######## wb_arbiter ########
==> wb_arbiter/metal_stack.png <==
The bar under the picture is 50 um long. Only two layers are drawn.
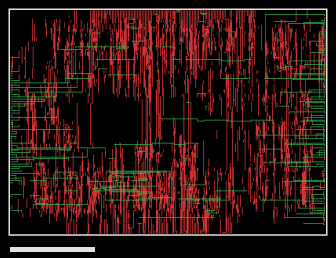
==> wb_arbiter/final_congestion.png <==
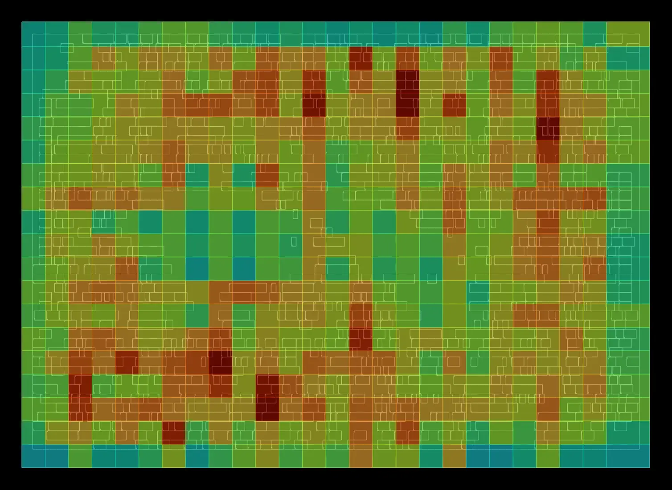
[src/rtl/wb_arbiter_pkg.sv]
// Shared widths, the writeback entry type and a destination-decode helper for the
// register-file writeback arbiter.
package wb_arbiter_pkg;

  localparam int REG_ADDR_W     = 5;
  localparam int XLEN           = 64;
  localparam int NUM_REGS       = 32;
  localparam int STARVE_MAX_DEF = 3;

  typedef struct packed {
    logic [REG_ADDR_W-1:0] addr;
    logic [XLEN-1:0]       data;
  } wb_entry_t;

  // One-hot of a destination register; x0 never maps to a scoreboard bit.
  function automatic logic [NUM_REGS-1:0] rd_onehot(input logic [REG_ADDR_W-1:0] rd);
    rd_onehot     = '0;
    rd_onehot[rd] = (rd != '0);
  endfunction

endpackage

[src/rtl/wb_arbiter_skid.sv]
// One-entry valid/ready holding buffer for an MDU result awaiting the write port.
// The entry can be drained and refilled in the same cycle.
module wb_skid_buf
  import wb_arbiter_pkg::*;
(
  input  logic                  clk,
  input  logic                  rst_n,
  input  logic                  i_flush,
  input  logic                  i_valid,
  output logic                  o_ready,
  input  logic [REG_ADDR_W-1:0] i_addr,
  input  logic [XLEN-1:0]       i_data,
  input  logic                  i_pop,
  output logic                  o_valid,
  output logic [REG_ADDR_W-1:0] o_addr,
  output logic [XLEN-1:0]       o_data
);

  logic      valid_q, valid_d;
  wb_entry_t entry_q, entry_d;
  logic      load;

  assign o_ready = !valid_q || i_pop;
  assign load    = i_valid && o_ready && !i_flush;

  always_comb begin
    valid_d = valid_q;
    entry_d = entry_q;
    if (i_pop) valid_d = 1'b0;
    if (load) begin
      valid_d      = 1'b1;
      entry_d.addr = i_addr;
      entry_d.data = i_data;
    end
    if (i_flush) valid_d = 1'b0;
  end

  always_ff @(posedge clk or negedge rst_n) begin
    if (!rst_n) valid_q <= 1'b0;
    else        valid_q <= valid_d;
  end

  // Payload is qualified by valid_q, so it needs no reset.
  always_ff @(posedge clk) begin
    entry_q <= entry_d;
  end

  assign o_valid = valid_q;
  assign o_addr  = entry_q.addr;
  assign o_data  = entry_q.data;

endmodule

[src/rtl/wb_arbiter.sv]
// Arbitrates the single reg_file write port between the pipeline WB stage and a
// skid-buffered MDU result, with bounded starvation and a pending-rd scoreboard.
module wb_arbiter
  import wb_arbiter_pkg::*;
#(
  parameter int STARVE_MAX = STARVE_MAX_DEF,
  parameter int CNT_W      = 2
) (
  input  logic                  clk,
  input  logic                  rst_n,
  input  logic                  i_flush,
  input  logic                  i_pipe_valid,
  output logic                  o_pipe_ready,
  input  logic                  i_pipe_rd_wen,
  input  logic [REG_ADDR_W-1:0] i_pipe_rd_addr,
  input  logic [XLEN-1:0]       i_pipe_rd_data,
  input  logic                  i_pipe_mem_read,
  input  logic [XLEN-1:0]       i_pipe_mem_rdata,
  input  logic                  i_mdu_issue,
  input  logic [REG_ADDR_W-1:0] i_mdu_issue_rd,
  input  logic                  i_mdu_valid,
  output logic                  o_mdu_ready,
  input  logic [REG_ADDR_W-1:0] i_mdu_rd_addr,
  input  logic [XLEN-1:0]       i_mdu_rd_data,
  output logic                  o_rd_wen,
  output logic [REG_ADDR_W-1:0] o_rd_addr,
  output logic [XLEN-1:0]       o_rd_wdata,
  output logic [NUM_REGS-1:0]   o_busy_mask
);

  logic                  skid_valid;
  logic [REG_ADDR_W-1:0] skid_addr;
  logic [XLEN-1:0]       skid_data;
  logic                  grant_skid, grant_pipe;
  logic [XLEN-1:0]       pipe_wdata;

  logic [CNT_W-1:0]      starve_cnt_q, starve_cnt_d;
  logic                  rd_wen_q, rd_wen_d;
  logic [REG_ADDR_W-1:0] rd_addr_q, rd_addr_d;
  logic [XLEN-1:0]       rd_wdata_q, rd_wdata_d;
  logic [NUM_REGS-1:0]   busy_q, busy_d;

  wb_skid_buf u_skid (
    .clk     (clk),
    .rst_n   (rst_n),
    .i_flush (i_flush),
    .i_valid (i_mdu_valid),
    .o_ready (o_mdu_ready),
    .i_addr  (i_mdu_rd_addr),
    .i_data  (i_mdu_rd_data),
    .i_pop   (grant_skid),
    .o_valid (skid_valid),
    .o_addr  (skid_addr),
    .o_data  (skid_data)
  );

  // The waiting MDU result wins when the pipe is idle or has won STARVE_MAX times in a row.
  assign grant_skid   = skid_valid && (!i_pipe_valid || (starve_cnt_q == CNT_W'(STARVE_MAX)));
  assign grant_pipe   = i_pipe_valid && !grant_skid;
  assign o_pipe_ready = !grant_skid;
  assign pipe_wdata   = i_pipe_mem_read ? i_pipe_mem_rdata : i_pipe_rd_data;

  always_comb begin
    starve_cnt_d = starve_cnt_q;
    rd_wen_d     = 1'b0;
    rd_addr_d    = rd_addr_q;
    rd_wdata_d   = rd_wdata_q;
    busy_d       = busy_q;

    if (!skid_valid || grant_skid) begin
      starve_cnt_d = '0;
    end else if (grant_pipe && (starve_cnt_q != CNT_W'(STARVE_MAX))) begin
      starve_cnt_d = starve_cnt_q + CNT_W'(1);
    end

    if (grant_skid) begin
      rd_wen_d   = (skid_addr != '0);
      rd_addr_d  = skid_addr;
      rd_wdata_d = skid_data;
      busy_d     = busy_d & ~rd_onehot(skid_addr);
    end else if (grant_pipe) begin
      rd_wen_d   = i_pipe_rd_wen && (i_pipe_rd_addr != '0);
      rd_addr_d  = i_pipe_rd_addr;
      rd_wdata_d = pipe_wdata;
    end

    // A new issue to the same rd outranks the retiring write.
    if (i_mdu_issue) busy_d = busy_d | rd_onehot(i_mdu_issue_rd);

    if (i_flush) begin
      starve_cnt_d = '0;
      rd_wen_d     = 1'b0;
      rd_addr_d    = rd_addr_q;
      rd_wdata_d   = rd_wdata_q;
      busy_d       = '0;
    end
  end

  always_ff @(posedge clk or negedge rst_n) begin
    if (!rst_n) begin
      starve_cnt_q <= '0;
      rd_wen_q     <= 1'b0;
      rd_addr_q    <= '0;
      rd_wdata_q   <= '0;
      busy_q       <= '0;
    end else begin
      starve_cnt_q <= starve_cnt_d;
      rd_wen_q     <= rd_wen_d;
      rd_addr_q    <= rd_addr_d;
      rd_wdata_q   <= rd_wdata_d;
      busy_q       <= busy_d;
    end
  end

  assign o_rd_wen    = rd_wen_q;
  assign o_rd_addr   = rd_addr_q;
  assign o_rd_wdata  = rd_wdata_q;
  assign o_busy_mask = busy_q;

endmodule

[config.mk]
export PLATFORM = sky130hd
export DESIGN_NAME = wb_arbiter
export DESIGN_NICKNAME = d
export VERILOG_FILES = /design/src/rtl/wb_arbiter_pkg.sv /design/src/rtl/wb_arbiter_skid.sv /design/src/rtl/wb_arbiter.sv
export SDC_FILE = /design/constraint.sdc
export NUM_CORES = 1
export LEC_CHECK = 0
export CAP_MARGIN = 40
export CORE_ASPECT_RATIO = 0.7
export CORE_MARGIN = 3
export CORE_UTILIZATION = 35
export DETAILED_ROUTE_END_ITERATION = 8
export GPL_ROUTABILITY_DRIVEN = 0
export GPL_TIMING_DRIVEN = 0
export PLACE_DENSITY_LB_ADDON = 0.2
export SKIP_LAST_GASP = 1
export SLEW_MARGIN = 30
export SYNTH_ARGS = -nofsm -noshare
export SYNTH_HDL_FRONTEND = slang
export SYNTH_SLANG_ARGS = --single-unit
[constraint.sdc]
create_clock -name clk -period 3.9 [get_ports clk]
set_input_delay 1.17 -clock clk [delete_from_list [all_inputs] [get_ports clk]]
set_output_delay 1.17 -clock clk [all_outputs]
set_load 0.01 [all_outputs]
==> flow_summary.ini <==
; generated from flow reports
[run_status]
status = finished, final reports clean

[power]
clock_power_mw = 1.63
power_frac_comb = 0.209

[die]
design.die.area_mm2 = 0.02435
rows = 45
io_pins = 319
dieHeight_um = 131.5

[cells_and_area]
nClkBuffers = 22
post_layout_nonfiller_instances = 1331

[grt]
grt_use_met3 = 0.06724
groute.usage.overall = 0.2320

[setup_path]
worstRegToRegCells = 6
cp_num_buf_inv = 3
criticalPathCategory = primary input to output pin
critPathMaxStageDelay_ns = 0.53
cp_num_cells = 5
critPathSlowestCell = sky130_fd_sc_hd__clkdlybuf4s50_1

[clocking]
hold_buffers = 0
ctsRootBufferMaster = sky130_fd_sc_hd__clkbuf_16

[synth]
synth_top_flop_cell = sky130_fd_sc_hd__dfrtp_1
synth-area-yosys_mm2 = 0.007871
synthesis.area_per_instance_um2 = 11.29
async_reset_ff_frac = 0.6034

[routing]
top_layer_used = met4
drt-met1-wl_um = 13100
detail_route.vias_per_cell = 5.482
routed_wirelength_um = 28960

[hold_path]
holdPathEnd = starve_cnt_q[0]$_DFFE_PN0P_

[placement]
place_area_mm2 = 0.01145
## Picture notes: wb_arbiter/metal_stack.png
met3: in green, wire length 2,470 um. met2: in red, wire length 12,900 um.

## Picture notes: wb_arbiter/final_congestion.png
met1 capacity usage during global routing: 0.3391
Routed WL per cell: 21.76 um
post-layout utilization of the core: 0.5485
routing usage on met2: 0.3337

-- what timing repair did --
| item | in CTS | in global routing |
|---|---|---|
| gates resized | 5 | 2 |
| setup buffers | 0 | 0 |
| endpoints found under the hold margin | 0 | 0 |
| setup endpoints to repair | 2 | 2 |
-- kinds of logic (layout without fill, tap and decap cells) --
group | after synthesis | after routing | synth area share
simple gates | 174 | 174 | 0.1197
compound gates | 269 | 269 | 0.2403
other cells | 0 | 3 | 0
fa+ha+maj | 1 | 1 | 0.001589
buf+inv | 79 | 428 | 0.04133
flops | 174 | 174 | 0.5970
-- state kept, by name, indices dropped and copies added (netlist names) --
register,count
o_rd_wen,1
u_skid.o_data,64
starve_cnt_q,2
o_rd_wdata,64
u_skid.o_addr,5
o_busy_mask,32
u_skid.o_valid,1
o_rd_addr,5
-- synthesized netlist by cell type, drive strengths merged, types with 7 or more instances --
cell,number,area (um^2)
a221oi,64,560.5
buf,19,100.1
clkbuf,51,191.4
dfrtp,105,2628
edfxtp,69,2072
inv,9,33.78
nand2,68,255.2
nor2,7,26.28
nor2b,67,419.2
nor4,7,43.79
o21ai,93,465.4
o311ai,25,219.0
o31ai,64,480.5
o32ai,7,61.31

######## uart_tx_fifo ########
## config.mk

```make
export PLATFORM = sky130hd
export DESIGN_NAME = uart_tx_fifo
export DESIGN_NICKNAME = d
export VERILOG_FILES = /design/src/rtl/uart_tx_fifo.sv
export SDC_FILE = /design/constraint.sdc
export NUM_CORES = 1
export LEC_CHECK = 0
export ABC_AREA = 1
export CORE_MARGIN = 2
export CORE_UTILIZATION = 55
export DETAILED_ROUTE_END_ITERATION = 6
export GPL_TIMING_DRIVEN = 0
export PLACE_DENSITY = 0.76
export SLEW_MARGIN = 20
export SYNTH_ARGS = -nofsm -noshare
export SYNTH_HDL_FRONTEND = slang
export SYNTH_SLANG_ARGS = --single-unit
```

## constraint.sdc

```tcl
create_clock -name i_clk -period 2.2 [get_ports i_clk]
set_input_delay 0.22 -clock i_clk [delete_from_list [all_inputs] [get_ports i_clk]]
set_output_delay 0.22 -clock i_clk [all_outputs]
set_load 0.02 [all_outputs]
```

## src/rtl/uart_tx_fifo.sv

```systemverilog
// Byte FIFO in front of a UART transmitter; a small drain FSM hands one byte
// at a time downstream and paces itself on the transmitter's busy signal.
module uart_tx_fifo #(
    parameter int DEPTH    = 16,
    parameter int CNT_BITS = $clog2(DEPTH) + 1
) (
    input  logic                i_clk,
    input  logic                i_rst_n,
    input  logic                i_wr,
    input  logic [7:0]          i_data,
    output logic                o_full,
    output logic                o_empty,
    output logic [CNT_BITS-1:0] o_count,
    output logic                o_overflow,
    input  logic                i_busy,
    output logic                o_wr,
    output logic [7:0]          o_data
);
    // state   | meaning
    // IDLE    | waiting for a stored byte and an idle transmitter
    // SEND    | o_wr asserted for exactly one cycle
    // WAIT_HI | waiting for the transmitter to report busy
    // WAIT_LO | waiting for the transmitter to finish the byte
    typedef enum logic [1:0] {IDLE, SEND, WAIT_HI, WAIT_LO} state_t;

    localparam int PTR_BITS = CNT_BITS - 1;
    localparam logic [CNT_BITS-1:0] CNT_FULL = CNT_BITS'(DEPTH);
    localparam logic [CNT_BITS-1:0] CNT_ONE  = CNT_BITS'(1);
    localparam logic [PTR_BITS-1:0] PTR_ONE  = PTR_BITS'(1);

    state_t              state;
    logic [7:0]          mem [DEPTH];
    logic [PTR_BITS-1:0] wr_ptr;
    logic [PTR_BITS-1:0] rd_ptr;
    logic [CNT_BITS-1:0] count;
    logic                push;
    logic                pop;

    assign o_count = count;
    assign o_full  = (count == CNT_FULL);
    assign o_empty = (count == '0);
    // Full status from before the edge governs, so a pop never frees room for a same-cycle write.
    assign push    = i_wr && !o_full;
    assign pop     = (state == IDLE) && !o_empty && !i_busy;

    always_ff @(posedge i_clk) begin
        if (push) begin
            mem[wr_ptr] <= i_data;
        end
    end

    always_ff @(posedge i_clk or negedge i_rst_n) begin
        if (!i_rst_n) begin
            wr_ptr     <= '0;
            rd_ptr     <= '0;
            count      <= '0;
            o_overflow <= 1'b0;
        end else begin
            o_overflow <= i_wr && o_full;
            if (push) begin
                wr_ptr <= wr_ptr + PTR_ONE;
            end
            if (pop) begin
                rd_ptr <= rd_ptr + PTR_ONE;
            end
            case ({push, pop})
                2'b10:   count <= count + CNT_ONE;
                2'b01:   count <= count - CNT_ONE;
                default: count <= count;
            endcase
        end
    end

    always_ff @(posedge i_clk or negedge i_rst_n) begin
        if (!i_rst_n) begin
            state  <= IDLE;
            o_wr   <= 1'b0;
            o_data <= 8'h00;
        end else begin
            case (state)
                IDLE: begin
                    if (pop) begin
                        o_data <= mem[rd_ptr];
                        o_wr   <= 1'b1;
                        state  <= SEND;
                    end
                end
                SEND: begin
                    o_wr  <= 1'b0;
                    state <= WAIT_HI;
                end
                WAIT_HI: begin
                    if (i_busy) begin
                        state <= WAIT_LO;
                    end
                end
                WAIT_LO: begin
                    if (!i_busy) begin
                        state <= IDLE;
                    end
                end
                default: begin
                    o_wr  <= 1'b0;
                    state <= IDLE;
                end
            endcase
        end
    end
endmodule

```

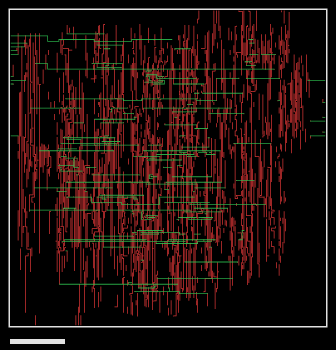
(uart_tx_fifo/metal_stack.png)
The bar under the picture is 20 um long. Only two layers are drawn.
met3: in green, wire length 1,510 um. met2: in red, wire length 8,200 um.

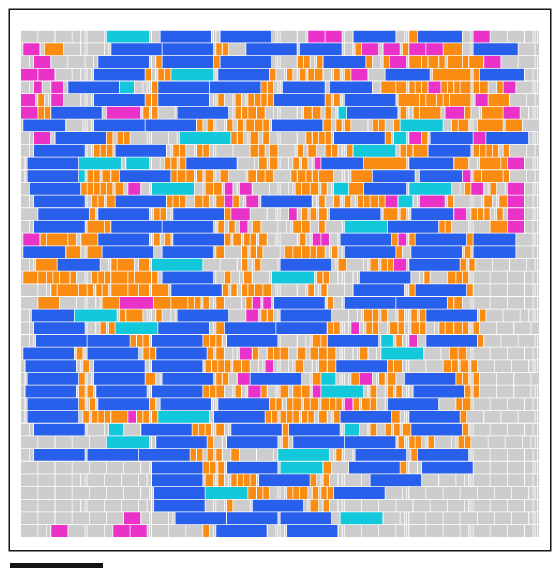
(uart_tx_fifo/cell_classes.png)
The bar under the picture is 20 um long. Fill, decap, tap and diode cells in gray.
all other logic: in orange, cells 504, share of their area 29%. flops: in blue, cells 153, share of their area 55%. clock drivers and dummy loads: in cyan, cells 32, share of their area 7.9%. other buffers and delay cells: in magenta, cells 70, share of their area 7.3%.

==> flow_summary.ini <==
; generated from flow reports
[sta]
setup_viol_count_final = 1
final-hold-violation-count = 0
fmax_mhz = 443.6
postLayoutSetupSlackWorst_ns = -0.05439

[synth]
synthSimpleGateAreaFrac = 0.2096
yosys-stat-cells = 685
edf_count = 128
synthTopLogicFamily = simple AND/OR/NAND/NOR gates
async_reset_ff_frac = 0.1634

[run_status]
status = complete, but fails checks
violated_checks = negative setup slack

[cells_and_area]
post_route_cells_drive_above_1_share = 0.1449
numSequentialCells = 153
top_class_by_area = flip-flops and latches
area.sequential_mm2 = 0.004476

[clocking]
cts_post_setup_buffers_inserted = 8

[setup_path]
reg2reg_slack_ns = -0.05

[power]
ir_worst_vdd_v = 0.0009003

[grt]
grt_pass1_wl_um = 25100

[die]
floorplan.core_util = 0.5684
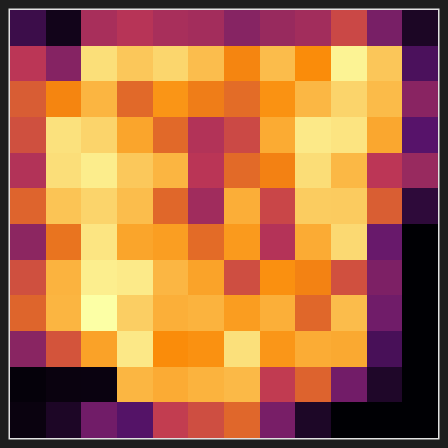
(uart_tx_fifo/density.png)
The die is cut into 12 by 12 equal tiles; black is low, pale yellow is high, 0 to 100% covered.
The densest ninth of the die: west. 6.2% of the tiles are nearly empty. The mean over all tiles is 60%. The fullest tile reaches 100%. The emptiest ninth of the die: south-east. 44% of the tiles are over 75% full.

## cell families after synthesis
| logic type | Yosys count |
|---|---|
| simple gates | 344 |
| buf+inv | 153 |
| flops | 153 |
| fa+ha+maj | 15 |
| compound gates | 10 |
| xor+xnor | 9 |
| mux | 1 |
## power breakdown
| group | switching, mW | internal (mW) |
|---|---|---|
| Clock | 1.16 | 1.93 |
| Sequential | 0.228 | 3.61 |
| Combinational | 2.81 | 1.48 |
| Total | 4.19 | 7.03 |
## metrics by stage
step | TNS, ns | util | total power [mW] | setup slack [ns]
6_report | -0.05439 | 0.6834 | 11.22 | -0.05439
3_3_place_gp | -15.60 | 0.6108 | 7.621 | -0.3469
2_1_floorplan | 0 | - | 6.462 | 0.005216
4_1_cts | -1.004 | 0.6763 | 11.01 | -0.1370
5_1_grt | -0.2199 | 0.6834 | 11.75 | -0.1838
3_5_place_dp | -6.670 | 0.6129 | 7.794 | -0.4288
## routing by layer
| layer | up-vias | GRT usage | share of wire |
|---|---|---|---|
| met3 | 46 | 0.07531 | 0.090 |
| met4 | 0 | 0.1000 | 0.027 |
| met1 | 2405 | 0.3319 | 0.39 |
| met2 | 261 | 0.4331 | 0.49 |
| li1 | 2316 | - | - |
| met5 | - | 0 | 0 |

######## multicycle_control_fsm_flat ########
==> multicycle_control_fsm_flat/final_congestion.png <==
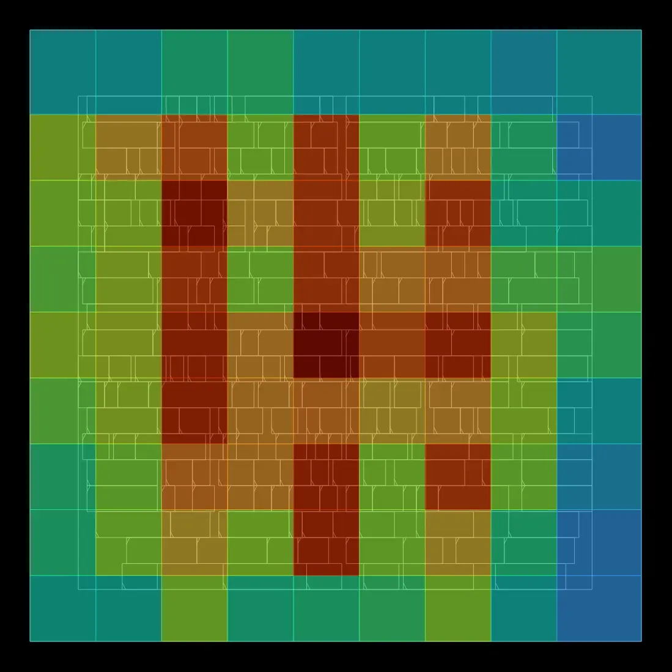
==> multicycle_control_fsm_flat/metal_stack.png <==
The bar under the picture is 20 um long. Only two layers are drawn.
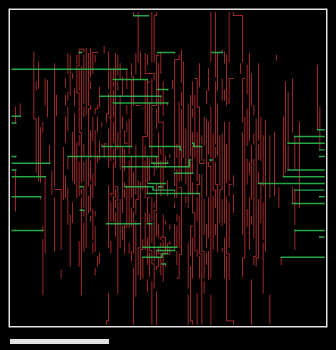
<file path="config.mk">
export PLATFORM = sky130hd
export DESIGN_NAME = multicycle_control_fsm_flat
export DESIGN_NICKNAME = d
export VERILOG_FILES = /design/src/rtl/multicycle_control_fsm_if.sv /design/src/rtl/multicycle_control_fsm.sv /design/src/flat_wrapper.sv
export SDC_FILE = /design/constraint.sdc
export NUM_CORES = 1
export LEC_CHECK = 0
export CAP_MARGIN = 30
export CORE_MARGIN = 5
export CORE_UTILIZATION = 46
export CTS_BUF_LIST = sky130_fd_sc_hd__clkbuf_16
export DETAILED_ROUTE_END_ITERATION = 10
export PLACE_DENSITY = 0.8
export SLEW_MARGIN = 20
export SYNTH_ARGS = -nofsm -noshare
export SYNTH_HDL_FRONTEND = slang
export SYNTH_SLANG_ARGS = --single-unit
</file>
<file path="constraint.sdc">
create_clock -name Clock -period 2.02 [get_ports Clock]
set_clock_uncertainty 0.05 [all_clocks]
set_input_delay 0.404 -clock Clock [delete_from_list [all_inputs] [get_ports Clock]]
set_output_delay 0.404 -clock Clock [all_outputs]
set_load 0.1 [all_outputs]
</file>
<file path="src/rtl/multicycle_control_fsm_if.sv">
// Control bundle between the multi-cycle sequencer and the CPU datapath.
// master = sequencer, slave = datapath.
interface multicycle_control_fsm_if #(
    parameter int CNT_WIDTH = 16
);
    logic [3:0]           OPCODE;
    logic                 MemReady;
    logic                 PCWrite;
    logic                 PCWriteCond;
    logic                 PCSource;
    logic                 IorD;
    logic                 IRWrite;
    logic                 MemRead;
    logic                 MemWrite;
    logic                 MemToReg;
    logic                 RegDst;
    logic                 RegWrite;
    logic                 AluSrcA;
    logic [1:0]           AluSrcB;
    logic [1:0]           AluOP;
    logic [3:0]           State;
    logic                 Halted;
    logic [CNT_WIDTH-1:0] InstrRetired;

    modport master (
        input  OPCODE, MemReady,
        output PCWrite, PCWriteCond, PCSource, IorD, IRWrite, MemRead, MemWrite,
               MemToReg, RegDst, RegWrite, AluSrcA, AluSrcB, AluOP, State,
               Halted, InstrRetired
    );

    modport slave (
        output OPCODE, MemReady,
        input  PCWrite, PCWriteCond, PCSource, IorD, IRWrite, MemRead, MemWrite,
               MemToReg, RegDst, RegWrite, AluSrcA, AluSrcB, AluOP, State,
               Halted, InstrRetired
    );
endinterface

</file>
<file path="src/rtl/multicycle_control_fsm.sv">
// Registered sequencer for the multi-cycle 24-bit CPU: steps each instruction
// through fetch/decode/execute/memory/write-back and counts retired instructions.
//
// state     | meaning
// ----------+--------------------------------------------------------------
// FETCH     | read instruction at PC, load IR and PC+1 when memory ready
// DECODE    | compute branch target into ALUOut, dispatch on opcode
// MEM_ADDR  | compute load/store address (A + imm)
// MEM_READ  | read data memory, wait for ready
// MEM_WB    | write MDR into rt
// MEM_WRITE | write data memory, wait for ready
// R_EXEC    | ALU op A (funct) B
// R_WB      | write ALUOut into rd
// BEQ_EXEC  | compare A-B, conditional PC load from ALUOut
// ADDI_EXEC | A + imm
// ADDI_WB   | write ALUOut into rt
// HALT      | illegal opcode trapped, left only by reset
module multicycle_control_fsm #(
    parameter logic [3:0] OP_R      = 4'b0110,
    parameter logic [3:0] OP_LS     = 4'b0010,
    parameter logic [3:0] OP_SS     = 4'b0011,
    parameter logic [3:0] OP_BEQ    = 4'b0100,
    parameter logic [3:0] OP_ADDI   = 4'b0001,
    parameter int         CNT_WIDTH = 16
) (
    input logic                     Clock,
    input logic                     Reset,
    multicycle_control_fsm_if.master bus
);
    localparam logic [3:0] S_FETCH     = 4'd0;
    localparam logic [3:0] S_DECODE    = 4'd1;
    localparam logic [3:0] S_MEM_ADDR  = 4'd2;
    localparam logic [3:0] S_MEM_READ  = 4'd3;
    localparam logic [3:0] S_MEM_WB    = 4'd4;
    localparam logic [3:0] S_MEM_WRITE = 4'd5;
    localparam logic [3:0] S_R_EXEC    = 4'd6;
    localparam logic [3:0] S_R_WB      = 4'd7;
    localparam logic [3:0] S_BEQ_EXEC  = 4'd8;
    localparam logic [3:0] S_ADDI_EXEC = 4'd9;
    localparam logic [3:0] S_ADDI_WB   = 4'd10;
    localparam logic [3:0] S_HALT      = 4'd15;

    logic [3:0]           state;
    logic [3:0]           next_state;
    logic [CNT_WIDTH-1:0] retired_cnt;
    logic                 retire;
    logic                 pc_write, pc_write_cond, ir_write, mem_read, mem_write, reg_write;

    always_ff @(posedge Clock) begin
        if (Reset) begin
            state       <= S_FETCH;
            retired_cnt <= '0;
        end else begin
            state <= next_state;
            if (retire) retired_cnt <= retired_cnt + CNT_WIDTH'(1);
        end
    end

    always_comb begin
        next_state    = state;
        retire        = 1'b0;
        pc_write      = 1'b0;
        pc_write_cond = 1'b0;
        ir_write      = 1'b0;
        mem_read      = 1'b0;
        mem_write     = 1'b0;
        reg_write     = 1'b0;
        bus.PCSource  = 1'b0;
        bus.IorD      = 1'b0;
        bus.MemToReg  = 1'b0;
        bus.RegDst    = 1'b0;
        bus.AluSrcA   = 1'b0;
        bus.AluSrcB   = 2'b00;
        bus.AluOP     = 2'b00;
        case (state)
            S_FETCH: begin
                mem_read    = 1'b1;
                bus.AluSrcB = 2'b01;
                if (bus.MemReady) begin
                    ir_write   = 1'b1;
                    pc_write   = 1'b1;
                    next_state = S_DECODE;
                end
            end
            S_DECODE: begin
                bus.AluSrcB = 2'b10;
                if (bus.OPCODE == OP_R)                                next_state = S_R_EXEC;
                else if (bus.OPCODE == OP_LS || bus.OPCODE == OP_SS)   next_state = S_MEM_ADDR;
                else if (bus.OPCODE == OP_BEQ)                         next_state = S_BEQ_EXEC;
                else if (bus.OPCODE == OP_ADDI)                        next_state = S_ADDI_EXEC;
                else                                                   next_state = S_HALT;
            end
            S_MEM_ADDR: begin
                bus.AluSrcA = 1'b1;
                bus.AluSrcB = 2'b10;
                next_state  = (bus.OPCODE == OP_LS) ? S_MEM_READ : S_MEM_WRITE;
            end
            S_MEM_READ: begin
                mem_read = 1'b1;
                bus.IorD = 1'b1;
                if (bus.MemReady) next_state = S_MEM_WB;
            end
            S_MEM_WB: begin
                reg_write    = 1'b1;
                bus.MemToReg = 1'b1;
                retire       = 1'b1;
                next_state   = S_FETCH;
            end
            S_MEM_WRITE: begin
                mem_write = 1'b1;
                bus.IorD  = 1'b1;
                if (bus.MemReady) begin
                    retire     = 1'b1;
                    next_state = S_FETCH;
                end
            end
            S_R_EXEC: begin
                bus.AluSrcA = 1'b1;
                bus.AluOP   = 2'b10;
                next_state  = S_R_WB;
            end
            S_R_WB: begin
                reg_write  = 1'b1;
                bus.RegDst = 1'b1;
                retire     = 1'b1;
                next_state = S_FETCH;
            end
            S_BEQ_EXEC: begin
                bus.AluSrcA   = 1'b1;
                bus.AluOP     = 2'b01;
                pc_write_cond = 1'b1;
                bus.PCSource  = 1'b1;
                retire        = 1'b1;
                next_state    = S_FETCH;
            end
            S_ADDI_EXEC: begin
                bus.AluSrcA = 1'b1;
                bus.AluSrcB = 2'b10;
                next_state  = S_ADDI_WB;
            end
            S_ADDI_WB: begin
                reg_write  = 1'b1;
                retire     = 1'b1;
                next_state = S_FETCH;
            end
            S_HALT:  next_state = S_HALT;
            default: next_state = S_HALT;
        endcase
    end

    // Strobes are killed combinationally so nothing fires during the reset cycle.
    assign bus.PCWrite      = pc_write      & ~Reset;
    assign bus.PCWriteCond  = pc_write_cond & ~Reset;
    assign bus.IRWrite      = ir_write      & ~Reset;
    assign bus.MemRead      = mem_read      & ~Reset;
    assign bus.MemWrite     = mem_write     & ~Reset;
    assign bus.RegWrite     = reg_write     & ~Reset;
    assign bus.State        = state;
    assign bus.Halted       = (state == S_HALT);
    assign bus.InstrRetired = retired_cnt;
endmodule

</file>
<file path="src/flat_wrapper.sv">
// flat-port wrapper written by rule: the top's interface ports become plain ports
module multicycle_control_fsm_flat 
#(
    parameter logic [3:0] OP_R      = 4'b0110,
    parameter logic [3:0] OP_LS     = 4'b0010,
    parameter logic [3:0] OP_SS     = 4'b0011,
    parameter logic [3:0] OP_BEQ    = 4'b0100,
    parameter logic [3:0] OP_ADDI   = 4'b0001,
    parameter int         CNT_WIDTH = 16
)
  (Clock, Reset, bus_OPCODE, bus_MemReady, bus_PCWrite, bus_PCWriteCond, bus_PCSource, bus_IorD, bus_IRWrite, bus_MemRead, bus_MemWrite, bus_MemToReg, bus_RegDst, bus_RegWrite, bus_AluSrcA, bus_AluSrcB, bus_AluOP, bus_State, bus_Halted, bus_InstrRetired);
  multicycle_control_fsm_if #(.CNT_WIDTH(CNT_WIDTH)) bus_i ();
  input logic Clock;
  input logic Reset;
  input wire logic [$bits(bus_i.OPCODE)-1:0] bus_OPCODE;
  input wire logic [$bits(bus_i.MemReady)-1:0] bus_MemReady;
  output wire logic [$bits(bus_i.PCWrite)-1:0] bus_PCWrite;
  output wire logic [$bits(bus_i.PCWriteCond)-1:0] bus_PCWriteCond;
  output wire logic [$bits(bus_i.PCSource)-1:0] bus_PCSource;
  output wire logic [$bits(bus_i.IorD)-1:0] bus_IorD;
  output wire logic [$bits(bus_i.IRWrite)-1:0] bus_IRWrite;
  output wire logic [$bits(bus_i.MemRead)-1:0] bus_MemRead;
  output wire logic [$bits(bus_i.MemWrite)-1:0] bus_MemWrite;
  output wire logic [$bits(bus_i.MemToReg)-1:0] bus_MemToReg;
  output wire logic [$bits(bus_i.RegDst)-1:0] bus_RegDst;
  output wire logic [$bits(bus_i.RegWrite)-1:0] bus_RegWrite;
  output wire logic [$bits(bus_i.AluSrcA)-1:0] bus_AluSrcA;
  output wire logic [$bits(bus_i.AluSrcB)-1:0] bus_AluSrcB;
  output wire logic [$bits(bus_i.AluOP)-1:0] bus_AluOP;
  output wire logic [$bits(bus_i.State)-1:0] bus_State;
  output wire logic [$bits(bus_i.Halted)-1:0] bus_Halted;
  output wire logic [$bits(bus_i.InstrRetired)-1:0] bus_InstrRetired;
  assign bus_i.OPCODE = bus_OPCODE;
  assign bus_i.MemReady = bus_MemReady;
  assign bus_PCWrite = bus_i.PCWrite;
  assign bus_PCWriteCond = bus_i.PCWriteCond;
  assign bus_PCSource = bus_i.PCSource;
  assign bus_IorD = bus_i.IorD;
  assign bus_IRWrite = bus_i.IRWrite;
  assign bus_MemRead = bus_i.MemRead;
  assign bus_MemWrite = bus_i.MemWrite;
  assign bus_MemToReg = bus_i.MemToReg;
  assign bus_RegDst = bus_i.RegDst;
  assign bus_RegWrite = bus_i.RegWrite;
  assign bus_AluSrcA = bus_i.AluSrcA;
  assign bus_AluSrcB = bus_i.AluSrcB;
  assign bus_AluOP = bus_i.AluOP;
  assign bus_State = bus_i.State;
  assign bus_Halted = bus_i.Halted;
  assign bus_InstrRetired = bus_i.InstrRetired;
  multicycle_control_fsm #(.OP_R(OP_R), .OP_LS(OP_LS), .OP_SS(OP_SS), .OP_BEQ(OP_BEQ), .OP_ADDI(OP_ADDI), .CNT_WIDTH(CNT_WIDTH)) u_core (.Clock(Clock), .Reset(Reset), .bus(bus_i));
endmodule
</file>
==> flow_summary.ini <==
; generated from flow reports
[grt]
grt_pass1_vias = 1571
grtUsageMet2 = 0.3932

[setup_path]
worstRegToRegCells = 7
cp.arrival_ns = 1.67
path_delay_family = simple AND/OR/NAND/NOR gates
startpoint_type = flip-flop
path_max_fanout = 2
rr_startpoint = u_core.bus.State[1]$_SDFFE_PP0P_
r2r-end = u_core.bus.InstrRetired[10]$_SDFFE_PP0P_

[sta]
holdWs_ns = 0.4441
setup_viol_count_final = 3
rsz_0062_raised_after_global_routing = true
maxSlewViolCount = 0
postLayoutSetupSlackWorst_ns = -0.1074

[synth]
synthSimpleGateAreaFrac = 0.2551
top_cell_area_share = 0.2980
netlist_instances = 176
yosys.cell_types.count = 44
edf_count = 0

[power]
power_group_with_the_largest_share = combinational logic
power_switching_share = 0.5492
powerSeq_uw = 526

[routing]
detail_route.vias_per_cell = 5.961
routed_wirelength_um = 4893
dr.pass1.iters = 4

[cells_and_area]
finish.net_count = 237
number_of_flip_flops_under_the_largest_register_name = 16

[clocking]
cts_buffers = 3
post_cts_resize_count = 4

[run_status]
violated_checks = negative setup slack
status = complete, but fails checks

[die]
design.die.area_mm2 = 0.004102
io_pins = 43
Notes on multicycle_control_fsm_flat/final_congestion.png above:
post-layout utilization of the core: 0.8785
most heavily used metal layer in global routing: met2
met1 capacity usage during global routing: 0.2990
met3 Use GR: 0.04904
total routing resource utilization after global routing: 0.2383

Notes on multicycle_control_fsm_flat/metal_stack.png above:
met3: in green, wire length 275 um. met2: in red, wire length 2,510 um.

==> Yosys cell counts, drive strengths merged, types with 2 or more instances <==
| cell | n |
|---|---|
| nor2 | 32 |
| dfxtp | 20 |
| xnor2 | 16 |
| a21oi | 12 |
| nand2 | 12 |
| buf | 10 |
| a211oi | 8 |
| nor3 | 7 |
| inv | 6 |
| nand3 | 6 |
| nand4 | 5 |
| clkbuf | 4 |
| o21a | 4 |
| a2111oi | 3 |
| nand2b | 3 |
| o21ai | 3 |
| a31oi | 2 |
| o211ai | 2 |
| o22ai | 2 |
| xor2 | 2 |
==> cell type report <==
type,count,area share
Clock buffer,3,0.03072
Clock inverter,1,0.01229
Inverter,7,0.01280
Multi-Input combinational cell,135,0.4147
Sequential cell,20,0.1756
Tap cell,31,0.01587
Timing Repair Buffer,62,0.3379
==> through the flow <==
step	total power, mW	cells	worst slack [ns]	area [um^2]
floorplan	3.020	176	-0.7812	1603
global placement	3.915	253	-0.008365	2296
detailed placement	3.979	253	-0.06779	2296
CTS	4.623	258	-0.1176	2417
global route	4.868	259	-0.1471	2444
finish	4.704	259	-0.1074	2444

######## cu_bubble_stage_flat ########
==> cu_bubble_stage_flat/cell_classes.png <==
The bar under the picture is 10 um long. Fill, decap, tap and diode cells in gray.
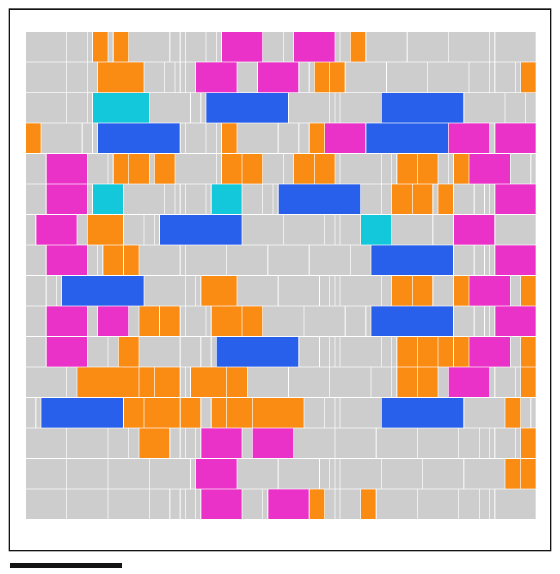
==> cu_bubble_stage_flat/final_congestion.png <==
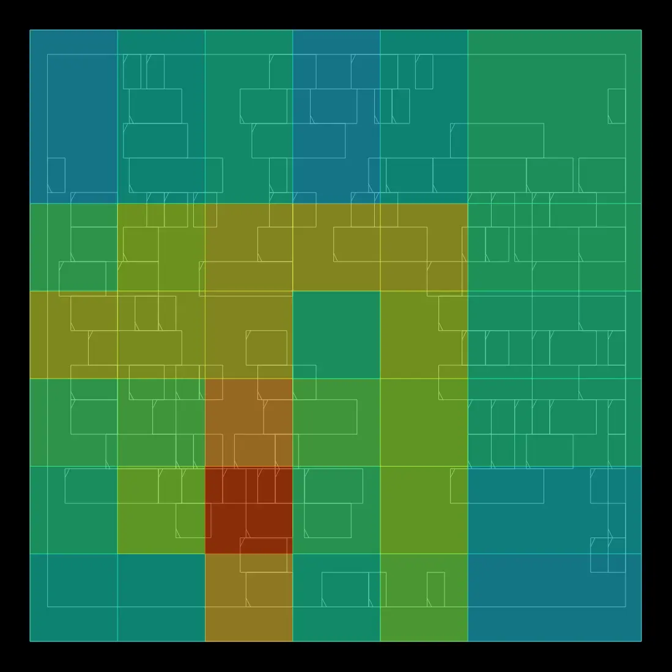
==> cu_bubble_stage_flat/metal_stack.png <==
The bar under the picture is 10 um long. Only two layers are drawn.
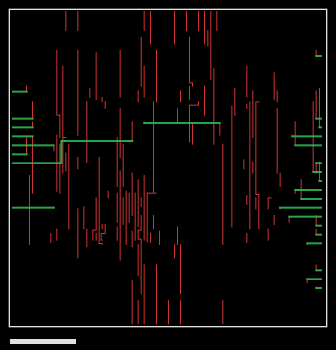
==> src/rtl/cu_bubble_if.sv <==
// Handshake/control bundle between the control unit and the bubble stage.
// The master modport is the control-unit side. The slave modport is the stage.
interface cu_bubble_if #(
    parameter int CTRL_W = 8,
    parameter int CNT_W  = 2
);
    logic [CTRL_W-1:0] ctrl_in;
    logic              valid_in;
    logic              cond_pass;
    logic              stall;
    logic              flush;
    logic              bubble_req;
    logic [CNT_W-1:0]  bubble_len;
    logic [CTRL_W-1:0] ctrl_out;
    logic              valid_out;
    logic              ready_out;
    logic [15:0]       bubble_total;

    modport master (
        output ctrl_in, valid_in, cond_pass, stall, flush, bubble_req, bubble_len,
        input  ctrl_out, valid_out, ready_out, bubble_total
    );

    modport slave (
        input  ctrl_in, valid_in, cond_pass, stall, flush, bubble_req, bubble_len,
        output ctrl_out, valid_out, ready_out, bubble_total
    );
endinterface

==> src/rtl/cu_bubble_stage.sv <==
// Registered control-bundle stage with NOP injection, stall hold and a bubble-run sequencer.
// Optional bubble statistics counter is enabled by defining CU_BUBBLE_STATS_EN.
module cu_bubble_stage #(
    parameter int                CTRL_W       = 8,
    parameter logic [CTRL_W-1:0] BUBBLE_VALUE = {CTRL_W{1'b0}},
    parameter int                MAX_BUBBLES  = 3,
    parameter int                CNT_W        = 2
) (
    input  logic  clk,
    input  logic  reset,
    cu_bubble_if.slave bus
);
    localparam logic [0:0]       ST_RUN    = 1'b0;
    localparam logic [0:0]       ST_BUBBLE = 1'b1;
    localparam logic [CNT_W-1:0] MAX_B     = CNT_W'(MAX_BUBBLES);
    localparam logic [CNT_W-1:0] CNT_ONE   = CNT_W'(1);
    localparam logic [CNT_W-1:0] CNT_ZERO  = {CNT_W{1'b0}};

    logic [CTRL_W-1:0] ctrl_q, ctrl_d;
    logic              valid_q, valid_d;
    logic [0:0]        state_q, state_d;
    logic [CNT_W-1:0]  cnt_q, cnt_d;
    logic              req_s;
    logic              pass_s;
    logic              hold_s;
    logic [CNT_W-1:0]  eff_s;

    assign req_s  = bus.bubble_req && (bus.bubble_len != CNT_ZERO);
    assign pass_s = bus.valid_in && bus.cond_pass;
    assign hold_s = bus.stall && !bus.flush;
    assign eff_s  = (bus.bubble_len > MAX_B) ? MAX_B : bus.bubble_len;

    // Next-state selection: flush beats stall, stall beats the sequencer.
    always_comb begin
        ctrl_d  = ctrl_q;
        valid_d = valid_q;
        state_d = state_q;
        cnt_d   = cnt_q;
        if (bus.flush) begin
            ctrl_d  = BUBBLE_VALUE;
            valid_d = 1'b0;
            state_d = ST_RUN;
            cnt_d   = CNT_ZERO;
        end else if (bus.stall) begin
            ctrl_d  = ctrl_q;
            valid_d = valid_q;
        end else begin
            case (state_q)
                ST_RUN: begin
                    if (req_s) begin
                        ctrl_d  = BUBBLE_VALUE;
                        valid_d = 1'b0;
                        if (eff_s > CNT_ONE) begin
                            cnt_d   = eff_s - CNT_ONE;
                            state_d = ST_BUBBLE;
                        end else begin
                            cnt_d   = CNT_ZERO;
                            state_d = ST_RUN;
                        end
                    end else begin
                        ctrl_d  = pass_s ? bus.ctrl_in : BUBBLE_VALUE;
                        valid_d = pass_s;
                    end
                end
                ST_BUBBLE: begin
                    ctrl_d  = BUBBLE_VALUE;
                    valid_d = 1'b0;
                    // A zero count here would be corrupt state; leave the run rather than wrap.
                    if (cnt_q <= CNT_ONE) begin
                        cnt_d   = CNT_ZERO;
                        state_d = ST_RUN;
                    end else begin
                        cnt_d   = cnt_q - CNT_ONE;
                        state_d = ST_BUBBLE;
                    end
                end
                default: begin
                    ctrl_d  = BUBBLE_VALUE;
                    valid_d = 1'b0;
                    cnt_d   = CNT_ZERO;
                    state_d = ST_RUN;
                end
            endcase
        end
    end

    // Pipeline and sequencer registers with synchronous reset.
    always_ff @(posedge clk) begin
        if (reset) begin
            ctrl_q  <= BUBBLE_VALUE;
            valid_q <= 1'b0;
            state_q <= ST_RUN;
            cnt_q   <= CNT_ZERO;
        end else begin
            ctrl_q  <= ctrl_d;
            valid_q <= valid_d;
            state_q <= state_d;
            cnt_q   <= cnt_d;
        end
    end

    assign bus.ctrl_out  = ctrl_q;
    assign bus.valid_out = valid_q;
    assign bus.ready_out = !bus.stall && (state_q == ST_RUN) && !req_s;

`ifdef CU_BUBBLE_STATS_EN
    logic [15:0] total_q, total_d;
    logic        bub_wr_s;

    // An edge counts when it loads the NOP pattern with valid low; held cycles do not.
    assign bub_wr_s = !hold_s && !valid_d && (ctrl_d == BUBBLE_VALUE);

    // Saturating bubble counter, cleared only by reset.
    always_comb begin
        total_d = total_q;
        if (bub_wr_s && (total_q != 16'hFFFF)) begin
            total_d = total_q + 16'h0001;
        end else begin
            total_d = total_q;
        end
    end

    // Statistics register.
    always_ff @(posedge clk) begin
        if (reset) begin
            total_q <= 16'h0000;
        end else begin
            total_q <= total_d;
        end
    end

    assign bus.bubble_total = total_q;
`else
    assign bus.bubble_total = 16'h0000;
`endif

endmodule

==> src/flat_wrapper.sv <==
// flat-port wrapper written by rule: the top's interface ports become plain ports
module cu_bubble_stage_flat 
#(
    parameter int                CTRL_W       = 8,
    parameter logic [CTRL_W-1:0] BUBBLE_VALUE = {CTRL_W{1'b0}},
    parameter int                MAX_BUBBLES  = 3,
    parameter int                CNT_W        = 2
)
  (clk, reset, bus_ctrl_in, bus_valid_in, bus_cond_pass, bus_stall, bus_flush, bus_bubble_req, bus_bubble_len, bus_ctrl_out, bus_valid_out, bus_ready_out, bus_bubble_total);
  cu_bubble_if #(.CTRL_W(CTRL_W), .CNT_W(CNT_W)) bus_i ();
  input  logic clk;
  input  logic reset;
  input wire logic [$bits(bus_i.ctrl_in)-1:0] bus_ctrl_in;
  input wire logic [$bits(bus_i.valid_in)-1:0] bus_valid_in;
  input wire logic [$bits(bus_i.cond_pass)-1:0] bus_cond_pass;
  input wire logic [$bits(bus_i.stall)-1:0] bus_stall;
  input wire logic [$bits(bus_i.flush)-1:0] bus_flush;
  input wire logic [$bits(bus_i.bubble_req)-1:0] bus_bubble_req;
  input wire logic [$bits(bus_i.bubble_len)-1:0] bus_bubble_len;
  output wire logic [$bits(bus_i.ctrl_out)-1:0] bus_ctrl_out;
  output wire logic [$bits(bus_i.valid_out)-1:0] bus_valid_out;
  output wire logic [$bits(bus_i.ready_out)-1:0] bus_ready_out;
  output wire logic [$bits(bus_i.bubble_total)-1:0] bus_bubble_total;
  assign bus_i.ctrl_in = bus_ctrl_in;
  assign bus_i.valid_in = bus_valid_in;
  assign bus_i.cond_pass = bus_cond_pass;
  assign bus_i.stall = bus_stall;
  assign bus_i.flush = bus_flush;
  assign bus_i.bubble_req = bus_bubble_req;
  assign bus_i.bubble_len = bus_bubble_len;
  assign bus_ctrl_out = bus_i.ctrl_out;
  assign bus_valid_out = bus_i.valid_out;
  assign bus_ready_out = bus_i.ready_out;
  assign bus_bubble_total = bus_i.bubble_total;
  cu_bubble_stage #(.CTRL_W(CTRL_W), .BUBBLE_VALUE(BUBBLE_VALUE), .MAX_BUBBLES(MAX_BUBBLES), .CNT_W(CNT_W)) u_core (.clk(clk), .reset(reset), .bus(bus_i));
endmodule
==> config.mk <==
export PLATFORM = sky130hd
export DESIGN_NAME = cu_bubble_stage_flat
export DESIGN_NICKNAME = d
export VERILOG_FILES = /design/src/rtl/cu_bubble_if.sv /design/src/rtl/cu_bubble_stage.sv /design/src/flat_wrapper.sv
export SDC_FILE = /design/constraint.sdc
export NUM_CORES = 1
export LEC_CHECK = 0
export ABC_CLOCK_PERIOD_IN_PS = 3300
export CORE_UTILIZATION = 30
export CTS_CLUSTER_DIAMETER = 200
export DETAILED_ROUTE_END_ITERATION = 16
export GPL_ROUTABILITY_DRIVEN = 1
export HOLD_SLACK_MARGIN = 0.15
export PLACE_DENSITY = 0.8
export SLEW_MARGIN = 10
export SYNTH_ARGS = -nofsm -noshare
export SYNTH_HDL_FRONTEND = slang
export SYNTH_SLANG_ARGS = --single-unit
==> constraint.sdc <==
create_clock -name clk -period 3.3 [get_ports clk]
set_clock_uncertainty 0.1 [all_clocks]
set_input_delay 0.33 -clock clk [delete_from_list [all_inputs] [get_ports clk]]
set_output_delay 0.33 -clock clk [all_outputs]
set_load 0.03 [all_outputs]
==> flow_summary.ini <==
; generated from flow reports
[setup_path]
worst_path_most_repeated_cell = sky130_fd_sc_hd__clkdlybuf4s50_1
r2r-end = u_core.cnt_q[0]$_SDFFE_PP0P_
path_max_fanout = 4
critPathSlowestCell = sky130_fd_sc_hd__clkdlybuf4s50_1

[grt]
grt_pass1_vias = 486

[clocking]
hold_buffers = 0

[sta]
final-hold-violation-count = 0

[placement]
place_worst_setup_slack_ns = 1.010

[routing]
routed-wl-met3_um = 95
dr.pass1.iters = 4

[synth]
synthTopLogicFamily = simple AND/OR/NAND/NOR gates

[cells_and_area]
number_of_flip_flops_under_the_largest_register_name = 8
finish.net_count = 123

[die]
floorplan.core_util = 0.3226

[run_status]
status = finished, final reports clean
Notes on cu_bubble_stage_flat/cell_classes.png above:
flops: in blue, cells 12, share of their area 28%. other buffers and delay cells: in magenta, cells 27, share of their area 31%. all other logic: in orange, cells 62, share of their area 37%. clock drivers and dummy loads: in cyan, cells 4, share of their area 4.2%.

Notes on cu_bubble_stage_flat/final_congestion.png above:
Routed WL per cell: 9.697 um
met1 capacity usage during global routing: 0.1199
met3 Use GR: 0.05556
routing usage on met2: 0.2293

Notes on cu_bubble_stage_flat/metal_stack.png above:
met2: in red, wire length 634 um. met3: in green, wire length 95.4 um.

where the power goes:
| group | leakage (nW) | switching, mW | internal [mW] | total (mW) |
|---|---|---|---|---|
| sequential | 0.0969 | 0.00143 | 0.146 | 0.148 |
| clock | 0.0210 | 0.0470 | 0.0670 | 0.114 |
| combinational | 0.208 | 0.0459 | 0.0265 | 0.0724 |
worst min-delay path by stage:
stage | start | endpoint | slack (ns) | cells past startpoint
CTS | u_core.bus.valid_out$_SDFFE_PP0N_ | u_core.bus.valid_out$_SDFFE_PP0N_ | 0.37 | 2
finish | u_core.bus.valid_out$_SDFFE_PP0N_ | u_core.bus.valid_out$_SDFFE_PP0N_ | 0.37 | 2
global route | u_core.bus.valid_out$_SDFFE_PP0N_ | u_core.bus.valid_out$_SDFFE_PP0N_ | 0.39 | 2
global placement | u_core.bus.valid_out$_SDFFE_PP0N_ | u_core.bus.valid_out$_SDFFE_PP0N_ | 0.35 | 2
floorplan | bus_stall | u_core.cnt_q[0]$_SDFFE_PP0P_ | 0.32 | 1
detailed placement | u_core.bus.valid_out$_SDFFE_PP0N_ | u_core.bus.valid_out$_SDFFE_PP0N_ | 0.35 | 2

######## alu_phase_sequencer_flat ########
## config.mk

```make
export PLATFORM = sky130hd
export DESIGN_NAME = alu_phase_sequencer_flat
export DESIGN_NICKNAME = d
export VERILOG_FILES = /design/src/rtl/alu_phase_sequencer_if.sv /design/src/rtl/alu_phase_sequencer.sv /design/src/flat_wrapper.sv
export SDC_FILE = /design/constraint.sdc
export NUM_CORES = 1
export LEC_CHECK = 0
export CORE_MARGIN = 4
export CORE_UTILIZATION = 33
export CTS_BUF_LIST = sky130_fd_sc_hd__clkbuf_2 sky130_fd_sc_hd__clkbuf_4 sky130_fd_sc_hd__clkbuf_8
export CTS_CLUSTER_DIAMETER = 150
export DETAILED_ROUTE_END_ITERATION = 8
export PLACE_DENSITY = 0.68
export SLEW_MARGIN = 0
export SYNTH_ARGS = -nofsm -noshare
export SYNTH_HDL_FRONTEND = slang
export SYNTH_SLANG_ARGS = --single-unit
```

## constraint.sdc

```tcl
create_clock -name clk -period 1.8 [get_ports clk]
set_input_delay 0.27 -clock clk [delete_from_list [all_inputs] [get_ports clk]]
set_output_delay 0.27 -clock clk [all_outputs]
set_load 0.02 [all_outputs]
```

## src/rtl/alu_phase_sequencer_if.sv

```systemverilog
// Request/response channel between the issue logic and alu_phase_sequencer.
// The issuer drives the request and rsp_ready; the sequencer drives the rest.
interface alu_phase_sequencer_if #(
  parameter int WIDTH = 16,
  parameter int OPW   = 3
);
  logic             req_valid;
  logic             req_ready;
  logic [OPW-1:0]   req_op;
  logic [WIDTH-1:0] req_a;
  logic [WIDTH-1:0] req_b;
  logic             rsp_valid;
  logic             rsp_ready;
  logic [WIDTH-1:0] rsp_data;

  modport master (
    output req_valid, req_op, req_a, req_b, rsp_ready,
    input  req_ready, rsp_valid, rsp_data
  );

  modport slave (
    input  req_valid, req_op, req_a, req_b, rsp_ready,
    output req_ready, rsp_valid, rsp_data
  );
endinterface

```

## src/rtl/alu_phase_sequencer.sv

```systemverilog
// Sequences one operation at a time through the adiabatic ALU, generating the
// four-phase power-clock enables and returning the captured result.
//
// state | meaning
// IDLE  | waiting for a request; req_ready high, ph_en low
// EVAL  | operands held on ALU, ph_en stepping through the four phases
// DONE  | result captured, rsp_valid high until rsp_ready
module alu_phase_sequencer #(
  parameter int WIDTH        = 16,
  parameter int OPW          = 3,
  parameter int PHASE_CYCLES = 4,
  parameter int STAGES       = 2,
  parameter int CNT_W        = 16
) (
  input  logic                 clk,
  input  logic                 rst,
  alu_phase_sequencer_if.slave bus,
  output logic [WIDTH-1:0]     alu_a,
  output logic [WIDTH-1:0]     alu_b,
  output logic [OPW-1:0]       alu_op,
  input  logic [WIDTH-1:0]     alu_result,
  output logic [3:0]           ph_en,
  output logic                 busy,
  output logic [CNT_W-1:0]     op_count
);

  localparam int SUB_W = (PHASE_CYCLES > 1) ? $clog2(PHASE_CYCLES) : 1;
  localparam int STG_W = (STAGES > 1) ? $clog2(STAGES) : 1;
  localparam logic [SUB_W-1:0] SUB_LAST = SUB_W'(PHASE_CYCLES - 1);
  localparam logic [STG_W-1:0] STG_LAST = STG_W'(STAGES - 1);

  typedef enum logic [1:0] {IDLE, EVAL, DONE} state_t;

  state_t           state;
  state_t           state_nxt;
  logic [1:0]       ph_idx;
  logic [SUB_W-1:0] sub_cnt;
  logic [STG_W-1:0] stg_cnt;
  logic             accept;
  logic             phase_tc;
  logic             eval_last;
  logic             rsp_fire;

  assign bus.req_ready = (state == IDLE);
  assign busy          = (state != IDLE);
  assign accept        = bus.req_valid && (state == IDLE);
  assign phase_tc      = (sub_cnt == SUB_LAST);
  assign eval_last     = (state == EVAL) && phase_tc && (ph_idx == 2'd3) && (stg_cnt == STG_LAST);
  assign rsp_fire      = (state == DONE) && bus.rsp_ready;

  always_ff @(posedge clk) begin
    if (rst) state <= IDLE;
    else     state <= state_nxt;
  end

  always_comb begin
    state_nxt = state;
    case (state)
      IDLE:    if (accept)    state_nxt = EVAL;
      EVAL:    if (eval_last) state_nxt = DONE;
      DONE:    if (rsp_fire)  state_nxt = IDLE;
      default:                state_nxt = IDLE;
    endcase
  end

  always_ff @(posedge clk) begin
    if (rst) begin
      alu_a         <= '0;
      alu_b         <= '0;
      alu_op        <= '0;
      ph_en         <= 4'b0000;
      ph_idx        <= 2'd0;
      sub_cnt       <= '0;
      stg_cnt       <= '0;
      bus.rsp_valid <= 1'b0;
      bus.rsp_data  <= '0;
      op_count      <= '0;
    end else if (accept) begin
      alu_a   <= bus.req_a;
      alu_b   <= bus.req_b;
      alu_op  <= bus.req_op;
      ph_idx  <= 2'd0;
      sub_cnt <= '0;
      stg_cnt <= '0;
      ph_en   <= 4'b0001;
    end else if (state == EVAL) begin
      if (!phase_tc) begin
        sub_cnt <= sub_cnt + 1'b1;
      end else begin
        sub_cnt <= '0;
        ph_idx  <= ph_idx + 2'd1;
        if (ph_idx == 2'd3) stg_cnt <= stg_cnt + 1'b1;
        // Rotating the one-hot keeps ph_en registered and glitch-free.
        ph_en   <= eval_last ? 4'b0000 : {ph_en[2:0], ph_en[3]};
      end
      if (eval_last) begin
        bus.rsp_valid <= 1'b1;
        bus.rsp_data  <= alu_result;
      end
    end else if (rsp_fire) begin
      bus.rsp_valid <= 1'b0;
      op_count      <= op_count + 1'b1;
    end
  end

endmodule

```

## src/flat_wrapper.sv

```systemverilog
// flat-port wrapper written by rule: the top's interface ports become plain ports
module alu_phase_sequencer_flat 
#(
  parameter int WIDTH        = 16,
  parameter int OPW          = 3,
  parameter int PHASE_CYCLES = 4,
  parameter int STAGES       = 2,
  parameter int CNT_W        = 16
)
  (clk, rst, alu_a, alu_b, alu_op, alu_result, ph_en, busy, op_count, bus_req_valid, bus_req_op, bus_req_a, bus_req_b, bus_rsp_ready, bus_req_ready, bus_rsp_valid, bus_rsp_data);
  alu_phase_sequencer_if #(.WIDTH(WIDTH), .OPW(OPW)) bus_i ();
  input  logic clk;
  input  logic rst;
  output logic [WIDTH-1:0] alu_a;
  output logic [WIDTH-1:0] alu_b;
  output logic [OPW-1:0] alu_op;
  input  logic [WIDTH-1:0] alu_result;
  output logic [3:0] ph_en;
  output logic busy;
  output logic [CNT_W-1:0] op_count;
  input wire logic [$bits(bus_i.req_valid)-1:0] bus_req_valid;
  input wire logic [$bits(bus_i.req_op)-1:0] bus_req_op;
  input wire logic [$bits(bus_i.req_a)-1:0] bus_req_a;
  input wire logic [$bits(bus_i.req_b)-1:0] bus_req_b;
  input wire logic [$bits(bus_i.rsp_ready)-1:0] bus_rsp_ready;
  output wire logic [$bits(bus_i.req_ready)-1:0] bus_req_ready;
  output wire logic [$bits(bus_i.rsp_valid)-1:0] bus_rsp_valid;
  output wire logic [$bits(bus_i.rsp_data)-1:0] bus_rsp_data;
  assign bus_i.req_valid = bus_req_valid;
  assign bus_i.req_op = bus_req_op;
  assign bus_i.req_a = bus_req_a;
  assign bus_i.req_b = bus_req_b;
  assign bus_i.rsp_ready = bus_rsp_ready;
  assign bus_req_ready = bus_i.req_ready;
  assign bus_rsp_valid = bus_i.rsp_valid;
  assign bus_rsp_data = bus_i.rsp_data;
  alu_phase_sequencer #(.WIDTH(WIDTH), .OPW(OPW), .PHASE_CYCLES(PHASE_CYCLES), .STAGES(STAGES), .CNT_W(CNT_W)) u_core (.clk(clk), .rst(rst), .bus(bus_i), .alu_a(alu_a), .alu_b(alu_b), .alu_op(alu_op), .alu_result(alu_result), .ph_en(ph_en), .busy(busy), .op_count(op_count));
endmodule
```

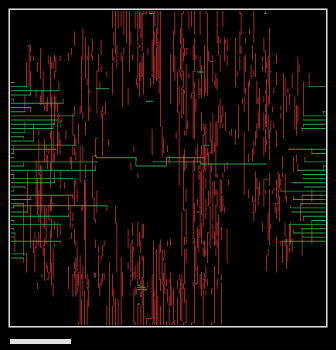
(alu_phase_sequencer_flat/metal_stack.png)
The bar under the picture is 20 um long. Only two layers are drawn.
met2: in red, wire length 3,820 um. met3: in green, wire length 715 um.

==> flow_summary.ini <==
; generated from flow reports
[routing]
antenna_left = 0
vias = 2850

[setup_path]
critical_path.endpoint = u_core.op_count[14]$_SDFFE_PP0P_

[run]
openroad.warnings = 26

[grt]
grt_pass1_wl_um = 12440
groute.usage.overall = 0.1490

[cells_and_area]
logic_gates = 257
finish.net_count = 558

[clocking]
tritoncts = yes

[placement]
routability_congestion_estimate = 0.7692
placed_cells_incl_taps = 597

[synth]
synth_sequential_area_ratio = 0.5336
yosys.cell_types.count = 32

[die]
io_pins = 129

[run_status]
status = finished, final reports clean
[Yosys cell counts (all sizes together) (2+ instances only)]
cell type	number	area, um^2
nand2	113	424.2
dfxtp	79	1582
a21oi	62	310.3
nor2	18	67.56
clkbuf	17	63.81
nand3	10	50.05
nor2b	5	31.28
xor2	5	43.79
and3	4	25.02
inv	4	15.01
mux2	4	45.04
nor3	4	20.02
o21ai	4	20.02
or3	4	25.02
xnor2	4	35.03
buf	3	15.01
ha	3	37.54
a22oi	2	15.01
mux2i	2	20.02
or4	2	18.77
[kinds of logic (layout without fill, tap and decap cells)]
logic type | count (synthesis) | count (layout) | synth area share
compound gates | 69 | 69 | 0.1190
xor+xnor | 9 | 9 | 0.02659
fa+ha+maj | 3 | 3 | 0.01266
buf+inv | 24 | 169 | 0.03166
flops | 79 | 79 | 0.5336
mux | 6 | 6 | 0.02195
simple gates | 170 | 170 | 0.2545
[metrics by stage]
step                      hold WS (ns)  utilization  power (mW)  setup TNS, ns
after detailed placement        0.4459       0.5139       2.311         -1.244
after global routing            0.3493       0.5389       3.726              0
final                           0.3164       0.5389       3.578              0
after global placement          0.4413       0.5139       2.305         -1.099
after floorplan                 0.4060            -       2.041              0
after CTS                       0.2984       0.5369       3.632              0

######## ps2_frame_receiver ########
==> ps2_frame_receiver/density.png <==
The die is cut into 10 by 10 equal tiles; black is low, pale yellow is high, 0 to 100% covered.
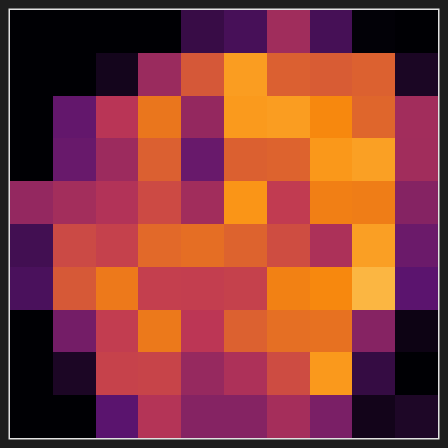
==> ps2_frame_receiver/final_congestion.png <==
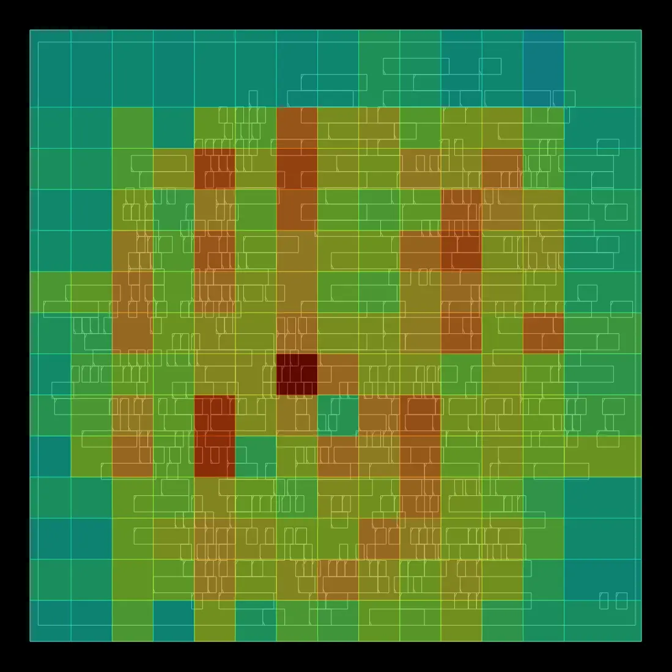
File: config.mk
export PLATFORM = sky130hd
export DESIGN_NAME = ps2_frame_receiver
export DESIGN_NICKNAME = d
export VERILOG_FILES = /design/src/rtl/ps2_pkg.sv /design/src/rtl/ps2_frame_receiver_sync_fifo.sv /design/src/rtl/ps2_frame_receiver.sv
export SDC_FILE = /design/constraint.sdc
export NUM_CORES = 1
export LEC_CHECK = 0
export ABC_AREA = 1
export CORE_UTILIZATION = 40
export CTS_CLUSTER_DIAMETER = 50
export CTS_CLUSTER_SIZE = 20
export DETAILED_ROUTE_END_ITERATION = 10
export RECOVER_POWER = 100
export SETUP_SLACK_MARGIN = 0.15
export SLEW_MARGIN = 20
export SYNTH_ARGS = -nofsm -noshare
export SYNTH_HDL_FRONTEND = slang
export SYNTH_SLANG_ARGS = --single-unit
export TNS_END_PERCENT = 30
File: constraint.sdc
create_clock -name clk -period 7.35 [get_ports clk]
set_input_delay 1.1025 -clock clk [delete_from_list [all_inputs] [get_ports clk]]
set_output_delay 1.1025 -clock clk [all_outputs]
set_load 0.02 [all_outputs]
File: src/rtl/ps2_pkg.sv
// ---------------------------------------------------------------------------
// ps2_pkg
// Shared definitions for the PS/2 receive path: frame FSM state encoding,
// default frame/timeout constants and the odd-parity check helper.
// ---------------------------------------------------------------------------
package ps2_pkg;

   typedef enum logic [1:0] {
      IDLE,
      DATA,
      PARITY,
      STOP
   } ps2_state_e;

   localparam int unsigned PS2_DATA_W         = 8;
   localparam int unsigned PS2_TIMEOUT_CYCLES = 50000;

   // Returns 1 when data plus parity bit hold an odd number of ones.
   // Callers zero-extend narrower data; zero bits do not change the XOR.
   function automatic logic odd_parity_ok(input logic [31:0] data, input logic parity);
      return (^data) ^ parity;
   endfunction

endpackage

File: src/rtl/ps2_frame_receiver_sync_fifo.sv
// ---------------------------------------------------------------------------
// sync_fifo
// Single-clock FIFO with a registered head view.
//   clk, reset_n : clock, asynchronous active-low reset
//   push         : write push_data (ignored when full, unless popping too)
//   push_data    : WIDTH-bit write data
//   pop          : remove the head entry (ignored when empty)
//   full         : DEPTH entries stored
//   empty        : no entries stored (registered)
//   head_data    : registered copy of the oldest entry, 0 when empty
// ---------------------------------------------------------------------------
module sync_fifo #(
   parameter int unsigned WIDTH = 8,
   parameter int unsigned DEPTH = 4
) (
   input  logic             clk,
   input  logic             reset_n,
   input  logic             push,
   input  logic [WIDTH-1:0] push_data,
   input  logic             pop,
   output logic             full,
   output logic             empty,
   output logic [WIDTH-1:0] head_data
);

   localparam int unsigned PTR_W = (DEPTH > 1) ? $clog2(DEPTH) : 1;
   localparam int unsigned CNT_W = PTR_W + 1;

   logic [WIDTH-1:0] mem [DEPTH];
   logic [PTR_W-1:0] wr_q, rd_q, rd_next;
   logic [CNT_W-1:0] count_q, count_d, remaining;
   logic [WIDTH-1:0] head_q, head_d;
   logic             valid_q;
   logic             pop_ok, push_ok;

   assign full      = (count_q == CNT_W'(DEPTH));
   assign empty     = !valid_q;
   assign head_data = head_q;

   // The head register is loaded with whatever will be at rd_next after
   // this cycle's pop; if the FIFO drains to exactly zero before the push,
   // the pushed word itself becomes the head.
   always_comb begin
      pop_ok    = pop && (count_q != '0);
      push_ok   = push && (!full || pop_ok);
      rd_next   = rd_q + PTR_W'(pop_ok);
      remaining = count_q - CNT_W'(pop_ok);
      count_d   = remaining + CNT_W'(push_ok);
      head_d    = '0;
      if (count_d == '0) begin
         head_d = '0;
      end else if (remaining == '0) begin
         head_d = push_data;
      end else begin
         head_d = mem[rd_next];
      end
   end

   always_ff @(posedge clk or negedge reset_n) begin
      if (!reset_n) begin
         wr_q    <= '0;
         rd_q    <= '0;
         count_q <= '0;
         head_q  <= '0;
         valid_q <= 1'b0;
      end else begin
         if (push_ok) begin
            wr_q <= wr_q + PTR_W'(1);
         end
         rd_q    <= rd_next;
         count_q <= count_d;
         head_q  <= head_d;
         valid_q <= (count_d != '0);
      end
   end

   always_ff @(posedge clk) begin
      if (push_ok) begin
         mem[wr_q] <= push_data;
      end
   end

endmodule

File: src/rtl/ps2_frame_receiver.sv
// ---------------------------------------------------------------------------
// ps2_frame_receiver
// Frames PS/2 serial bits (start, DATA_W data LSB first, optional odd
// parity, stop), checks parity/stop, aborts stalled frames and buffers good
// bytes in a FIFO toward the keyboard decoder.
//   clk, reset_n  : clock, asynchronous active-low reset
//   sample_ready  : one-cycle strobe, serial_data is a valid bit
//   serial_data   : sampled PS/2 data line
//   out_valid     : FIFO non-empty
//   out_ready     : consumer accepts out_data
//   out_data      : head-of-FIFO byte
//   frame_error   : pulse, bad stop bit or timeout
//   parity_error  : pulse, parity mismatch
//   overflow      : pulse, good frame dropped with FIFO full
// ---------------------------------------------------------------------------
module ps2_frame_receiver
   import ps2_pkg::*;
#(
   parameter int unsigned DATA_W         = PS2_DATA_W,
   parameter bit          PARITY_EN      = 1'b1,
   parameter int unsigned FIFO_DEPTH     = 4,
   parameter int unsigned TIMEOUT_CYCLES = PS2_TIMEOUT_CYCLES
) (
   input  logic              clk,
   input  logic              reset_n,
   input  logic              sample_ready,
   input  logic              serial_data,
   output logic              out_valid,
   input  logic              out_ready,
   output logic [DATA_W-1:0] out_data,
   output logic              frame_error,
   output logic              parity_error,
   output logic              overflow
);

   localparam int unsigned CNT_W = (DATA_W > 1) ? $clog2(DATA_W) : 1;
   localparam int unsigned TO_W  = (TIMEOUT_CYCLES > 1) ? $clog2(TIMEOUT_CYCLES) : 1;

   ps2_state_e        state_q, state_d;
   logic [CNT_W-1:0]  cnt_q, cnt_d;
   logic [DATA_W-1:0] data_q, data_d;
   logic              par_q, par_d;
   logic [TO_W-1:0]   to_q, to_d;
   logic              fe_q, fe_d, pe_q, pe_d, ov_q, ov_d;
   logic              timeout, push, pop, fifo_full, fifo_empty;

   assign out_valid    = !fifo_empty;
   assign pop          = out_valid && out_ready;
   assign frame_error  = fe_q;
   assign parity_error = pe_q;
   assign overflow     = ov_q;

   always_comb begin
      state_d = state_q;
      cnt_d   = cnt_q;
      data_d  = data_q;
      par_d   = par_q;
      fe_d    = 1'b0;
      pe_d    = 1'b0;
      ov_d    = 1'b0;
      push    = 1'b0;
      timeout = (state_q != IDLE) && (to_q == TO_W'(TIMEOUT_CYCLES - 1));
      to_d    = (state_q == IDLE || sample_ready) ? '0 : to_q + TO_W'(1);

      // Timeout takes precedence: a strobe landing in the same cycle is dropped.
      if (timeout) begin
         state_d = IDLE;
         fe_d    = 1'b1;
         to_d    = '0;
      end else if (sample_ready) begin
         unique case (state_q)
            IDLE: begin
               if (!serial_data) begin
                  state_d = DATA;
                  cnt_d   = '0;
                  data_d  = '0;
               end
            end
            DATA: begin
               data_d[cnt_q] = serial_data;
               if (cnt_q == CNT_W'(DATA_W - 1)) begin
                  state_d = PARITY_EN ? PARITY : STOP;
               end else begin
                  cnt_d = cnt_q + CNT_W'(1);
               end
            end
            PARITY: begin
               par_d   = serial_data;
               state_d = STOP;
            end
            STOP: begin
               state_d = IDLE;
               if (!serial_data) begin
                  fe_d = 1'b1;
               end else if (PARITY_EN && !odd_parity_ok(32'(data_q), par_q)) begin
                  pe_d = 1'b1;
               end else if (fifo_full && !pop) begin
                  ov_d = 1'b1;
               end else begin
                  push = 1'b1;
               end
            end
            default: state_d = IDLE;
         endcase
      end
   end

   always_ff @(posedge clk or negedge reset_n) begin
      if (!reset_n) begin
         state_q <= IDLE;
         cnt_q   <= '0;
         data_q  <= '0;
         par_q   <= 1'b0;
         to_q    <= '0;
         fe_q    <= 1'b0;
         pe_q    <= 1'b0;
         ov_q    <= 1'b0;
      end else begin
         state_q <= state_d;
         cnt_q   <= cnt_d;
         data_q  <= data_d;
         par_q   <= par_d;
         to_q    <= to_d;
         fe_q    <= fe_d;
         pe_q    <= pe_d;
         ov_q    <= ov_d;
      end
   end

   sync_fifo #(
      .WIDTH (DATA_W),
      .DEPTH (FIFO_DEPTH)
   ) u_fifo (
      .clk       (clk),
      .reset_n   (reset_n),
      .push      (push),
      .push_data (data_q),
      .pop       (pop),
      .full      (fifo_full),
      .empty     (fifo_empty),
      .head_data (out_data)
   );

endmodule

==> flow_summary.ini <==
; generated from flow reports
[run_status]
status = complete, but fails checks
violated_checks = max-capacitance violations, max-slew violations

[cells_and_area]
numSequentialCells = 81
final_area_mm2 = 0.004522
antenna-diode-count = 0
buffer_area_frac = 0.03514
area_growth_pct = 11.54
seq-cell-share = 0.4837
finish.net_count = 477
logic_gates = 286

[placement]
routability_congestion_estimate = 0.7606
place_area_mm2 = 0.004342
dpl.hpwl_um = 5243

[setup_path]
path_max_fanout = 13
criticalPathCategory = flip-flop to flip-flop
cp_num_buf_inv = 3
critical_path.endpoint = u_fifo.head_data[4]$_DFF_PN0_

[run]
openroad.warnings = 33
max-cap-violations = 1

[synth]
synthTopCellsByCount = sky130_fd_sc_hd__nand2_1 (120), sky130_fd_sc_hd__inv_1 (57), sky130_fd_sc_hd__dfrtp_1 (49)
yosys.cell_types.count = 36
top_cell_area_share = 0.3025
netlist_instances = 434
mappedNetlistArea_mm2 = 0.004054
async_reset_ff_frac = 0.6049

[clocking]
cts_buffers = 9

[power]
p_leak_nw = 2.100
ir_worst_vdd_v = 0.0001811

[sta]
maxSlewViolCount = 50
fmax_mhz = 280.0
worst-slew-pin-transition_ns = 2.622
post-route-min-period_ns = 3.571

[die]
core-area_mm2 = 0.009819

[routing]
detail_route.vias_per_cell = 4.759
initialDrtViolationCount = 99

[grt]
groute.usage.overall = 0.1627
About ps2_frame_receiver/density.png:
15% of the tiles are nearly empty. The fullest tile reaches 84%. The mean over all tiles is 41%. The emptiest ninth of the die: north-west. 9.0% of the tiles are over 75% full.

About ps2_frame_receiver/final_congestion.png:
met3 Use GR: 0.02712
most heavily used metal layer in global routing: met2

flip-flops by register name, indices dropped and copies added, names as in the netlist:
register and flops:
par_q 1, to_q 16, parity_error 1, u_fifo.count_q 3
frame_error 1, u_fifo.mem 32, u_fifo.valid_q 1, state_q 2
u_fifo.head_data 8, u_fifo.wr_q 2, data_q 8, cnt_q 3
u_fifo.rd_q 2, overflow 1
worst min path at each step:
stage / end / cells after the start
floorplan: u_fifo.rd_q[0]$_DFF_PN0_ / 1
global placement: to_q[10]$_DFF_PN0_ / 1
detailed placement: to_q[10]$_DFF_PN0_ / 1
CTS: to_q[12]$_DFF_PN0_ / 2
global route: to_q[12]$_DFF_PN0_ / 2
finish: to_q[12]$_DFF_PN0_ / 2
routing by layer:
layer / global-route usage / share of wire / up-vias
met2: 0.2585 / 0.44 / 56
li1: - / - / 1450
met4: 0.07363 / 0.018 / 0
met3: 0.02712 / 0.042 / 11
met1: 0.2189 / 0.50 / 1305
met5: 0 / 0 / -
power by group:
group	switching, mW	internal (mW)	total [mW]	leakage, nW
logic	0.364	0.227	0.592	1.07
clock network	0.174	0.198	0.372	0.117
registers	0.0547	0.552	0.606	0.914

######## axe_clk_gen_ctrl_flat ########
==> axe_clk_gen_ctrl_flat/metal_stack.png <==
The bar under the picture is 20 um long. Only two layers are drawn.
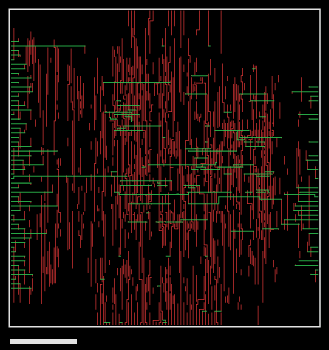
==> axe_clk_gen_ctrl_flat/cell_classes.png <==
The bar under the picture is 20 um long. Fill, decap, tap and diode cells in gray.
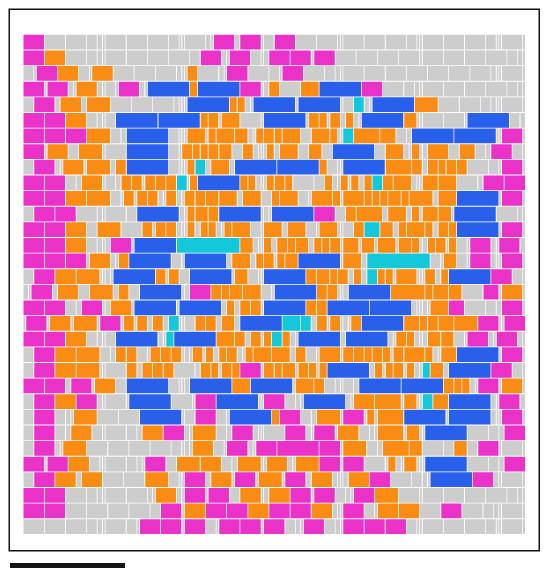
<file path="src/rtl/axe_clk_gen_ctrl_if.sv">
// Requester-side and clock-generator-side signals of the axe clock generator controller.
// Handshake: a requester raises i_req_valid[k] with stable payload and holds both until it
// sees the one-cycle o_req_ready[k]; o_rsp_valid[k] later pulses once with o_rsp_err.
interface axe_clk_gen_ctrl_if #(
  parameter int NUM_REQ = 4
);
  logic                   i_sw_enable;
  logic [NUM_REQ-1:0]     i_req_valid;
  logic [NUM_REQ-1:0]     o_req_ready;
  logic [NUM_REQ*16-1:0]  i_req_freq_mhz;
  logic [NUM_REQ*7-1:0]   i_req_duty;
  logic [NUM_REQ-1:0]     o_rsp_valid;
  logic                   o_rsp_err;
  logic                   o_busy;
  logic                   o_clk_en;
  logic                   o_cfg_valid;
  logic [15:0]            o_cfg_freq_mhz;
  logic [6:0]             o_cfg_duty;
  logic [2:0]             dbg_state;

  modport master (
    output i_sw_enable, i_req_valid, i_req_freq_mhz, i_req_duty,
    input  o_req_ready, o_rsp_valid, o_rsp_err, o_busy, o_clk_en,
    input  o_cfg_valid, o_cfg_freq_mhz, o_cfg_duty, dbg_state
  );

  modport slave (
    input  i_sw_enable, i_req_valid, i_req_freq_mhz, i_req_duty,
    output o_req_ready, o_rsp_valid, o_rsp_err, o_busy, o_clk_en,
    output o_cfg_valid, o_cfg_freq_mhz, o_cfg_duty, dbg_state
  );
endinterface

</file>
<file path="src/rtl/axe_clk_gen_ctrl.sv">
// Round-robin arbiter/sequencer that gates, reconfigures and re-enables a shared
// axe_clk_generator on behalf of NUM_REQ requesters.
module axe_clk_gen_ctrl #(
  parameter int NUM_REQ          = 4,
  parameter int GATE_CYCLES      = 4,
  parameter int SETTLE_CYCLES    = 8,
  parameter int DEFAULT_FREQ_MHZ = 800,
  parameter int DEFAULT_DUTY     = 50
) (
  input logic              i_clk,
  input logic              i_rst,
  axe_clk_gen_ctrl_if.slave bus
);

  typedef enum logic [2:0] {
    S_IDLE   = 3'd0,
    S_GATE   = 3'd1,
    S_APPLY  = 3'd2,
    S_SETTLE = 3'd3,
    S_RESP   = 3'd4
  } state_t;

  localparam int MAX_CYC = (GATE_CYCLES > SETTLE_CYCLES) ? GATE_CYCLES : SETTLE_CYCLES;
  localparam int CNT_W   = $clog2(MAX_CYC + 1);
  localparam int PTR_W   = (NUM_REQ > 1) ? $clog2(NUM_REQ) : 1;

  state_t             state_q, state_d;
  logic [CNT_W-1:0]   cnt_q, cnt_d;
  logic [PTR_W-1:0]   ptr_q, ptr_d, gnt_q, gnt_d, pick;
  logic               found;
  int                 idx;
  logic [15:0]        cap_freq_q, cap_freq_d, cfg_freq_q, cfg_freq_d;
  logic [6:0]         cap_duty_q, cap_duty_d, cfg_duty_q, cfg_duty_d;
  logic [NUM_REQ-1:0] ready_q, ready_d, rsp_valid_q, rsp_valid_d;
  logic               rsp_err_q, rsp_err_d;
  logic               busy_q, busy_d, clk_en_q, clk_en_d, cfg_valid_q, cfg_valid_d;
  logic               cap_invalid, cap_same;

  // First valid requester at or after the round-robin pointer, wrapping.
  always_comb begin
    found = 1'b0;
    pick  = '0;
    idx   = 0;
    for (int i = 0; i < NUM_REQ; i++) begin
      idx = int'(ptr_q) + i;
      if (idx >= NUM_REQ) idx = idx - NUM_REQ;
      if (!found && bus.i_req_valid[idx]) begin
        found = 1'b1;
        pick  = PTR_W'(idx);
      end
    end
  end

  assign cap_invalid = (cap_freq_q == 16'd0) || (cap_duty_q == 7'd0) || (cap_duty_q >= 7'd100);
  assign cap_same    = (cap_freq_q == cfg_freq_q) && (cap_duty_q == cfg_duty_q);

  always_comb begin
    state_d     = state_q;
    cnt_d       = cnt_q;
    ptr_d       = ptr_q;
    gnt_d       = gnt_q;
    cap_freq_d  = cap_freq_q;
    cap_duty_d  = cap_duty_q;
    cfg_freq_d  = cfg_freq_q;
    cfg_duty_d  = cfg_duty_q;
    ready_d     = '0;
    rsp_valid_d = '0;
    rsp_err_d   = 1'b0;
    case (state_q)
      S_IDLE: begin
        // A ready pulse on the output means the grant was issued last edge:
        // this cycle decides on the captured payload instead of arbitrating.
        if (ready_q != '0) begin
          if (cap_invalid || cap_same) begin
            state_d = S_RESP;
          end else begin
            state_d = S_GATE;
            cnt_d   = CNT_W'(GATE_CYCLES);
          end
        end else if (found) begin
          ready_d[pick] = 1'b1;
          gnt_d         = pick;
          ptr_d         = (pick == PTR_W'(NUM_REQ - 1)) ? '0 : pick + 1'b1;
          cap_freq_d    = bus.i_req_freq_mhz[int'(pick)*16 +: 16];
          cap_duty_d    = bus.i_req_duty[int'(pick)*7 +: 7];
        end
      end
      S_GATE: begin
        if (cnt_q == CNT_W'(1)) state_d = S_APPLY;
        else                    cnt_d   = cnt_q - 1'b1;
      end
      S_APPLY: begin
        state_d = S_SETTLE;
        cnt_d   = CNT_W'(SETTLE_CYCLES);
      end
      S_SETTLE: begin
        if (cnt_q == CNT_W'(1)) state_d = S_RESP;
        else                    cnt_d   = cnt_q - 1'b1;
      end
      S_RESP:  state_d = S_IDLE;
      default: state_d = S_IDLE;
    endcase

    if (state_d == S_APPLY) begin
      cfg_freq_d = cap_freq_q;
      cfg_duty_d = cap_duty_q;
    end
    if (state_d == S_RESP) begin
      rsp_valid_d[gnt_q] = 1'b1;
      rsp_err_d          = cap_invalid;
    end
    cfg_valid_d = (state_d == S_APPLY);
    busy_d      = (state_d != S_IDLE);
    clk_en_d    = ((state_d == S_IDLE) || (state_d == S_RESP)) ? bus.i_sw_enable : 1'b0;
  end

  always_ff @(posedge i_clk) begin
    if (i_rst) begin
      state_q     <= S_IDLE;
      cnt_q       <= '0;
      ptr_q       <= '0;
      gnt_q       <= '0;
      cap_freq_q  <= '0;
      cap_duty_q  <= '0;
      cfg_freq_q  <= 16'(DEFAULT_FREQ_MHZ);
      cfg_duty_q  <= 7'(DEFAULT_DUTY);
      ready_q     <= '0;
      rsp_valid_q <= '0;
      rsp_err_q   <= 1'b0;
      busy_q      <= 1'b0;
      clk_en_q    <= 1'b0;
      cfg_valid_q <= 1'b0;
    end else begin
      state_q     <= state_d;
      cnt_q       <= cnt_d;
      ptr_q       <= ptr_d;
      gnt_q       <= gnt_d;
      cap_freq_q  <= cap_freq_d;
      cap_duty_q  <= cap_duty_d;
      cfg_freq_q  <= cfg_freq_d;
      cfg_duty_q  <= cfg_duty_d;
      ready_q     <= ready_d;
      rsp_valid_q <= rsp_valid_d;
      rsp_err_q   <= rsp_err_d;
      busy_q      <= busy_d;
      clk_en_q    <= clk_en_d;
      cfg_valid_q <= cfg_valid_d;
    end
  end

  assign bus.o_req_ready    = ready_q;
  assign bus.o_rsp_valid    = rsp_valid_q;
  assign bus.o_rsp_err      = rsp_err_q;
  assign bus.o_busy         = busy_q;
  assign bus.o_clk_en       = clk_en_q;
  assign bus.o_cfg_valid    = cfg_valid_q;
  assign bus.o_cfg_freq_mhz = cfg_freq_q;
  assign bus.o_cfg_duty     = cfg_duty_q;
  assign bus.dbg_state      = state_q;

endmodule

</file>
<file path="src/flat_wrapper.sv">
// flat-port wrapper written by rule: the top's interface ports become plain ports
module axe_clk_gen_ctrl_flat 
#(
  parameter int NUM_REQ          = 4,
  parameter int GATE_CYCLES      = 4,
  parameter int SETTLE_CYCLES    = 8,
  parameter int DEFAULT_FREQ_MHZ = 800,
  parameter int DEFAULT_DUTY     = 50
)
  (i_clk, i_rst, bus_i_sw_enable, bus_i_req_valid, bus_i_req_freq_mhz, bus_i_req_duty, bus_o_req_ready, bus_o_rsp_valid, bus_o_rsp_err, bus_o_busy, bus_o_clk_en, bus_o_cfg_valid, bus_o_cfg_freq_mhz, bus_o_cfg_duty, bus_dbg_state);
  axe_clk_gen_ctrl_if #(.NUM_REQ(NUM_REQ)) bus_i ();
  input logic i_clk;
  input logic i_rst;
  input wire logic [$bits(bus_i.i_sw_enable)-1:0] bus_i_sw_enable;
  input wire logic [$bits(bus_i.i_req_valid)-1:0] bus_i_req_valid;
  input wire logic [$bits(bus_i.i_req_freq_mhz)-1:0] bus_i_req_freq_mhz;
  input wire logic [$bits(bus_i.i_req_duty)-1:0] bus_i_req_duty;
  output wire logic [$bits(bus_i.o_req_ready)-1:0] bus_o_req_ready;
  output wire logic [$bits(bus_i.o_rsp_valid)-1:0] bus_o_rsp_valid;
  output wire logic [$bits(bus_i.o_rsp_err)-1:0] bus_o_rsp_err;
  output wire logic [$bits(bus_i.o_busy)-1:0] bus_o_busy;
  output wire logic [$bits(bus_i.o_clk_en)-1:0] bus_o_clk_en;
  output wire logic [$bits(bus_i.o_cfg_valid)-1:0] bus_o_cfg_valid;
  output wire logic [$bits(bus_i.o_cfg_freq_mhz)-1:0] bus_o_cfg_freq_mhz;
  output wire logic [$bits(bus_i.o_cfg_duty)-1:0] bus_o_cfg_duty;
  output wire logic [$bits(bus_i.dbg_state)-1:0] bus_dbg_state;
  assign bus_i.i_sw_enable = bus_i_sw_enable;
  assign bus_i.i_req_valid = bus_i_req_valid;
  assign bus_i.i_req_freq_mhz = bus_i_req_freq_mhz;
  assign bus_i.i_req_duty = bus_i_req_duty;
  assign bus_o_req_ready = bus_i.o_req_ready;
  assign bus_o_rsp_valid = bus_i.o_rsp_valid;
  assign bus_o_rsp_err = bus_i.o_rsp_err;
  assign bus_o_busy = bus_i.o_busy;
  assign bus_o_clk_en = bus_i.o_clk_en;
  assign bus_o_cfg_valid = bus_i.o_cfg_valid;
  assign bus_o_cfg_freq_mhz = bus_i.o_cfg_freq_mhz;
  assign bus_o_cfg_duty = bus_i.o_cfg_duty;
  assign bus_dbg_state = bus_i.dbg_state;
  axe_clk_gen_ctrl #(.NUM_REQ(NUM_REQ), .GATE_CYCLES(GATE_CYCLES), .SETTLE_CYCLES(SETTLE_CYCLES), .DEFAULT_FREQ_MHZ(DEFAULT_FREQ_MHZ), .DEFAULT_DUTY(DEFAULT_DUTY)) u_core (.i_clk(i_clk), .i_rst(i_rst), .bus(bus_i));
endmodule
</file>
<file path="config.mk">
export PLATFORM = sky130hd
export DESIGN_NAME = axe_clk_gen_ctrl_flat
export DESIGN_NICKNAME = d
export VERILOG_FILES = /design/src/rtl/axe_clk_gen_ctrl_if.sv /design/src/rtl/axe_clk_gen_ctrl.sv /design/src/flat_wrapper.sv
export SDC_FILE = /design/constraint.sdc
export NUM_CORES = 1
export LEC_CHECK = 0
export CORE_AREA = 2 2 90 92
export CTS_BUF_LIST = sky130_fd_sc_hd__clkbuf_2
export CTS_CLUSTER_DIAMETER = 40
export DETAILED_ROUTE_END_ITERATION = 8
export DIE_AREA = 0 0 92 94
export PLACE_DENSITY = 0.9
export SLEW_MARGIN = 20
export SYNTH_ARGS = -nofsm -noshare
export SYNTH_HDL_FRONTEND = slang
export SYNTH_SLANG_ARGS = --single-unit
export TNS_END_PERCENT = 30
</file>
<file path="constraint.sdc">
create_clock -name i_clk -period 5.3 [get_ports i_clk]
set_input_delay 1.06 -clock i_clk [delete_from_list [all_inputs] [get_ports i_clk]]
set_output_delay 1.06 -clock i_clk [all_outputs]
set_load 0.03 [all_outputs]
</file>
==> flow_summary.ini <==
; generated from flow reports
[run_status]
status = finished, final reports clean

[cells_and_area]
top_class_by_area = combinational gates
top_layout_cells = sky130_fd_sc_hd__clkdlybuf4s50_1 (136), sky130_fd_sc_hd__dfxtp_1 (69), sky130_fd_sc_hd__nand2_1 (55), sky130_fd_sc_hd__mux2i_1 (50), sky130_fd_sc_hd__nand3_1 (31)
final.signal_buffer_count = 139
area_growth_pct = 40.62
layout_top_cell_excl_fill_tap = sky130_fd_sc_hd__clkdlybuf4s50_1

[hold_path]
hold_class = flip-flop to flip-flop
worst_hold_path.num_cells = 2

[routing]
remaining_drc_errors = 0
wl_per_cell_um = 14.66

[power]
power_group_with_the_largest_share = combinational logic
ir_worst_vdd_v = 0.0002565

[setup_path]
end_kind = flip-flop
criticalPathCategory = primary input to flip-flop
reg2reg_slack_ns = 2.70
path_max_fanout = 33

[clocking]
tritoncts = yes
hold_buffers = 0

[grt]
grtUsageMet2 = 0.4118
groute.usage.overall = 0.2229
groute.layer.met1.usage = 0.2443
grt_pass1_vias = 3425

[sta]
setup_viol_count_final = 0
skew_ns = 0.02383
holdWs_ns = 0.4910
final_period_util = 0.6128
worst-slew-pin-transition_ns = 0.9598

[synth]
fp_nets = 523
post-synth-top-area-cell = sky130_fd_sc_hd__dfxtp_1
synth.top_cells.by_area = sky130_fd_sc_hd__dfxtp_1 (37%), sky130_fd_sc_hd__mux2i_1 (14%), sky130_fd_sc_hd__mux2_2 (7.0%)
yosys_warnings = 0
adders_majority_by_area = 0.02029

[die]
core-area_mm2 = 0.007607

[placement]
io_buffer_count = 136

[run]
max-cap-violations = 0
Notes on axe_clk_gen_ctrl_flat/metal_stack.png above:
met3: in green, wire length 794 um. met2: in red, wire length 4,840 um.

Notes on axe_clk_gen_ctrl_flat/cell_classes.png above:
flops: in blue, cells 69, share of their area 27%. other buffers and delay cells: in magenta, cells 139, share of their area 28%. clock drivers and dummy loads: in cyan, cells 16, share of their area 2.6%. all other logic: in orange, cells 322, share of their area 43%.

worst max-delay path, delay by kind of cell:
family,cells,cell delay (ns)
AOI/OAI and AO/OA,1,0.34
and+or+nand+nor,1,0.85
buffers and inverters,3,1.38
synth_stat cells, types with 7 or more instances:
cell type,instances
sky130_fd_sc_hd__dfxtp_1,69
sky130_fd_sc_hd__nand2_1,55
sky130_fd_sc_hd__mux2i_1,50
sky130_fd_sc_hd__nand3_1,31
sky130_fd_sc_hd__o21ai_1,25
sky130_fd_sc_hd__a21oi_1,23
sky130_fd_sc_hd__mux2_2,23
sky130_fd_sc_hd__xnor2_1,23
sky130_fd_sc_hd__nor2_1,18
sky130_fd_sc_hd__clkbuf_1,14
sky130_fd_sc_hd__nor4_1,9
sky130_fd_sc_hd__buf_2,8
sky130_fd_sc_hd__nor3_1,8
sky130_fd_sc_hd__inv_1,7
through the flow:
step | instances | area [um^2] | total power, mW
2_1_floorplan | 418 | 3700 | 1.391
3_3_place_gp | 632 | 5069 | 1.589
3_5_place_dp | 632 | 5069 | 1.624
4_1_cts | 648 | 5202 | 1.962
5_1_grt | 648 | 5202 | 2.094
6_report | 648 | 5202 | 1.962

######## spi_parity_tx ########
==> spi_parity_tx/cell_classes.png <==
The bar under the picture is 20 um long. Fill, decap, tap and diode cells in gray.
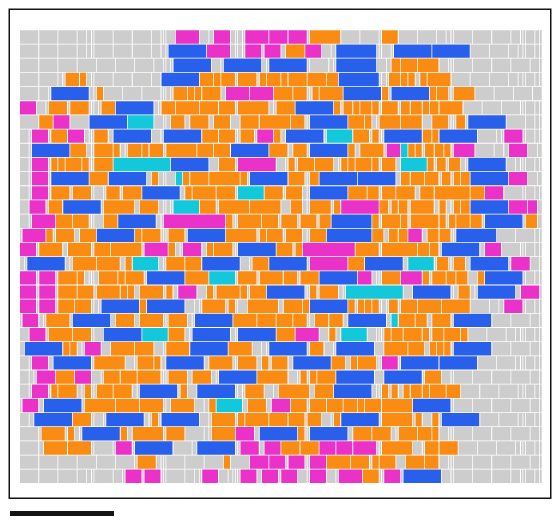
## src/rtl/spi_link_pkg.sv

```systemverilog
// Shared definitions for the inter-board SPI transmit link.
//   - state_t     : transmitter FSM states
//   - DEF_DATA_W  : default payload width
//   - DEF_CLK_DIV : default CLK cycles per SCLK half-period
//   - par()       : parity of a payload (zero-extended to PAR_MAX_W bits)
package spi_link_pkg;

    localparam int DEF_DATA_W  = 64;
    localparam int DEF_CLK_DIV = 4;

    // Widest payload the parity helper accepts. Narrower payloads are
    // zero-extended by the caller, which leaves the XOR unchanged.
    localparam int PAR_MAX_W   = 256;

    typedef enum logic [2:0] {
        IDLE,
        SETUP,
        SHIFT,
        ACK_HI,
        ACK_LO
    } state_t;

    // Even parity when odd=0 (XOR of all bits), odd parity when odd=1.
    function automatic logic par(input logic [PAR_MAX_W-1:0] data, input logic odd);
        return (^data) ^ odd;
    endfunction

endpackage

```

## src/rtl/spi_sack_sync.sv

```systemverilog
// Two-flop synchroniser for the asynchronous SACK handshake input.
//   clk    : system clock
//   rst    : synchronous active-high reset, clears both flops
//   sack   : raw acknowledge from the remote receiver
//   sack_s : synchronised acknowledge, two cycles behind sack
module spi_sack_sync (
    input  logic clk,
    input  logic rst,
    input  logic sack,
    output logic sack_s
);

    logic meta;

    always_ff @(posedge clk) begin
        if (rst) begin
            meta   <= 1'b0;
            sack_s <= 1'b0;
        end else begin
            meta   <= sack;
            sack_s <= meta;
        end
    end

endmodule

```

## src/rtl/spi_parity_tx.sv

```systemverilog
// Transmit-side SPI master with parity. Each accepted WR word is sent
// MSB-first followed by one parity bit, then the receiver's SACK
// high/low handshake is awaited and DONE or ERR is reported.
//   CLK, RESET : clock and synchronous active-high reset
//   WR, DATA   : single-cycle transmit request and its payload
//   BUSY       : transfer in progress (frame or handshake)
//   DONE, ERR  : one-cycle completion / acknowledge-timeout pulses
//   SS, SCLK,
//   SD         : SPI pins (SS active low, SCLK idle low)
//   SACK       : asynchronous acknowledge from the receiver
module spi_parity_tx
    import spi_link_pkg::*;
#(
    parameter int DATA_W      = DEF_DATA_W,
    parameter int CLK_DIV     = DEF_CLK_DIV,
    parameter int ACK_TIMEOUT = 1024,
    parameter int PARITY_ODD  = 0
) (
    input  logic              CLK,
    input  logic              RESET,
    input  logic              WR,
    input  logic [DATA_W-1:0] DATA,
    output logic              BUSY,
    output logic              DONE,
    output logic              ERR,
    output logic              SS,
    output logic              SCLK,
    output logic              SD,
    input  logic              SACK
);

    localparam int SH_W  = DATA_W + 1;
    localparam int BIT_W = $clog2(DATA_W + 2);
    localparam int DIV_W = $clog2(CLK_DIV);
    localparam int TMO_W = $clog2(ACK_TIMEOUT + 1);

    localparam logic [DIV_W-1:0] DIV_LAST = DIV_W'(CLK_DIV - 1);
    localparam logic [BIT_W-1:0] BIT_LAST = BIT_W'(DATA_W);
    localparam logic [TMO_W-1:0] TMO_LAST = TMO_W'(ACK_TIMEOUT - 1);

    state_t            state, state_n;
    logic [SH_W-1:0]   shreg, shreg_n;
    logic [BIT_W-1:0]  bit_cnt, bit_cnt_n;
    logic [DIV_W-1:0]  div_cnt, div_cnt_n;
    logic [TMO_W-1:0]  tmo_cnt, tmo_cnt_n;
    logic              phase, phase_n;     // 0: SCLK low half, 1: high half
    logic              busy_n, done_n, err_n;
    logic              sack_s;
    logic              in_frame;

    spi_sack_sync u_sack_sync (
        .clk    (CLK),
        .rst    (RESET),
        .sack   (SACK),
        .sack_s (sack_s)
    );

    assign in_frame = (state == SETUP) || (state == SHIFT);

    always_comb begin
        state_n   = state;
        shreg_n   = shreg;
        bit_cnt_n = bit_cnt;
        div_cnt_n = div_cnt;
        tmo_cnt_n = tmo_cnt;
        phase_n   = phase;
        busy_n    = BUSY;
        done_n    = 1'b0;
        err_n     = 1'b0;

        case (state)
            IDLE: begin
                if (WR) begin
                    // Parity rides along as the last bit of the shift register.
                    shreg_n = {DATA, par(PAR_MAX_W'(DATA), 1'(PARITY_ODD))};
                    busy_n  = 1'b1;
                    state_n = SETUP;
                end
            end

            SETUP: begin
                if (div_cnt == DIV_LAST) begin
                    state_n = SHIFT;
                end else begin
                    div_cnt_n = div_cnt + 1'b1;
                end
            end

            SHIFT: begin
                if (div_cnt == DIV_LAST) begin
                    div_cnt_n = '0;
                    if (!phase) begin
                        phase_n = 1'b1;
                    end else if (bit_cnt == BIT_LAST) begin
                        state_n = ACK_HI;
                    end else begin
                        // End of a high half: next bit appears as SCLK falls.
                        phase_n   = 1'b0;
                        bit_cnt_n = bit_cnt + 1'b1;
                        shreg_n   = {shreg[SH_W-2:0], 1'b0};
                    end
                end else begin
                    div_cnt_n = div_cnt + 1'b1;
                end
            end

            ACK_HI: begin
                if (sack_s) begin
                    state_n = ACK_LO;
                end else if (tmo_cnt == TMO_LAST) begin
                    state_n = IDLE;
                    err_n   = 1'b1;
                    busy_n  = 1'b0;
                end else begin
                    tmo_cnt_n = tmo_cnt + 1'b1;
                end
            end

            ACK_LO: begin
                if (!sack_s) begin
                    state_n = IDLE;
                    done_n  = 1'b1;
                    busy_n  = 1'b0;
                end else if (tmo_cnt == TMO_LAST) begin
                    state_n = IDLE;
                    err_n   = 1'b1;
                    busy_n  = 1'b0;
                end else begin
                    tmo_cnt_n = tmo_cnt + 1'b1;
                end
            end

            default: state_n = IDLE;
        endcase

        // Every state starts with fresh counters, so none ever wraps.
        if (state_n != state) begin
            div_cnt_n = '0;
            bit_cnt_n = '0;
            tmo_cnt_n = '0;
            phase_n   = 1'b0;
        end
    end

    // The SPI pins are registered copies of the current state, so the
    // pin waveform trails the FSM by one cycle but is glitch free.
    always_ff @(posedge CLK) begin
        if (RESET) begin
            state   <= IDLE;
            shreg   <= '0;
            bit_cnt <= '0;
            div_cnt <= '0;
            tmo_cnt <= '0;
            phase   <= 1'b0;
            BUSY    <= 1'b0;
            DONE    <= 1'b0;
            ERR     <= 1'b0;
            SS      <= 1'b1;
            SCLK    <= 1'b0;
            SD      <= 1'b0;
        end else begin
            state   <= state_n;
            shreg   <= shreg_n;
            bit_cnt <= bit_cnt_n;
            div_cnt <= div_cnt_n;
            tmo_cnt <= tmo_cnt_n;
            phase   <= phase_n;
            BUSY    <= busy_n;
            DONE    <= done_n;
            ERR     <= err_n;
            SS      <= !in_frame;
            SCLK    <= (state == SHIFT) && phase;
            SD      <= in_frame && shreg[SH_W-1];
        end
    end

endmodule

```

## config.mk

```make
export PLATFORM = sky130hd
export DESIGN_NAME = spi_parity_tx
export DESIGN_NICKNAME = d
export VERILOG_FILES = /design/src/rtl/spi_link_pkg.sv /design/src/rtl/spi_sack_sync.sv /design/src/rtl/spi_parity_tx.sv
export SDC_FILE = /design/constraint.sdc
export NUM_CORES = 1
export LEC_CHECK = 0
export CAP_MARGIN = 25
export CORE_ASPECT_RATIO = 0.9
export CORE_MARGIN = 1.5
export CORE_UTILIZATION = 55
export DETAILED_ROUTE_END_ITERATION = 12
export HOLD_SLACK_MARGIN = 0.03
export PLACE_DENSITY = 0.92
export SETUP_SLACK_MARGIN = 0.5
export SYNTH_ARGS = -nofsm -noshare
export SYNTH_HDL_FRONTEND = slang
export SYNTH_SLANG_ARGS = --single-unit
```

## constraint.sdc

```tcl
create_clock -name CLK -period 2.55 [get_ports CLK]
set_clock_uncertainty 0.1 [all_clocks]
set_input_delay 0.51 -clock CLK [delete_from_list [all_inputs] [get_ports CLK]]
set_output_delay 0.51 -clock CLK [all_outputs]
set_load 0.02 [all_outputs]
```

==> flow_summary.ini <==
; generated from flow reports
[run_status]
status = finished, final reports clean

[setup_path]
worstRegToRegCells = 7
cp_num_buf_inv = 2
reg2reg_slack_ns = 0.40
path_delay_family = simple AND/OR/NAND/NOR gates
crit_path_cell_trace = nor4_2 -> nand3_1 -> nor2b_2 -> inv_2 -> nand2_4 -> bufbuf_16 -> a211oi_1
rr_startpoint = bit_cnt[2]$_SDFFE_PP0P_
critPathLaunch = bit_cnt[2]$_SDFFE_PP0P_

[grt]
groute.layer.met1.usage = 0.2876
pin_count_of_the_biggest_net_entering_global_routing = 67

[die]
floorplan.core_util = 0.5744
rows = 32
core-area_mm2 = 0.008728

[routing]
routed-wl-met3_um = 559
detail_route.vias_per_cell = 5.842
dr.pass1.iters = 4
wl_per_cell_um = 17.51

[synth]
netlist_instances = 521
fp_nets = 593
edf_count = 0
synthTopLogicFamily = AND-OR/OR-AND gates
yosys_warnings = 0
yosys.cell_count.top_type = sky130_fd_sc_hd__dfxtp_1
synth_sequential_area_ratio = 0.3873
yosys.cell_types.count = 44

[power]
portion_of_total_power_attributed_to_the_clock_network = 0.312

[hold_path]
min_from = tmo_cnt[10]$_SDFFE_PP0P_
hold_class = flip-flop to flip-flop

[sta]
setup_viol_count_final = 0
final-hold-violation-count = 0
holdWs_ns = 0.3555

[placement]
dpl.hpwl_um = 7614
io_buffer_count = 73

[clocking]
clock.latency.late_pin_ns = 0.37

[cells_and_area]
final.fill_count = 632
## Picture notes: spi_parity_tx/cell_classes.png
other buffers and delay cells: in magenta, cells 83, share of their area 14%. clock drivers and dummy loads: in cyan, cells 16, share of their area 3.6%. flops: in blue, cells 97, share of their area 32%. all other logic: in orange, cells 389, share of their area 51%.

==> what timing repair did <==
action,CTS,global route
setup endpoints to repair,85,84
pin swaps,42,25
endpoints found under the hold margin,0,0
hold buffers,0,0
gates cloned,1,0
setup buffers,1,1
gates resized,63,36
==> power by group through the flow <==
stage               Sequential, mW  Clock, mW  Combinational (mW)
CTS                           1.66       1.14               0.797
floorplan                     1.68          0               0.543
global route                  1.67       1.21               0.883
detailed placement            1.69          0               0.779
global placement              1.69          0               0.738
finish                        1.66       1.13               0.831
==> logic make-up (layout without fill, tap and decap cells) <==
family,Yosys count,after routing
compound gates,91,91
xor+xnor,75,75
fa+ha+maj,4,4
buf+inv,40,104
flops,97,97
mux,68,68
simple gates,146,146
==> layout make-up <==
type	count	area, um^2	share of cell area
clock inverters	2	60.06	0.009533
inverters	5	18.77	0.002979
multi-input cells	384	3094	0.4912
repair buffers	83	863.3	0.1370
clock buffers	14	162.7	0.02582
well taps	119	148.9	0.02363
flip-flops and latches	97	1952	0.3098
==> registers in the layout (all words and copies together) (netlist names), 2 cells and up <==
| name | flops |
|---|---|
| bit_cnt | 7 |
| div_cnt | 2 |
| shreg | 65 |
| state | 3 |
| tmo_cnt | 11 |

######## mem_arbiter_flat ########
## src/rtl/mem_arbiter_if.sv

```systemverilog
`default_nettype none
// ============================================================================
// mem_arbiter_if : fetch/data request ports and memory-side bus of mem_arbiter
// Rev 1.0
// ============================================================================
interface mem_arbiter_if #(
    parameter int ADDR_W = 16,
    parameter int DATA_W = 16
);
    logic              if_req_valid;
    logic              if_req_ready;
    logic [ADDR_W-1:0] if_addr;
    logic              if_rsp_valid;
    logic [DATA_W-1:0] if_rsp_data;

    logic              d_req_valid;
    logic              d_req_ready;
    logic              d_we;
    logic [ADDR_W-1:0] d_addr;
    logic [DATA_W-1:0] d_wdata;
    logic              d_rsp_valid;
    logic [DATA_W-1:0] d_rsp_data;

    logic              mem_req_valid;
    logic              mem_req_ready;
    logic              mem_we;
    logic [ADDR_W-1:0] mem_addr;
    logic [DATA_W-1:0] mem_wdata;
    logic              mem_rsp_valid;
    logic [DATA_W-1:0] mem_rdata;

    logic              err;

    // Arbiter side
    modport slave (
        input  if_req_valid, if_addr,
        input  d_req_valid, d_we, d_addr, d_wdata,
        input  mem_req_ready, mem_rsp_valid, mem_rdata,
        output if_req_ready, if_rsp_valid, if_rsp_data,
        output d_req_ready, d_rsp_valid, d_rsp_data,
        output mem_req_valid, mem_we, mem_addr, mem_wdata,
        output err
    );

    // CPU + memory side
    modport master (
        output if_req_valid, if_addr,
        output d_req_valid, d_we, d_addr, d_wdata,
        output mem_req_ready, mem_rsp_valid, mem_rdata,
        input  if_req_ready, if_rsp_valid, if_rsp_data,
        input  d_req_ready, d_rsp_valid, d_rsp_data,
        input  mem_req_valid, mem_we, mem_addr, mem_wdata,
        input  err
    );
endinterface
`default_nettype wire

```

## src/rtl/mem_arbiter.sv

```systemverilog
`default_nettype none
// ============================================================================
// mem_arbiter : single-outstanding arbiter of instruction-fetch and data ports
//               onto one memory port; data priority with fetch starvation bound.
// Rev 1.0
// ============================================================================
module mem_arbiter #(
    parameter int ADDR_W     = 16,
    parameter int DATA_W     = 16,
    parameter int STARVE_MAX = 4
) (
    input  logic          clk,
    input  logic          rst_n,
    mem_arbiter_if.slave  bus
);
    localparam int CNT_W = $clog2(STARVE_MAX + 1);
    localparam logic [CNT_W-1:0] c_STARVE_MAX = CNT_W'(STARVE_MAX);

    typedef enum logic [1:0] {
        S_IDLE  = 2'd0,
        S_ISSUE = 2'd1,
        S_WAIT  = 2'd2
    } state_t;

    state_t            r_state;
    state_t            w_state_nxt;
    logic [CNT_W-1:0]  r_starve_cnt;
    logic              r_owner_d;
    logic              r_we;
    logic [ADDR_W-1:0] r_addr;
    logic [DATA_W-1:0] r_wdata;
    logic              r_err;

    logic              w_fetch_wins;
    logic              w_grant_if;
    logic              w_grant_d;
    logic              w_if_rsp_valid;
    logic              w_d_rsp_valid;

    assign w_fetch_wins = bus.if_req_valid &&
                          (!bus.d_req_valid || (r_starve_cnt == c_STARVE_MAX));

    always_comb begin
        w_state_nxt    = r_state;
        w_grant_if     = 1'b0;
        w_grant_d      = 1'b0;
        w_if_rsp_valid = 1'b0;
        w_d_rsp_valid  = 1'b0;
        case (r_state)
            S_IDLE: begin
                if (w_fetch_wins) begin
                    w_grant_if  = 1'b1;
                    w_state_nxt = S_ISSUE;
                end else if (bus.d_req_valid) begin
                    w_grant_d   = 1'b1;
                    w_state_nxt = S_ISSUE;
                end
            end
            S_ISSUE: begin
                if (bus.mem_req_ready) begin
                    w_state_nxt = S_WAIT;
                end
            end
            S_WAIT: begin
                if (bus.mem_rsp_valid) begin
                    w_if_rsp_valid = !r_owner_d;
                    w_d_rsp_valid  = r_owner_d;
                    w_state_nxt    = S_IDLE;
                end
            end
            default: w_state_nxt = S_IDLE;
        endcase
    end

    always_ff @(posedge clk or negedge rst_n) begin
        if (!rst_n) begin
            r_state <= S_IDLE;
        end else begin
            r_state <= w_state_nxt;
        end
    end

    // Fields are captured at grant and held until the next grant
    always_ff @(posedge clk or negedge rst_n) begin
        if (!rst_n) begin
            r_owner_d <= 1'b0;
            r_we      <= 1'b0;
            r_addr    <= '0;
            r_wdata   <= '0;
        end else if (w_grant_if) begin
            r_owner_d <= 1'b0;
            r_we      <= 1'b0;
            r_addr    <= bus.if_addr;
            r_wdata   <= '0;
        end else if (w_grant_d) begin
            r_owner_d <= 1'b1;
            r_we      <= bus.d_we;
            r_addr    <= bus.d_addr;
            r_wdata   <= bus.d_wdata;
        end
    end

    always_ff @(posedge clk or negedge rst_n) begin
        if (!rst_n) begin
            r_starve_cnt <= '0;
        end else if (w_grant_if) begin
            r_starve_cnt <= '0;
        end else if (w_grant_d && bus.if_req_valid) begin
            if (r_starve_cnt != c_STARVE_MAX) begin
                r_starve_cnt <= r_starve_cnt + CNT_W'(1);
            end
        end else if ((r_state == S_IDLE) && !bus.if_req_valid) begin
            r_starve_cnt <= '0;
        end
    end

    // A response with nothing outstanding is a protocol error; sticky until reset
    always_ff @(posedge clk or negedge rst_n) begin
        if (!rst_n) begin
            r_err <= 1'b0;
        end else if (bus.mem_rsp_valid && (r_state != S_WAIT)) begin
            r_err <= 1'b1;
        end
    end

    // Readies are gated by rst_n so they read 0 while reset is held
    assign bus.if_req_ready  = w_grant_if & rst_n;
    assign bus.d_req_ready   = w_grant_d & rst_n;
    assign bus.if_rsp_valid  = w_if_rsp_valid;
    assign bus.if_rsp_data   = w_if_rsp_valid ? bus.mem_rdata : '0;
    assign bus.d_rsp_valid   = w_d_rsp_valid;
    assign bus.d_rsp_data    = (w_d_rsp_valid && !r_we) ? bus.mem_rdata : '0;
    assign bus.mem_req_valid = (r_state == S_ISSUE);
    assign bus.mem_we        = r_we;
    assign bus.mem_addr      = r_addr;
    assign bus.mem_wdata     = r_wdata;
    assign bus.err           = r_err;

endmodule
`default_nettype wire
```

## src/flat_wrapper.sv

```systemverilog
// flat-port wrapper written by rule: the top's interface ports become plain ports
module mem_arbiter_flat 
#(
    parameter int ADDR_W     = 16,
    parameter int DATA_W     = 16,
    parameter int STARVE_MAX = 4
)
  (clk, rst_n, bus_if_req_valid, bus_if_addr, bus_d_req_valid, bus_d_we, bus_d_addr, bus_d_wdata, bus_mem_req_ready, bus_mem_rsp_valid, bus_mem_rdata, bus_if_req_ready, bus_if_rsp_valid, bus_if_rsp_data, bus_d_req_ready, bus_d_rsp_valid, bus_d_rsp_data, bus_mem_req_valid, bus_mem_we, bus_mem_addr, bus_mem_wdata, bus_err);
  mem_arbiter_if #(.ADDR_W(ADDR_W), .DATA_W(DATA_W)) bus_i ();
  input  logic clk;
  input  logic rst_n;
  input wire logic [$bits(bus_i.if_req_valid)-1:0] bus_if_req_valid;
  input wire logic [$bits(bus_i.if_addr)-1:0] bus_if_addr;
  input wire logic [$bits(bus_i.d_req_valid)-1:0] bus_d_req_valid;
  input wire logic [$bits(bus_i.d_we)-1:0] bus_d_we;
  input wire logic [$bits(bus_i.d_addr)-1:0] bus_d_addr;
  input wire logic [$bits(bus_i.d_wdata)-1:0] bus_d_wdata;
  input wire logic [$bits(bus_i.mem_req_ready)-1:0] bus_mem_req_ready;
  input wire logic [$bits(bus_i.mem_rsp_valid)-1:0] bus_mem_rsp_valid;
  input wire logic [$bits(bus_i.mem_rdata)-1:0] bus_mem_rdata;
  output wire logic [$bits(bus_i.if_req_ready)-1:0] bus_if_req_ready;
  output wire logic [$bits(bus_i.if_rsp_valid)-1:0] bus_if_rsp_valid;
  output wire logic [$bits(bus_i.if_rsp_data)-1:0] bus_if_rsp_data;
  output wire logic [$bits(bus_i.d_req_ready)-1:0] bus_d_req_ready;
  output wire logic [$bits(bus_i.d_rsp_valid)-1:0] bus_d_rsp_valid;
  output wire logic [$bits(bus_i.d_rsp_data)-1:0] bus_d_rsp_data;
  output wire logic [$bits(bus_i.mem_req_valid)-1:0] bus_mem_req_valid;
  output wire logic [$bits(bus_i.mem_we)-1:0] bus_mem_we;
  output wire logic [$bits(bus_i.mem_addr)-1:0] bus_mem_addr;
  output wire logic [$bits(bus_i.mem_wdata)-1:0] bus_mem_wdata;
  output wire logic [$bits(bus_i.err)-1:0] bus_err;
  assign bus_i.if_req_valid = bus_if_req_valid;
  assign bus_i.if_addr = bus_if_addr;
  assign bus_i.d_req_valid = bus_d_req_valid;
  assign bus_i.d_we = bus_d_we;
  assign bus_i.d_addr = bus_d_addr;
  assign bus_i.d_wdata = bus_d_wdata;
  assign bus_i.mem_req_ready = bus_mem_req_ready;
  assign bus_i.mem_rsp_valid = bus_mem_rsp_valid;
  assign bus_i.mem_rdata = bus_mem_rdata;
  assign bus_if_req_ready = bus_i.if_req_ready;
  assign bus_if_rsp_valid = bus_i.if_rsp_valid;
  assign bus_if_rsp_data = bus_i.if_rsp_data;
  assign bus_d_req_ready = bus_i.d_req_ready;
  assign bus_d_rsp_valid = bus_i.d_rsp_valid;
  assign bus_d_rsp_data = bus_i.d_rsp_data;
  assign bus_mem_req_valid = bus_i.mem_req_valid;
  assign bus_mem_we = bus_i.mem_we;
  assign bus_mem_addr = bus_i.mem_addr;
  assign bus_mem_wdata = bus_i.mem_wdata;
  assign bus_err = bus_i.err;
  mem_arbiter #(.ADDR_W(ADDR_W), .DATA_W(DATA_W), .STARVE_MAX(STARVE_MAX)) u_core (.clk(clk), .rst_n(rst_n), .bus(bus_i));
endmodule
```

## config.mk

```make
export PLATFORM = sky130hd
export DESIGN_NAME = mem_arbiter_flat
export DESIGN_NICKNAME = d
export VERILOG_FILES = /design/src/rtl/mem_arbiter_if.sv /design/src/rtl/mem_arbiter.sv /design/src/flat_wrapper.sv
export SDC_FILE = /design/constraint.sdc
export NUM_CORES = 1
export LEC_CHECK = 0
export CORE_MARGIN = 2
export CORE_UTILIZATION = 37
export CTS_CLUSTER_SIZE = 20
export DETAILED_ROUTE_END_ITERATION = 16
export PLACE_DENSITY_LB_ADDON = 0.1
export SYNTH_ARGS = -nofsm -noshare
export SYNTH_HDL_FRONTEND = slang
export SYNTH_SLANG_ARGS = --single-unit
export TNS_END_PERCENT = 50
```

## constraint.sdc

```tcl
create_clock -name clk -period 4.3 [get_ports clk]
set_input_delay 0.43 -clock clk [delete_from_list [all_inputs] [get_ports clk]]
set_output_delay 0.43 -clock clk [all_outputs]
set_load 0.005 [all_outputs]
```

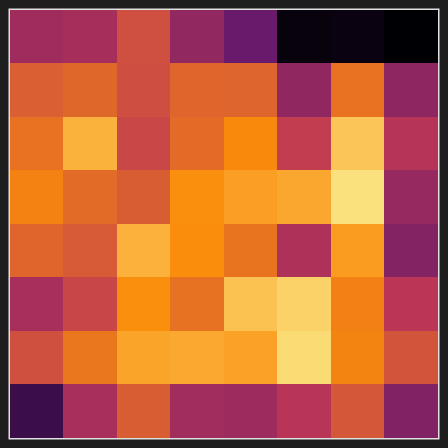
(mem_arbiter_flat/density.png)
The die is cut into 8 by 8 equal tiles; black is low, pale yellow is high, 0 to 100% covered.
The mean over all tiles is 59%. The emptiest ninth of the die: north-east. 25% of the tiles are over 75% full. The densest ninth of the die: center. 1.6% of the tiles are nearly empty. The fullest tile reaches 94%.

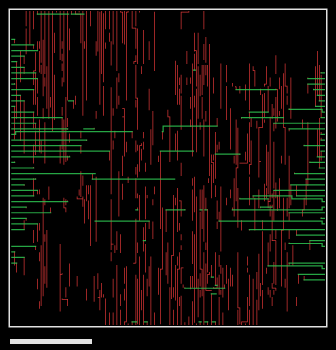
(mem_arbiter_flat/metal_stack.png)
The bar under the picture is 20 um long. Only two layers are drawn.
met2: in red, wire length 2,720 um. met3: in green, wire length 658 um.

==> flow_summary.ini <==
; generated from flow reports
[grt]
grt_pass1_wl_um = 9956
groute.usage.overall = 0.2107
globalRouteOverflowTotal = 0

[power]
ir_worst_vdd_v = 0.0002713
portion_of_total_power_attributed_to_the_clock_network = 0.175
comb-power_uw = 827
overall_power_of_the_completed_layout_mw = 1.768
clock_power_uw = 309

[cells_and_area]
layout_top_cell_excl_fill_tap = sky130_fd_sc_hd__clkdlybuf4s50_1
combinational_share_of_cell_area = 0.2004
final_core_utilization = 0.6957
nClkBuffers = 5
top_layout_cells = sky130_fd_sc_hd__clkdlybuf4s50_1 (140), sky130_fd_sc_hd__inv_1 (51), sky130_fd_sc_hd__dfrtp_1 (40), sky130_fd_sc_hd__and2_1 (34), sky130_fd_sc_hd__a22o_1 (17)

[run]
max-cap-violations = 0

[run_status]
status = finished, final reports clean

[clocking]
htreeDepth = 2
ctsRootBufferMaster = sky130_fd_sc_hd__clkbuf_8

[die]
core-area_mm2 = 0.005107

[placement]
place_area_mm2 = 0.003428
placed_cells_incl_taps = 402

[setup_path]
worst_ep_required_time_ns = 3.87
critical_path.endpoint = bus_if_req_ready
path_delay_family = buffers and inverters

[sta]
fmax_mhz = 343.7
maxSlewViolCount = 0
skew_ns = 0.009266

[routing]
antenna_left = 0
remaining_drc_errors = 0
initialDrtViolationCount = 134

[synth]
yosys_warnings = 0
netlist_instances = 198
mappedNetlistArea_mm2 = 0.001963

[hold_path]
hold_class = flip-flop to flip-flop
worst_hold_path.num_cells = 1
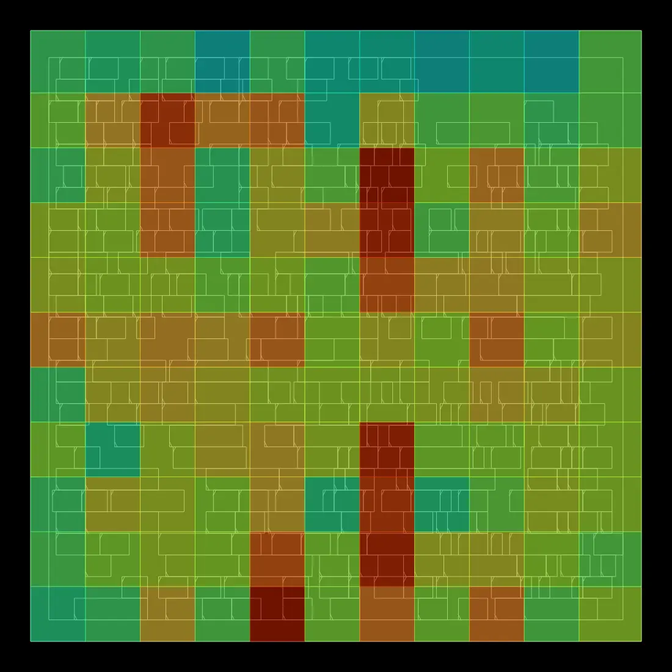
(mem_arbiter_flat/final_congestion.png)
met3 Use GR: 0.07294
met1 capacity usage during global routing: 0.2625
most heavily used metal layer in global routing: met2

-- layer usage --
layer  up-vias  wire [um]
met3        23        658
met5         -          0
met2       113       2723
met1       921       2453
met4         0        214
li1        947          -
-- logic make-up (layout without fill, tap and decap cells) --
group	count (synthesis)	in the layout	share of synthesized area
AND-OR/OR-AND	44	44	0.1912
AND/OR/NAND/NOR	50	50	0.1568
flip-flops	40	40	0.5099
buffers and inverters	62	205	0.1294
adder cells (fa/ha/maj)	2	2	0.01274
-- cells in the mapped netlist, types with 2 or more instances --
cell / number
sky130_fd_sc_hd__a22o_1: 17
sky130_fd_sc_hd__dfrtp_1: 40
sky130_fd_sc_hd__nand3_1: 2
sky130_fd_sc_hd__buf_2: 5
sky130_fd_sc_hd__nand2_1: 2
sky130_fd_sc_hd__a222oi_1: 16
sky130_fd_sc_hd__nor2_1: 3
sky130_fd_sc_hd__buf_6: 2
sky130_fd_sc_hd__nand2b_1: 3
sky130_fd_sc_hd__inv_1: 51
sky130_fd_sc_hd__and2_1: 34
sky130_fd_sc_hd__clkbuf_1: 4
sky130_fd_sc_hd__ha_1: 2
sky130_fd_sc_hd__o21ai_0: 6

######## iot_event_arbiter ########
--- src/rtl/iot_event_arbiter.sv ---
// iot_event_arbiter: round-robin arbiter feeding join/leave events from
// N_DEV agents into the shared active-device monitor counter.
module iot_event_arbiter #(
  parameter int N_DEV   = 4,
  parameter int MAX_CNT = 255
) (
  input  logic             clk,
  input  logic             rst,
  input  logic [N_DEV-1:0] req,
  input  logic [N_DEV-1:0] dir,
  input  logic             clear,
  output logic [N_DEV-1:0] gnt,
  output logic             rej,
  output logic             mon_rst,
  output logic             mon_on_off,
  output logic             mon_change,
  output logic [7:0]       shadow_cnt,
  output logic             busy
);

  localparam int PW = (N_DEV > 1) ? $clog2(N_DEV) : 1;
  localparam logic [7:0] MAXV = 8'(MAX_CNT);
  localparam logic [PW:0] NV = (PW+1)'(N_DEV);
  localparam logic [PW-1:0] LAST = PW'(N_DEV - 1);

  typedef enum logic [1:0] {
    INIT,
    ARB,
    CLR
  } state_t;

  state_t state, state_n;

  logic [PW-1:0]    rr_ptr, rr_ptr_n;
  logic [N_DEV-1:0] elig;
  logic [N_DEV-1:0] gnt_n;
  logic             rej_n;
  logic             mon_rst_n;
  logic             on_off_n;
  logic             change_n;
  logic [7:0]       cnt_n;
  logic             busy_n;

  logic             found;
  logic [PW-1:0]    win;
  logic [PW:0]      idx;
  logic             win_dir;
  logic             at_max;
  logic             at_zero;
  logic             blocked;

  // An agent still showing req while its grant is high is dropping it.
  assign elig = req & ~gnt;

  always_comb begin
    found = 1'b0;
    win   = '0;
    idx   = '0;
    for (int k = 0; k < N_DEV; k++) begin
      idx = {1'b0, rr_ptr} + (PW+1)'(k);
      if (idx >= NV) begin
        idx = idx - NV;
      end
      if (!found && elig[idx]) begin
        found = 1'b1;
        win   = idx[PW-1:0];
      end
    end
  end

  assign win_dir = dir[win];
  assign at_max  = (shadow_cnt >= MAXV);
  assign at_zero = (shadow_cnt == 8'd0);
  assign blocked = win_dir ? at_max : at_zero;

  always_comb begin
    state_n   = state;
    rr_ptr_n  = rr_ptr;
    gnt_n     = '0;
    rej_n     = 1'b0;
    mon_rst_n = 1'b0;
    on_off_n  = 1'b0;
    change_n  = mon_change;
    cnt_n     = shadow_cnt;
    unique case (state)
      INIT: state_n = ARB;
      CLR:  state_n = ARB;
      ARB: begin
        if (clear) begin
          state_n   = CLR;
          mon_rst_n = 1'b1;
          cnt_n     = 8'd0;
        end else if (found) begin
          gnt_n    = N_DEV'(1) << win;
          rr_ptr_n = (win == LAST) ? '0 : win + PW'(1);
          if (blocked) begin
            rej_n = 1'b1;
          end else begin
            on_off_n = 1'b1;
            change_n = win_dir;
            cnt_n    = win_dir ? shadow_cnt + 8'd1
                               : shadow_cnt - 8'd1;
          end
        end
      end
      default: state_n = INIT;
    endcase
    busy_n = (state_n != ARB) || (|(req & ~gnt_n));
  end

  always_ff @(posedge clk) begin
    if (rst) begin
      state      <= INIT;
      rr_ptr     <= '0;
      gnt        <= '0;
      rej        <= 1'b0;
      mon_rst    <= 1'b1;
      mon_on_off <= 1'b0;
      mon_change <= 1'b1;
      shadow_cnt <= 8'd0;
      busy       <= 1'b1;
    end else begin
      state      <= state_n;
      rr_ptr     <= rr_ptr_n;
      gnt        <= gnt_n;
      rej        <= rej_n;
      mon_rst    <= mon_rst_n;
      mon_on_off <= on_off_n;
      mon_change <= change_n;
      shadow_cnt <= cnt_n;
      busy       <= busy_n;
    end
  end

endmodule

--- config.mk ---
export PLATFORM = sky130hd
export DESIGN_NAME = iot_event_arbiter
export DESIGN_NICKNAME = d
export VERILOG_FILES = /design/src/rtl/iot_event_arbiter.sv
export SDC_FILE = /design/constraint.sdc
export NUM_CORES = 1
export LEC_CHECK = 0
export CAP_MARGIN = 20
export CORE_UTILIZATION = 25
export DETAILED_ROUTE_END_ITERATION = 10
export MAX_ROUTING_LAYER = met4
export PLACE_DENSITY_LB_ADDON = 0.15
export RECOVER_POWER = 25
export SKIP_LAST_GASP = 1
export SYNTH_ARGS = -nofsm -noshare
export SYNTH_HDL_FRONTEND = slang
export SYNTH_SLANG_ARGS = --single-unit
--- constraint.sdc ---
create_clock -name clk -period 8.8 [get_ports clk]
set_clock_uncertainty 0.2 [all_clocks]
set_input_delay 2.64 -clock clk [delete_from_list [all_inputs] [get_ports clk]]
set_output_delay 2.64 -clock clk [all_outputs]
set_load 0.01 [all_outputs]
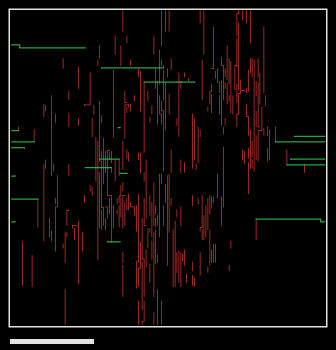
(iot_event_arbiter/metal_stack.png)
The bar under the picture is 20 um long. Only two layers are drawn.
met2: in red, wire length 1,460 um. met3: in green, wire length 131 um.

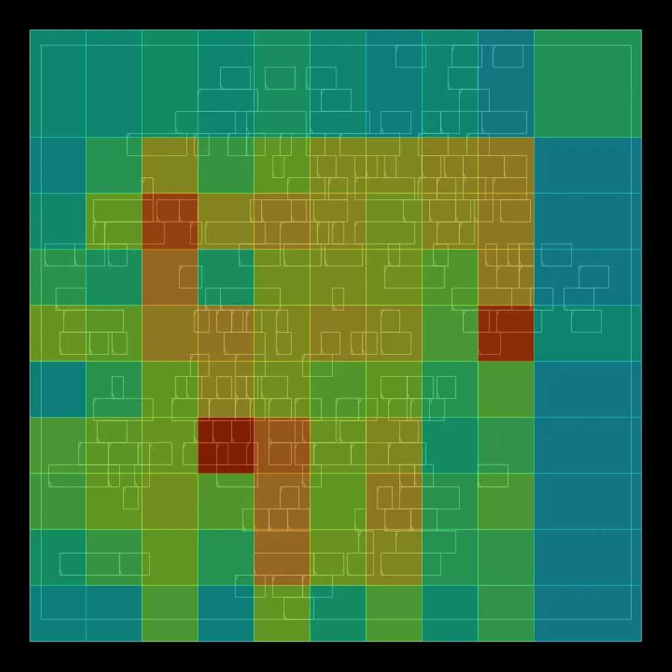
(iot_event_arbiter/final_congestion.png)
most heavily used metal layer in global routing: met1
routing usage on met2: 0.1885
post-layout utilization of the core: 0.3389
Routed WL per cell: 13.26 um
met1 capacity usage during global routing: 0.1960

==> flow_summary.ini <==
; generated from flow reports
[run_status]
status = finished, final reports clean

[synth]
ys_sh_aoi = 0.2095
synthSimpleGateAreaFrac = 0.3138
synth.area.mux_share = 0.04562
synthTopLogicFamily = simple AND/OR/NAND/NOR gates
fp_nets = 176
synthTopCellsByCount = sky130_fd_sc_hd__dfxtp_1 (21), sky130_fd_sc_hd__nor2_1 (14), sky130_fd_sc_hd__nand2_1 (10)
yosys.cell_types.count = 49
synth_sequential_area_ratio = 0.3128
post-synth-top-area-cell = sky130_fd_sc_hd__dfxtp_1

[cells_and_area]
post_layout_nonfiller_instances = 255
area_growth_pct = 29.61
final.fill_count = 582

[die]
design.die.area_mm2 = 0.005672

[clocking]
clock.latency.late_pin_ns = 0.26
hold_buffers = 0
post_cts_resize_count = 0
tritoncts = yes

[routing]
detail_route.vias_per_cell = 4.871
antenna_left = 0
initialDrtViolationCount = 41
dr.pass1.iters = 4

[setup_path]
critPathMaxStageDelay_ns = 0.54
critical_path.endpoint = shadow_cnt[7]$_SDFFE_PP0P_
crit_path_cell_trace = clkdlybuf4s50_1 -> nand2b_1 -> a311oi_2 -> o211ai_1 -> o22ai_4 -> ha_1 -> a211o_1 -> and2_1 -> a311oi_1 -> nand4b_1 -> mux2i_1 -> a21oi_1
cp_num_buf_inv = 1

[sta]
final-hold-violation-count = 0
maxSlewViolCount = 0
final_period_util = 0.6854

[placement]
routability_congestion_estimate = 1.001
placed_cells_incl_taps = 251

[run]
openroad.warnings = 29

[power]
power.density_cell_area_mw_per_mm2 = 157.6
seqPwrFrac = 0.393
intPower_uw = 181.1
clock_power_uw = 64.1
p_leak_nw = 0.6849
-- cell type report --
type                    count  area share
multi-input cells         128      0.5115
flip-flops and latches     21      0.2414
repair buffers             28      0.1616
well taps                  70     0.05029
clock buffers               3     0.02371
inverters                   4    0.008621
clock inverters             1    0.002874
-- per-stage QoR --
stage	hold slack, ns	util	power (mW)	setup slack [ns]
floorplan	0.2916	-	0.1816	3.262
global placement	0.2865	0.3277	0.2114	2.605
detailed placement	0.2892	0.3298	0.2133	2.518
CTS	0.3173	0.3389	0.2790	2.789
global route	0.3391	0.3389	0.2957	2.508
finish	0.3046	0.3389	0.2745	2.769
-- registers in the layout (all words and copies together), names as in the netlist --
register,count
shadow_cnt,8
gnt,4
rr_ptr,2
state,2
busy,1
mon_change,1
mon_on_off,1
mon_rst,1
rej,1
-- per-layer routing --
metal / routed length (um) / track usage
met1: 1730 / 0.1960
met2: 1464 / 0.1885
met3: 130 / 0.01720
met4: 55 / 0.04938
met5: 0 / -
-- cell families after synthesis --
group | count (synthesis)
simple gates | 74
compound gates | 37
flops | 21
buf+inv | 8
fa+ha+maj | 8
mux | 6
xor+xnor | 3


==> layout pictures side by side <==
Cell area per tile.
(a)
The die is cut into 8 by 8 equal tiles; black is low, pale yellow is high, 0 to 100% covered.
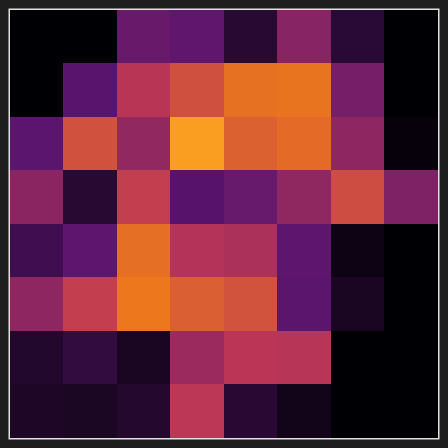
(b)
The die is cut into 19 by 13 equal tiles; black is low, pale yellow is high, 0 to 100% covered.
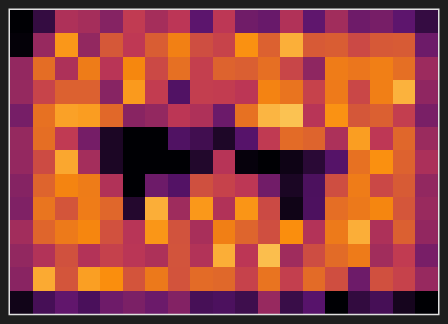
(c)
The die is cut into 10 by 10 equal tiles; black is low, pale yellow is high, 0 to 100% covered.
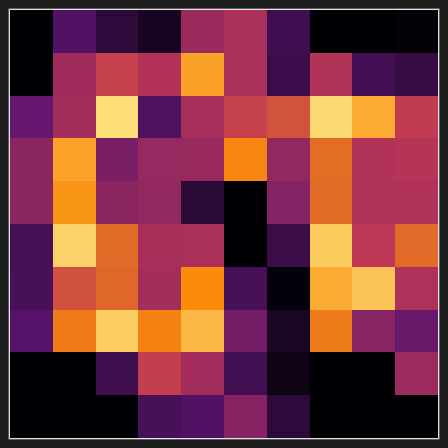
(d)
The die is cut into 10 by 9 equal tiles; black is low, pale yellow is high, 0 to 100% covered.
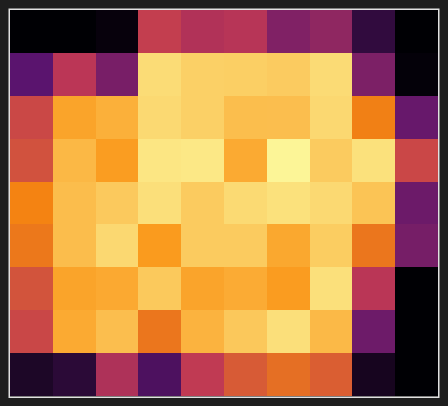
(e)
The die is cut into 6 by 6 equal tiles; black is low, pale yellow is high, 0 to 100% covered.
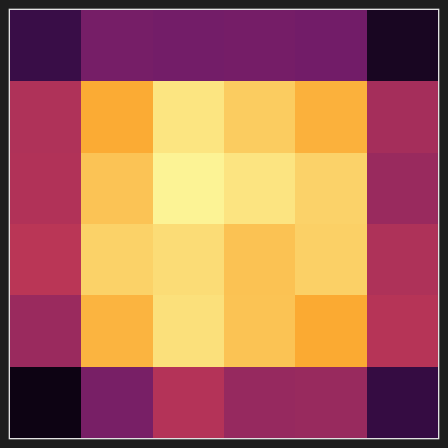
(f)
The die is cut into 9 by 9 equal tiles; black is low, pale yellow is high, 0 to 100% covered.
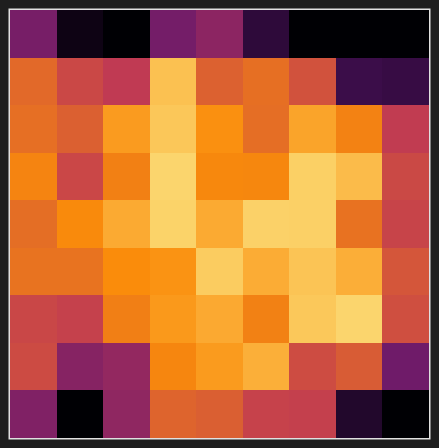
spi_parity_tx is (d).
cu_bubble_stage_flat is (c).
iot_event_arbiter is (a).
axe_clk_gen_ctrl_flat is (f).
multicycle_control_fsm_flat is (e).
wb_arbiter is (b).

Key to (a):
1.6% of the tiles are over 75% full. The fullest tile reaches 79%. The emptiest ninth of the die: south-east.


==> notes/layouts.md <==
Pictures saved along the way, in no particular order.

Sequential cells colored by netlist name.
Plate I
The bar under the picture is 20 um long.
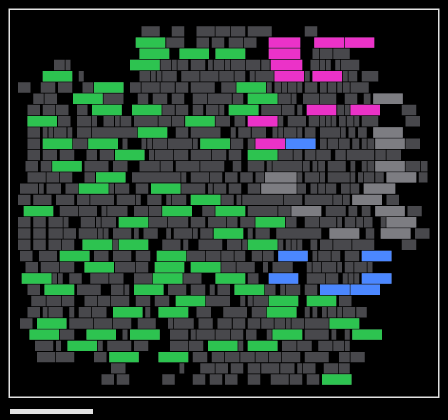
Plate II
The bar under the picture is 20 um long.
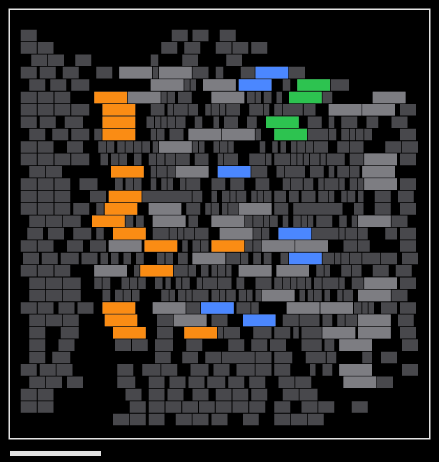
Plate III
The bar under the picture is 20 um long.
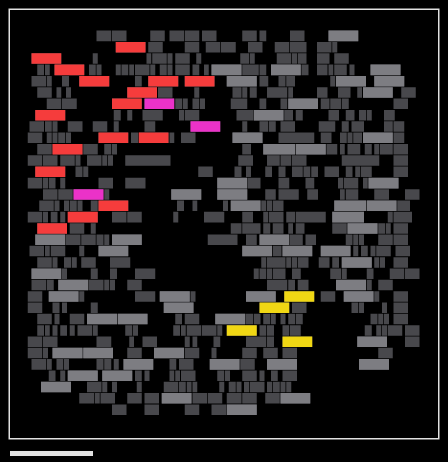
Plate IV
The bar under the picture is 20 um long.
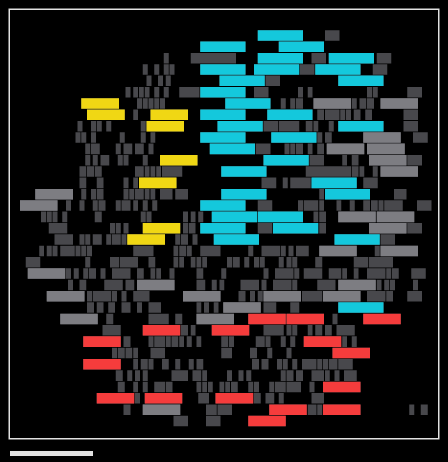
Plate V
The bar under the picture is 10 um long.
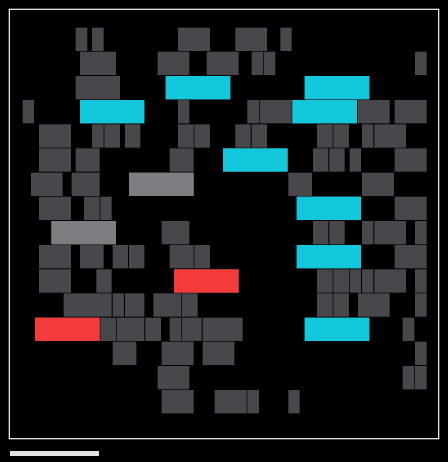
- Plate III = alu_phase_sequencer_flat
- Plate IV = ps2_frame_receiver
- Plate I = spi_parity_tx
- Plate V = cu_bubble_stage_flat
- Plate II = axe_clk_gen_ctrl_flat

Power figures rest on the tool's default switching activity, not on a simulated workload.
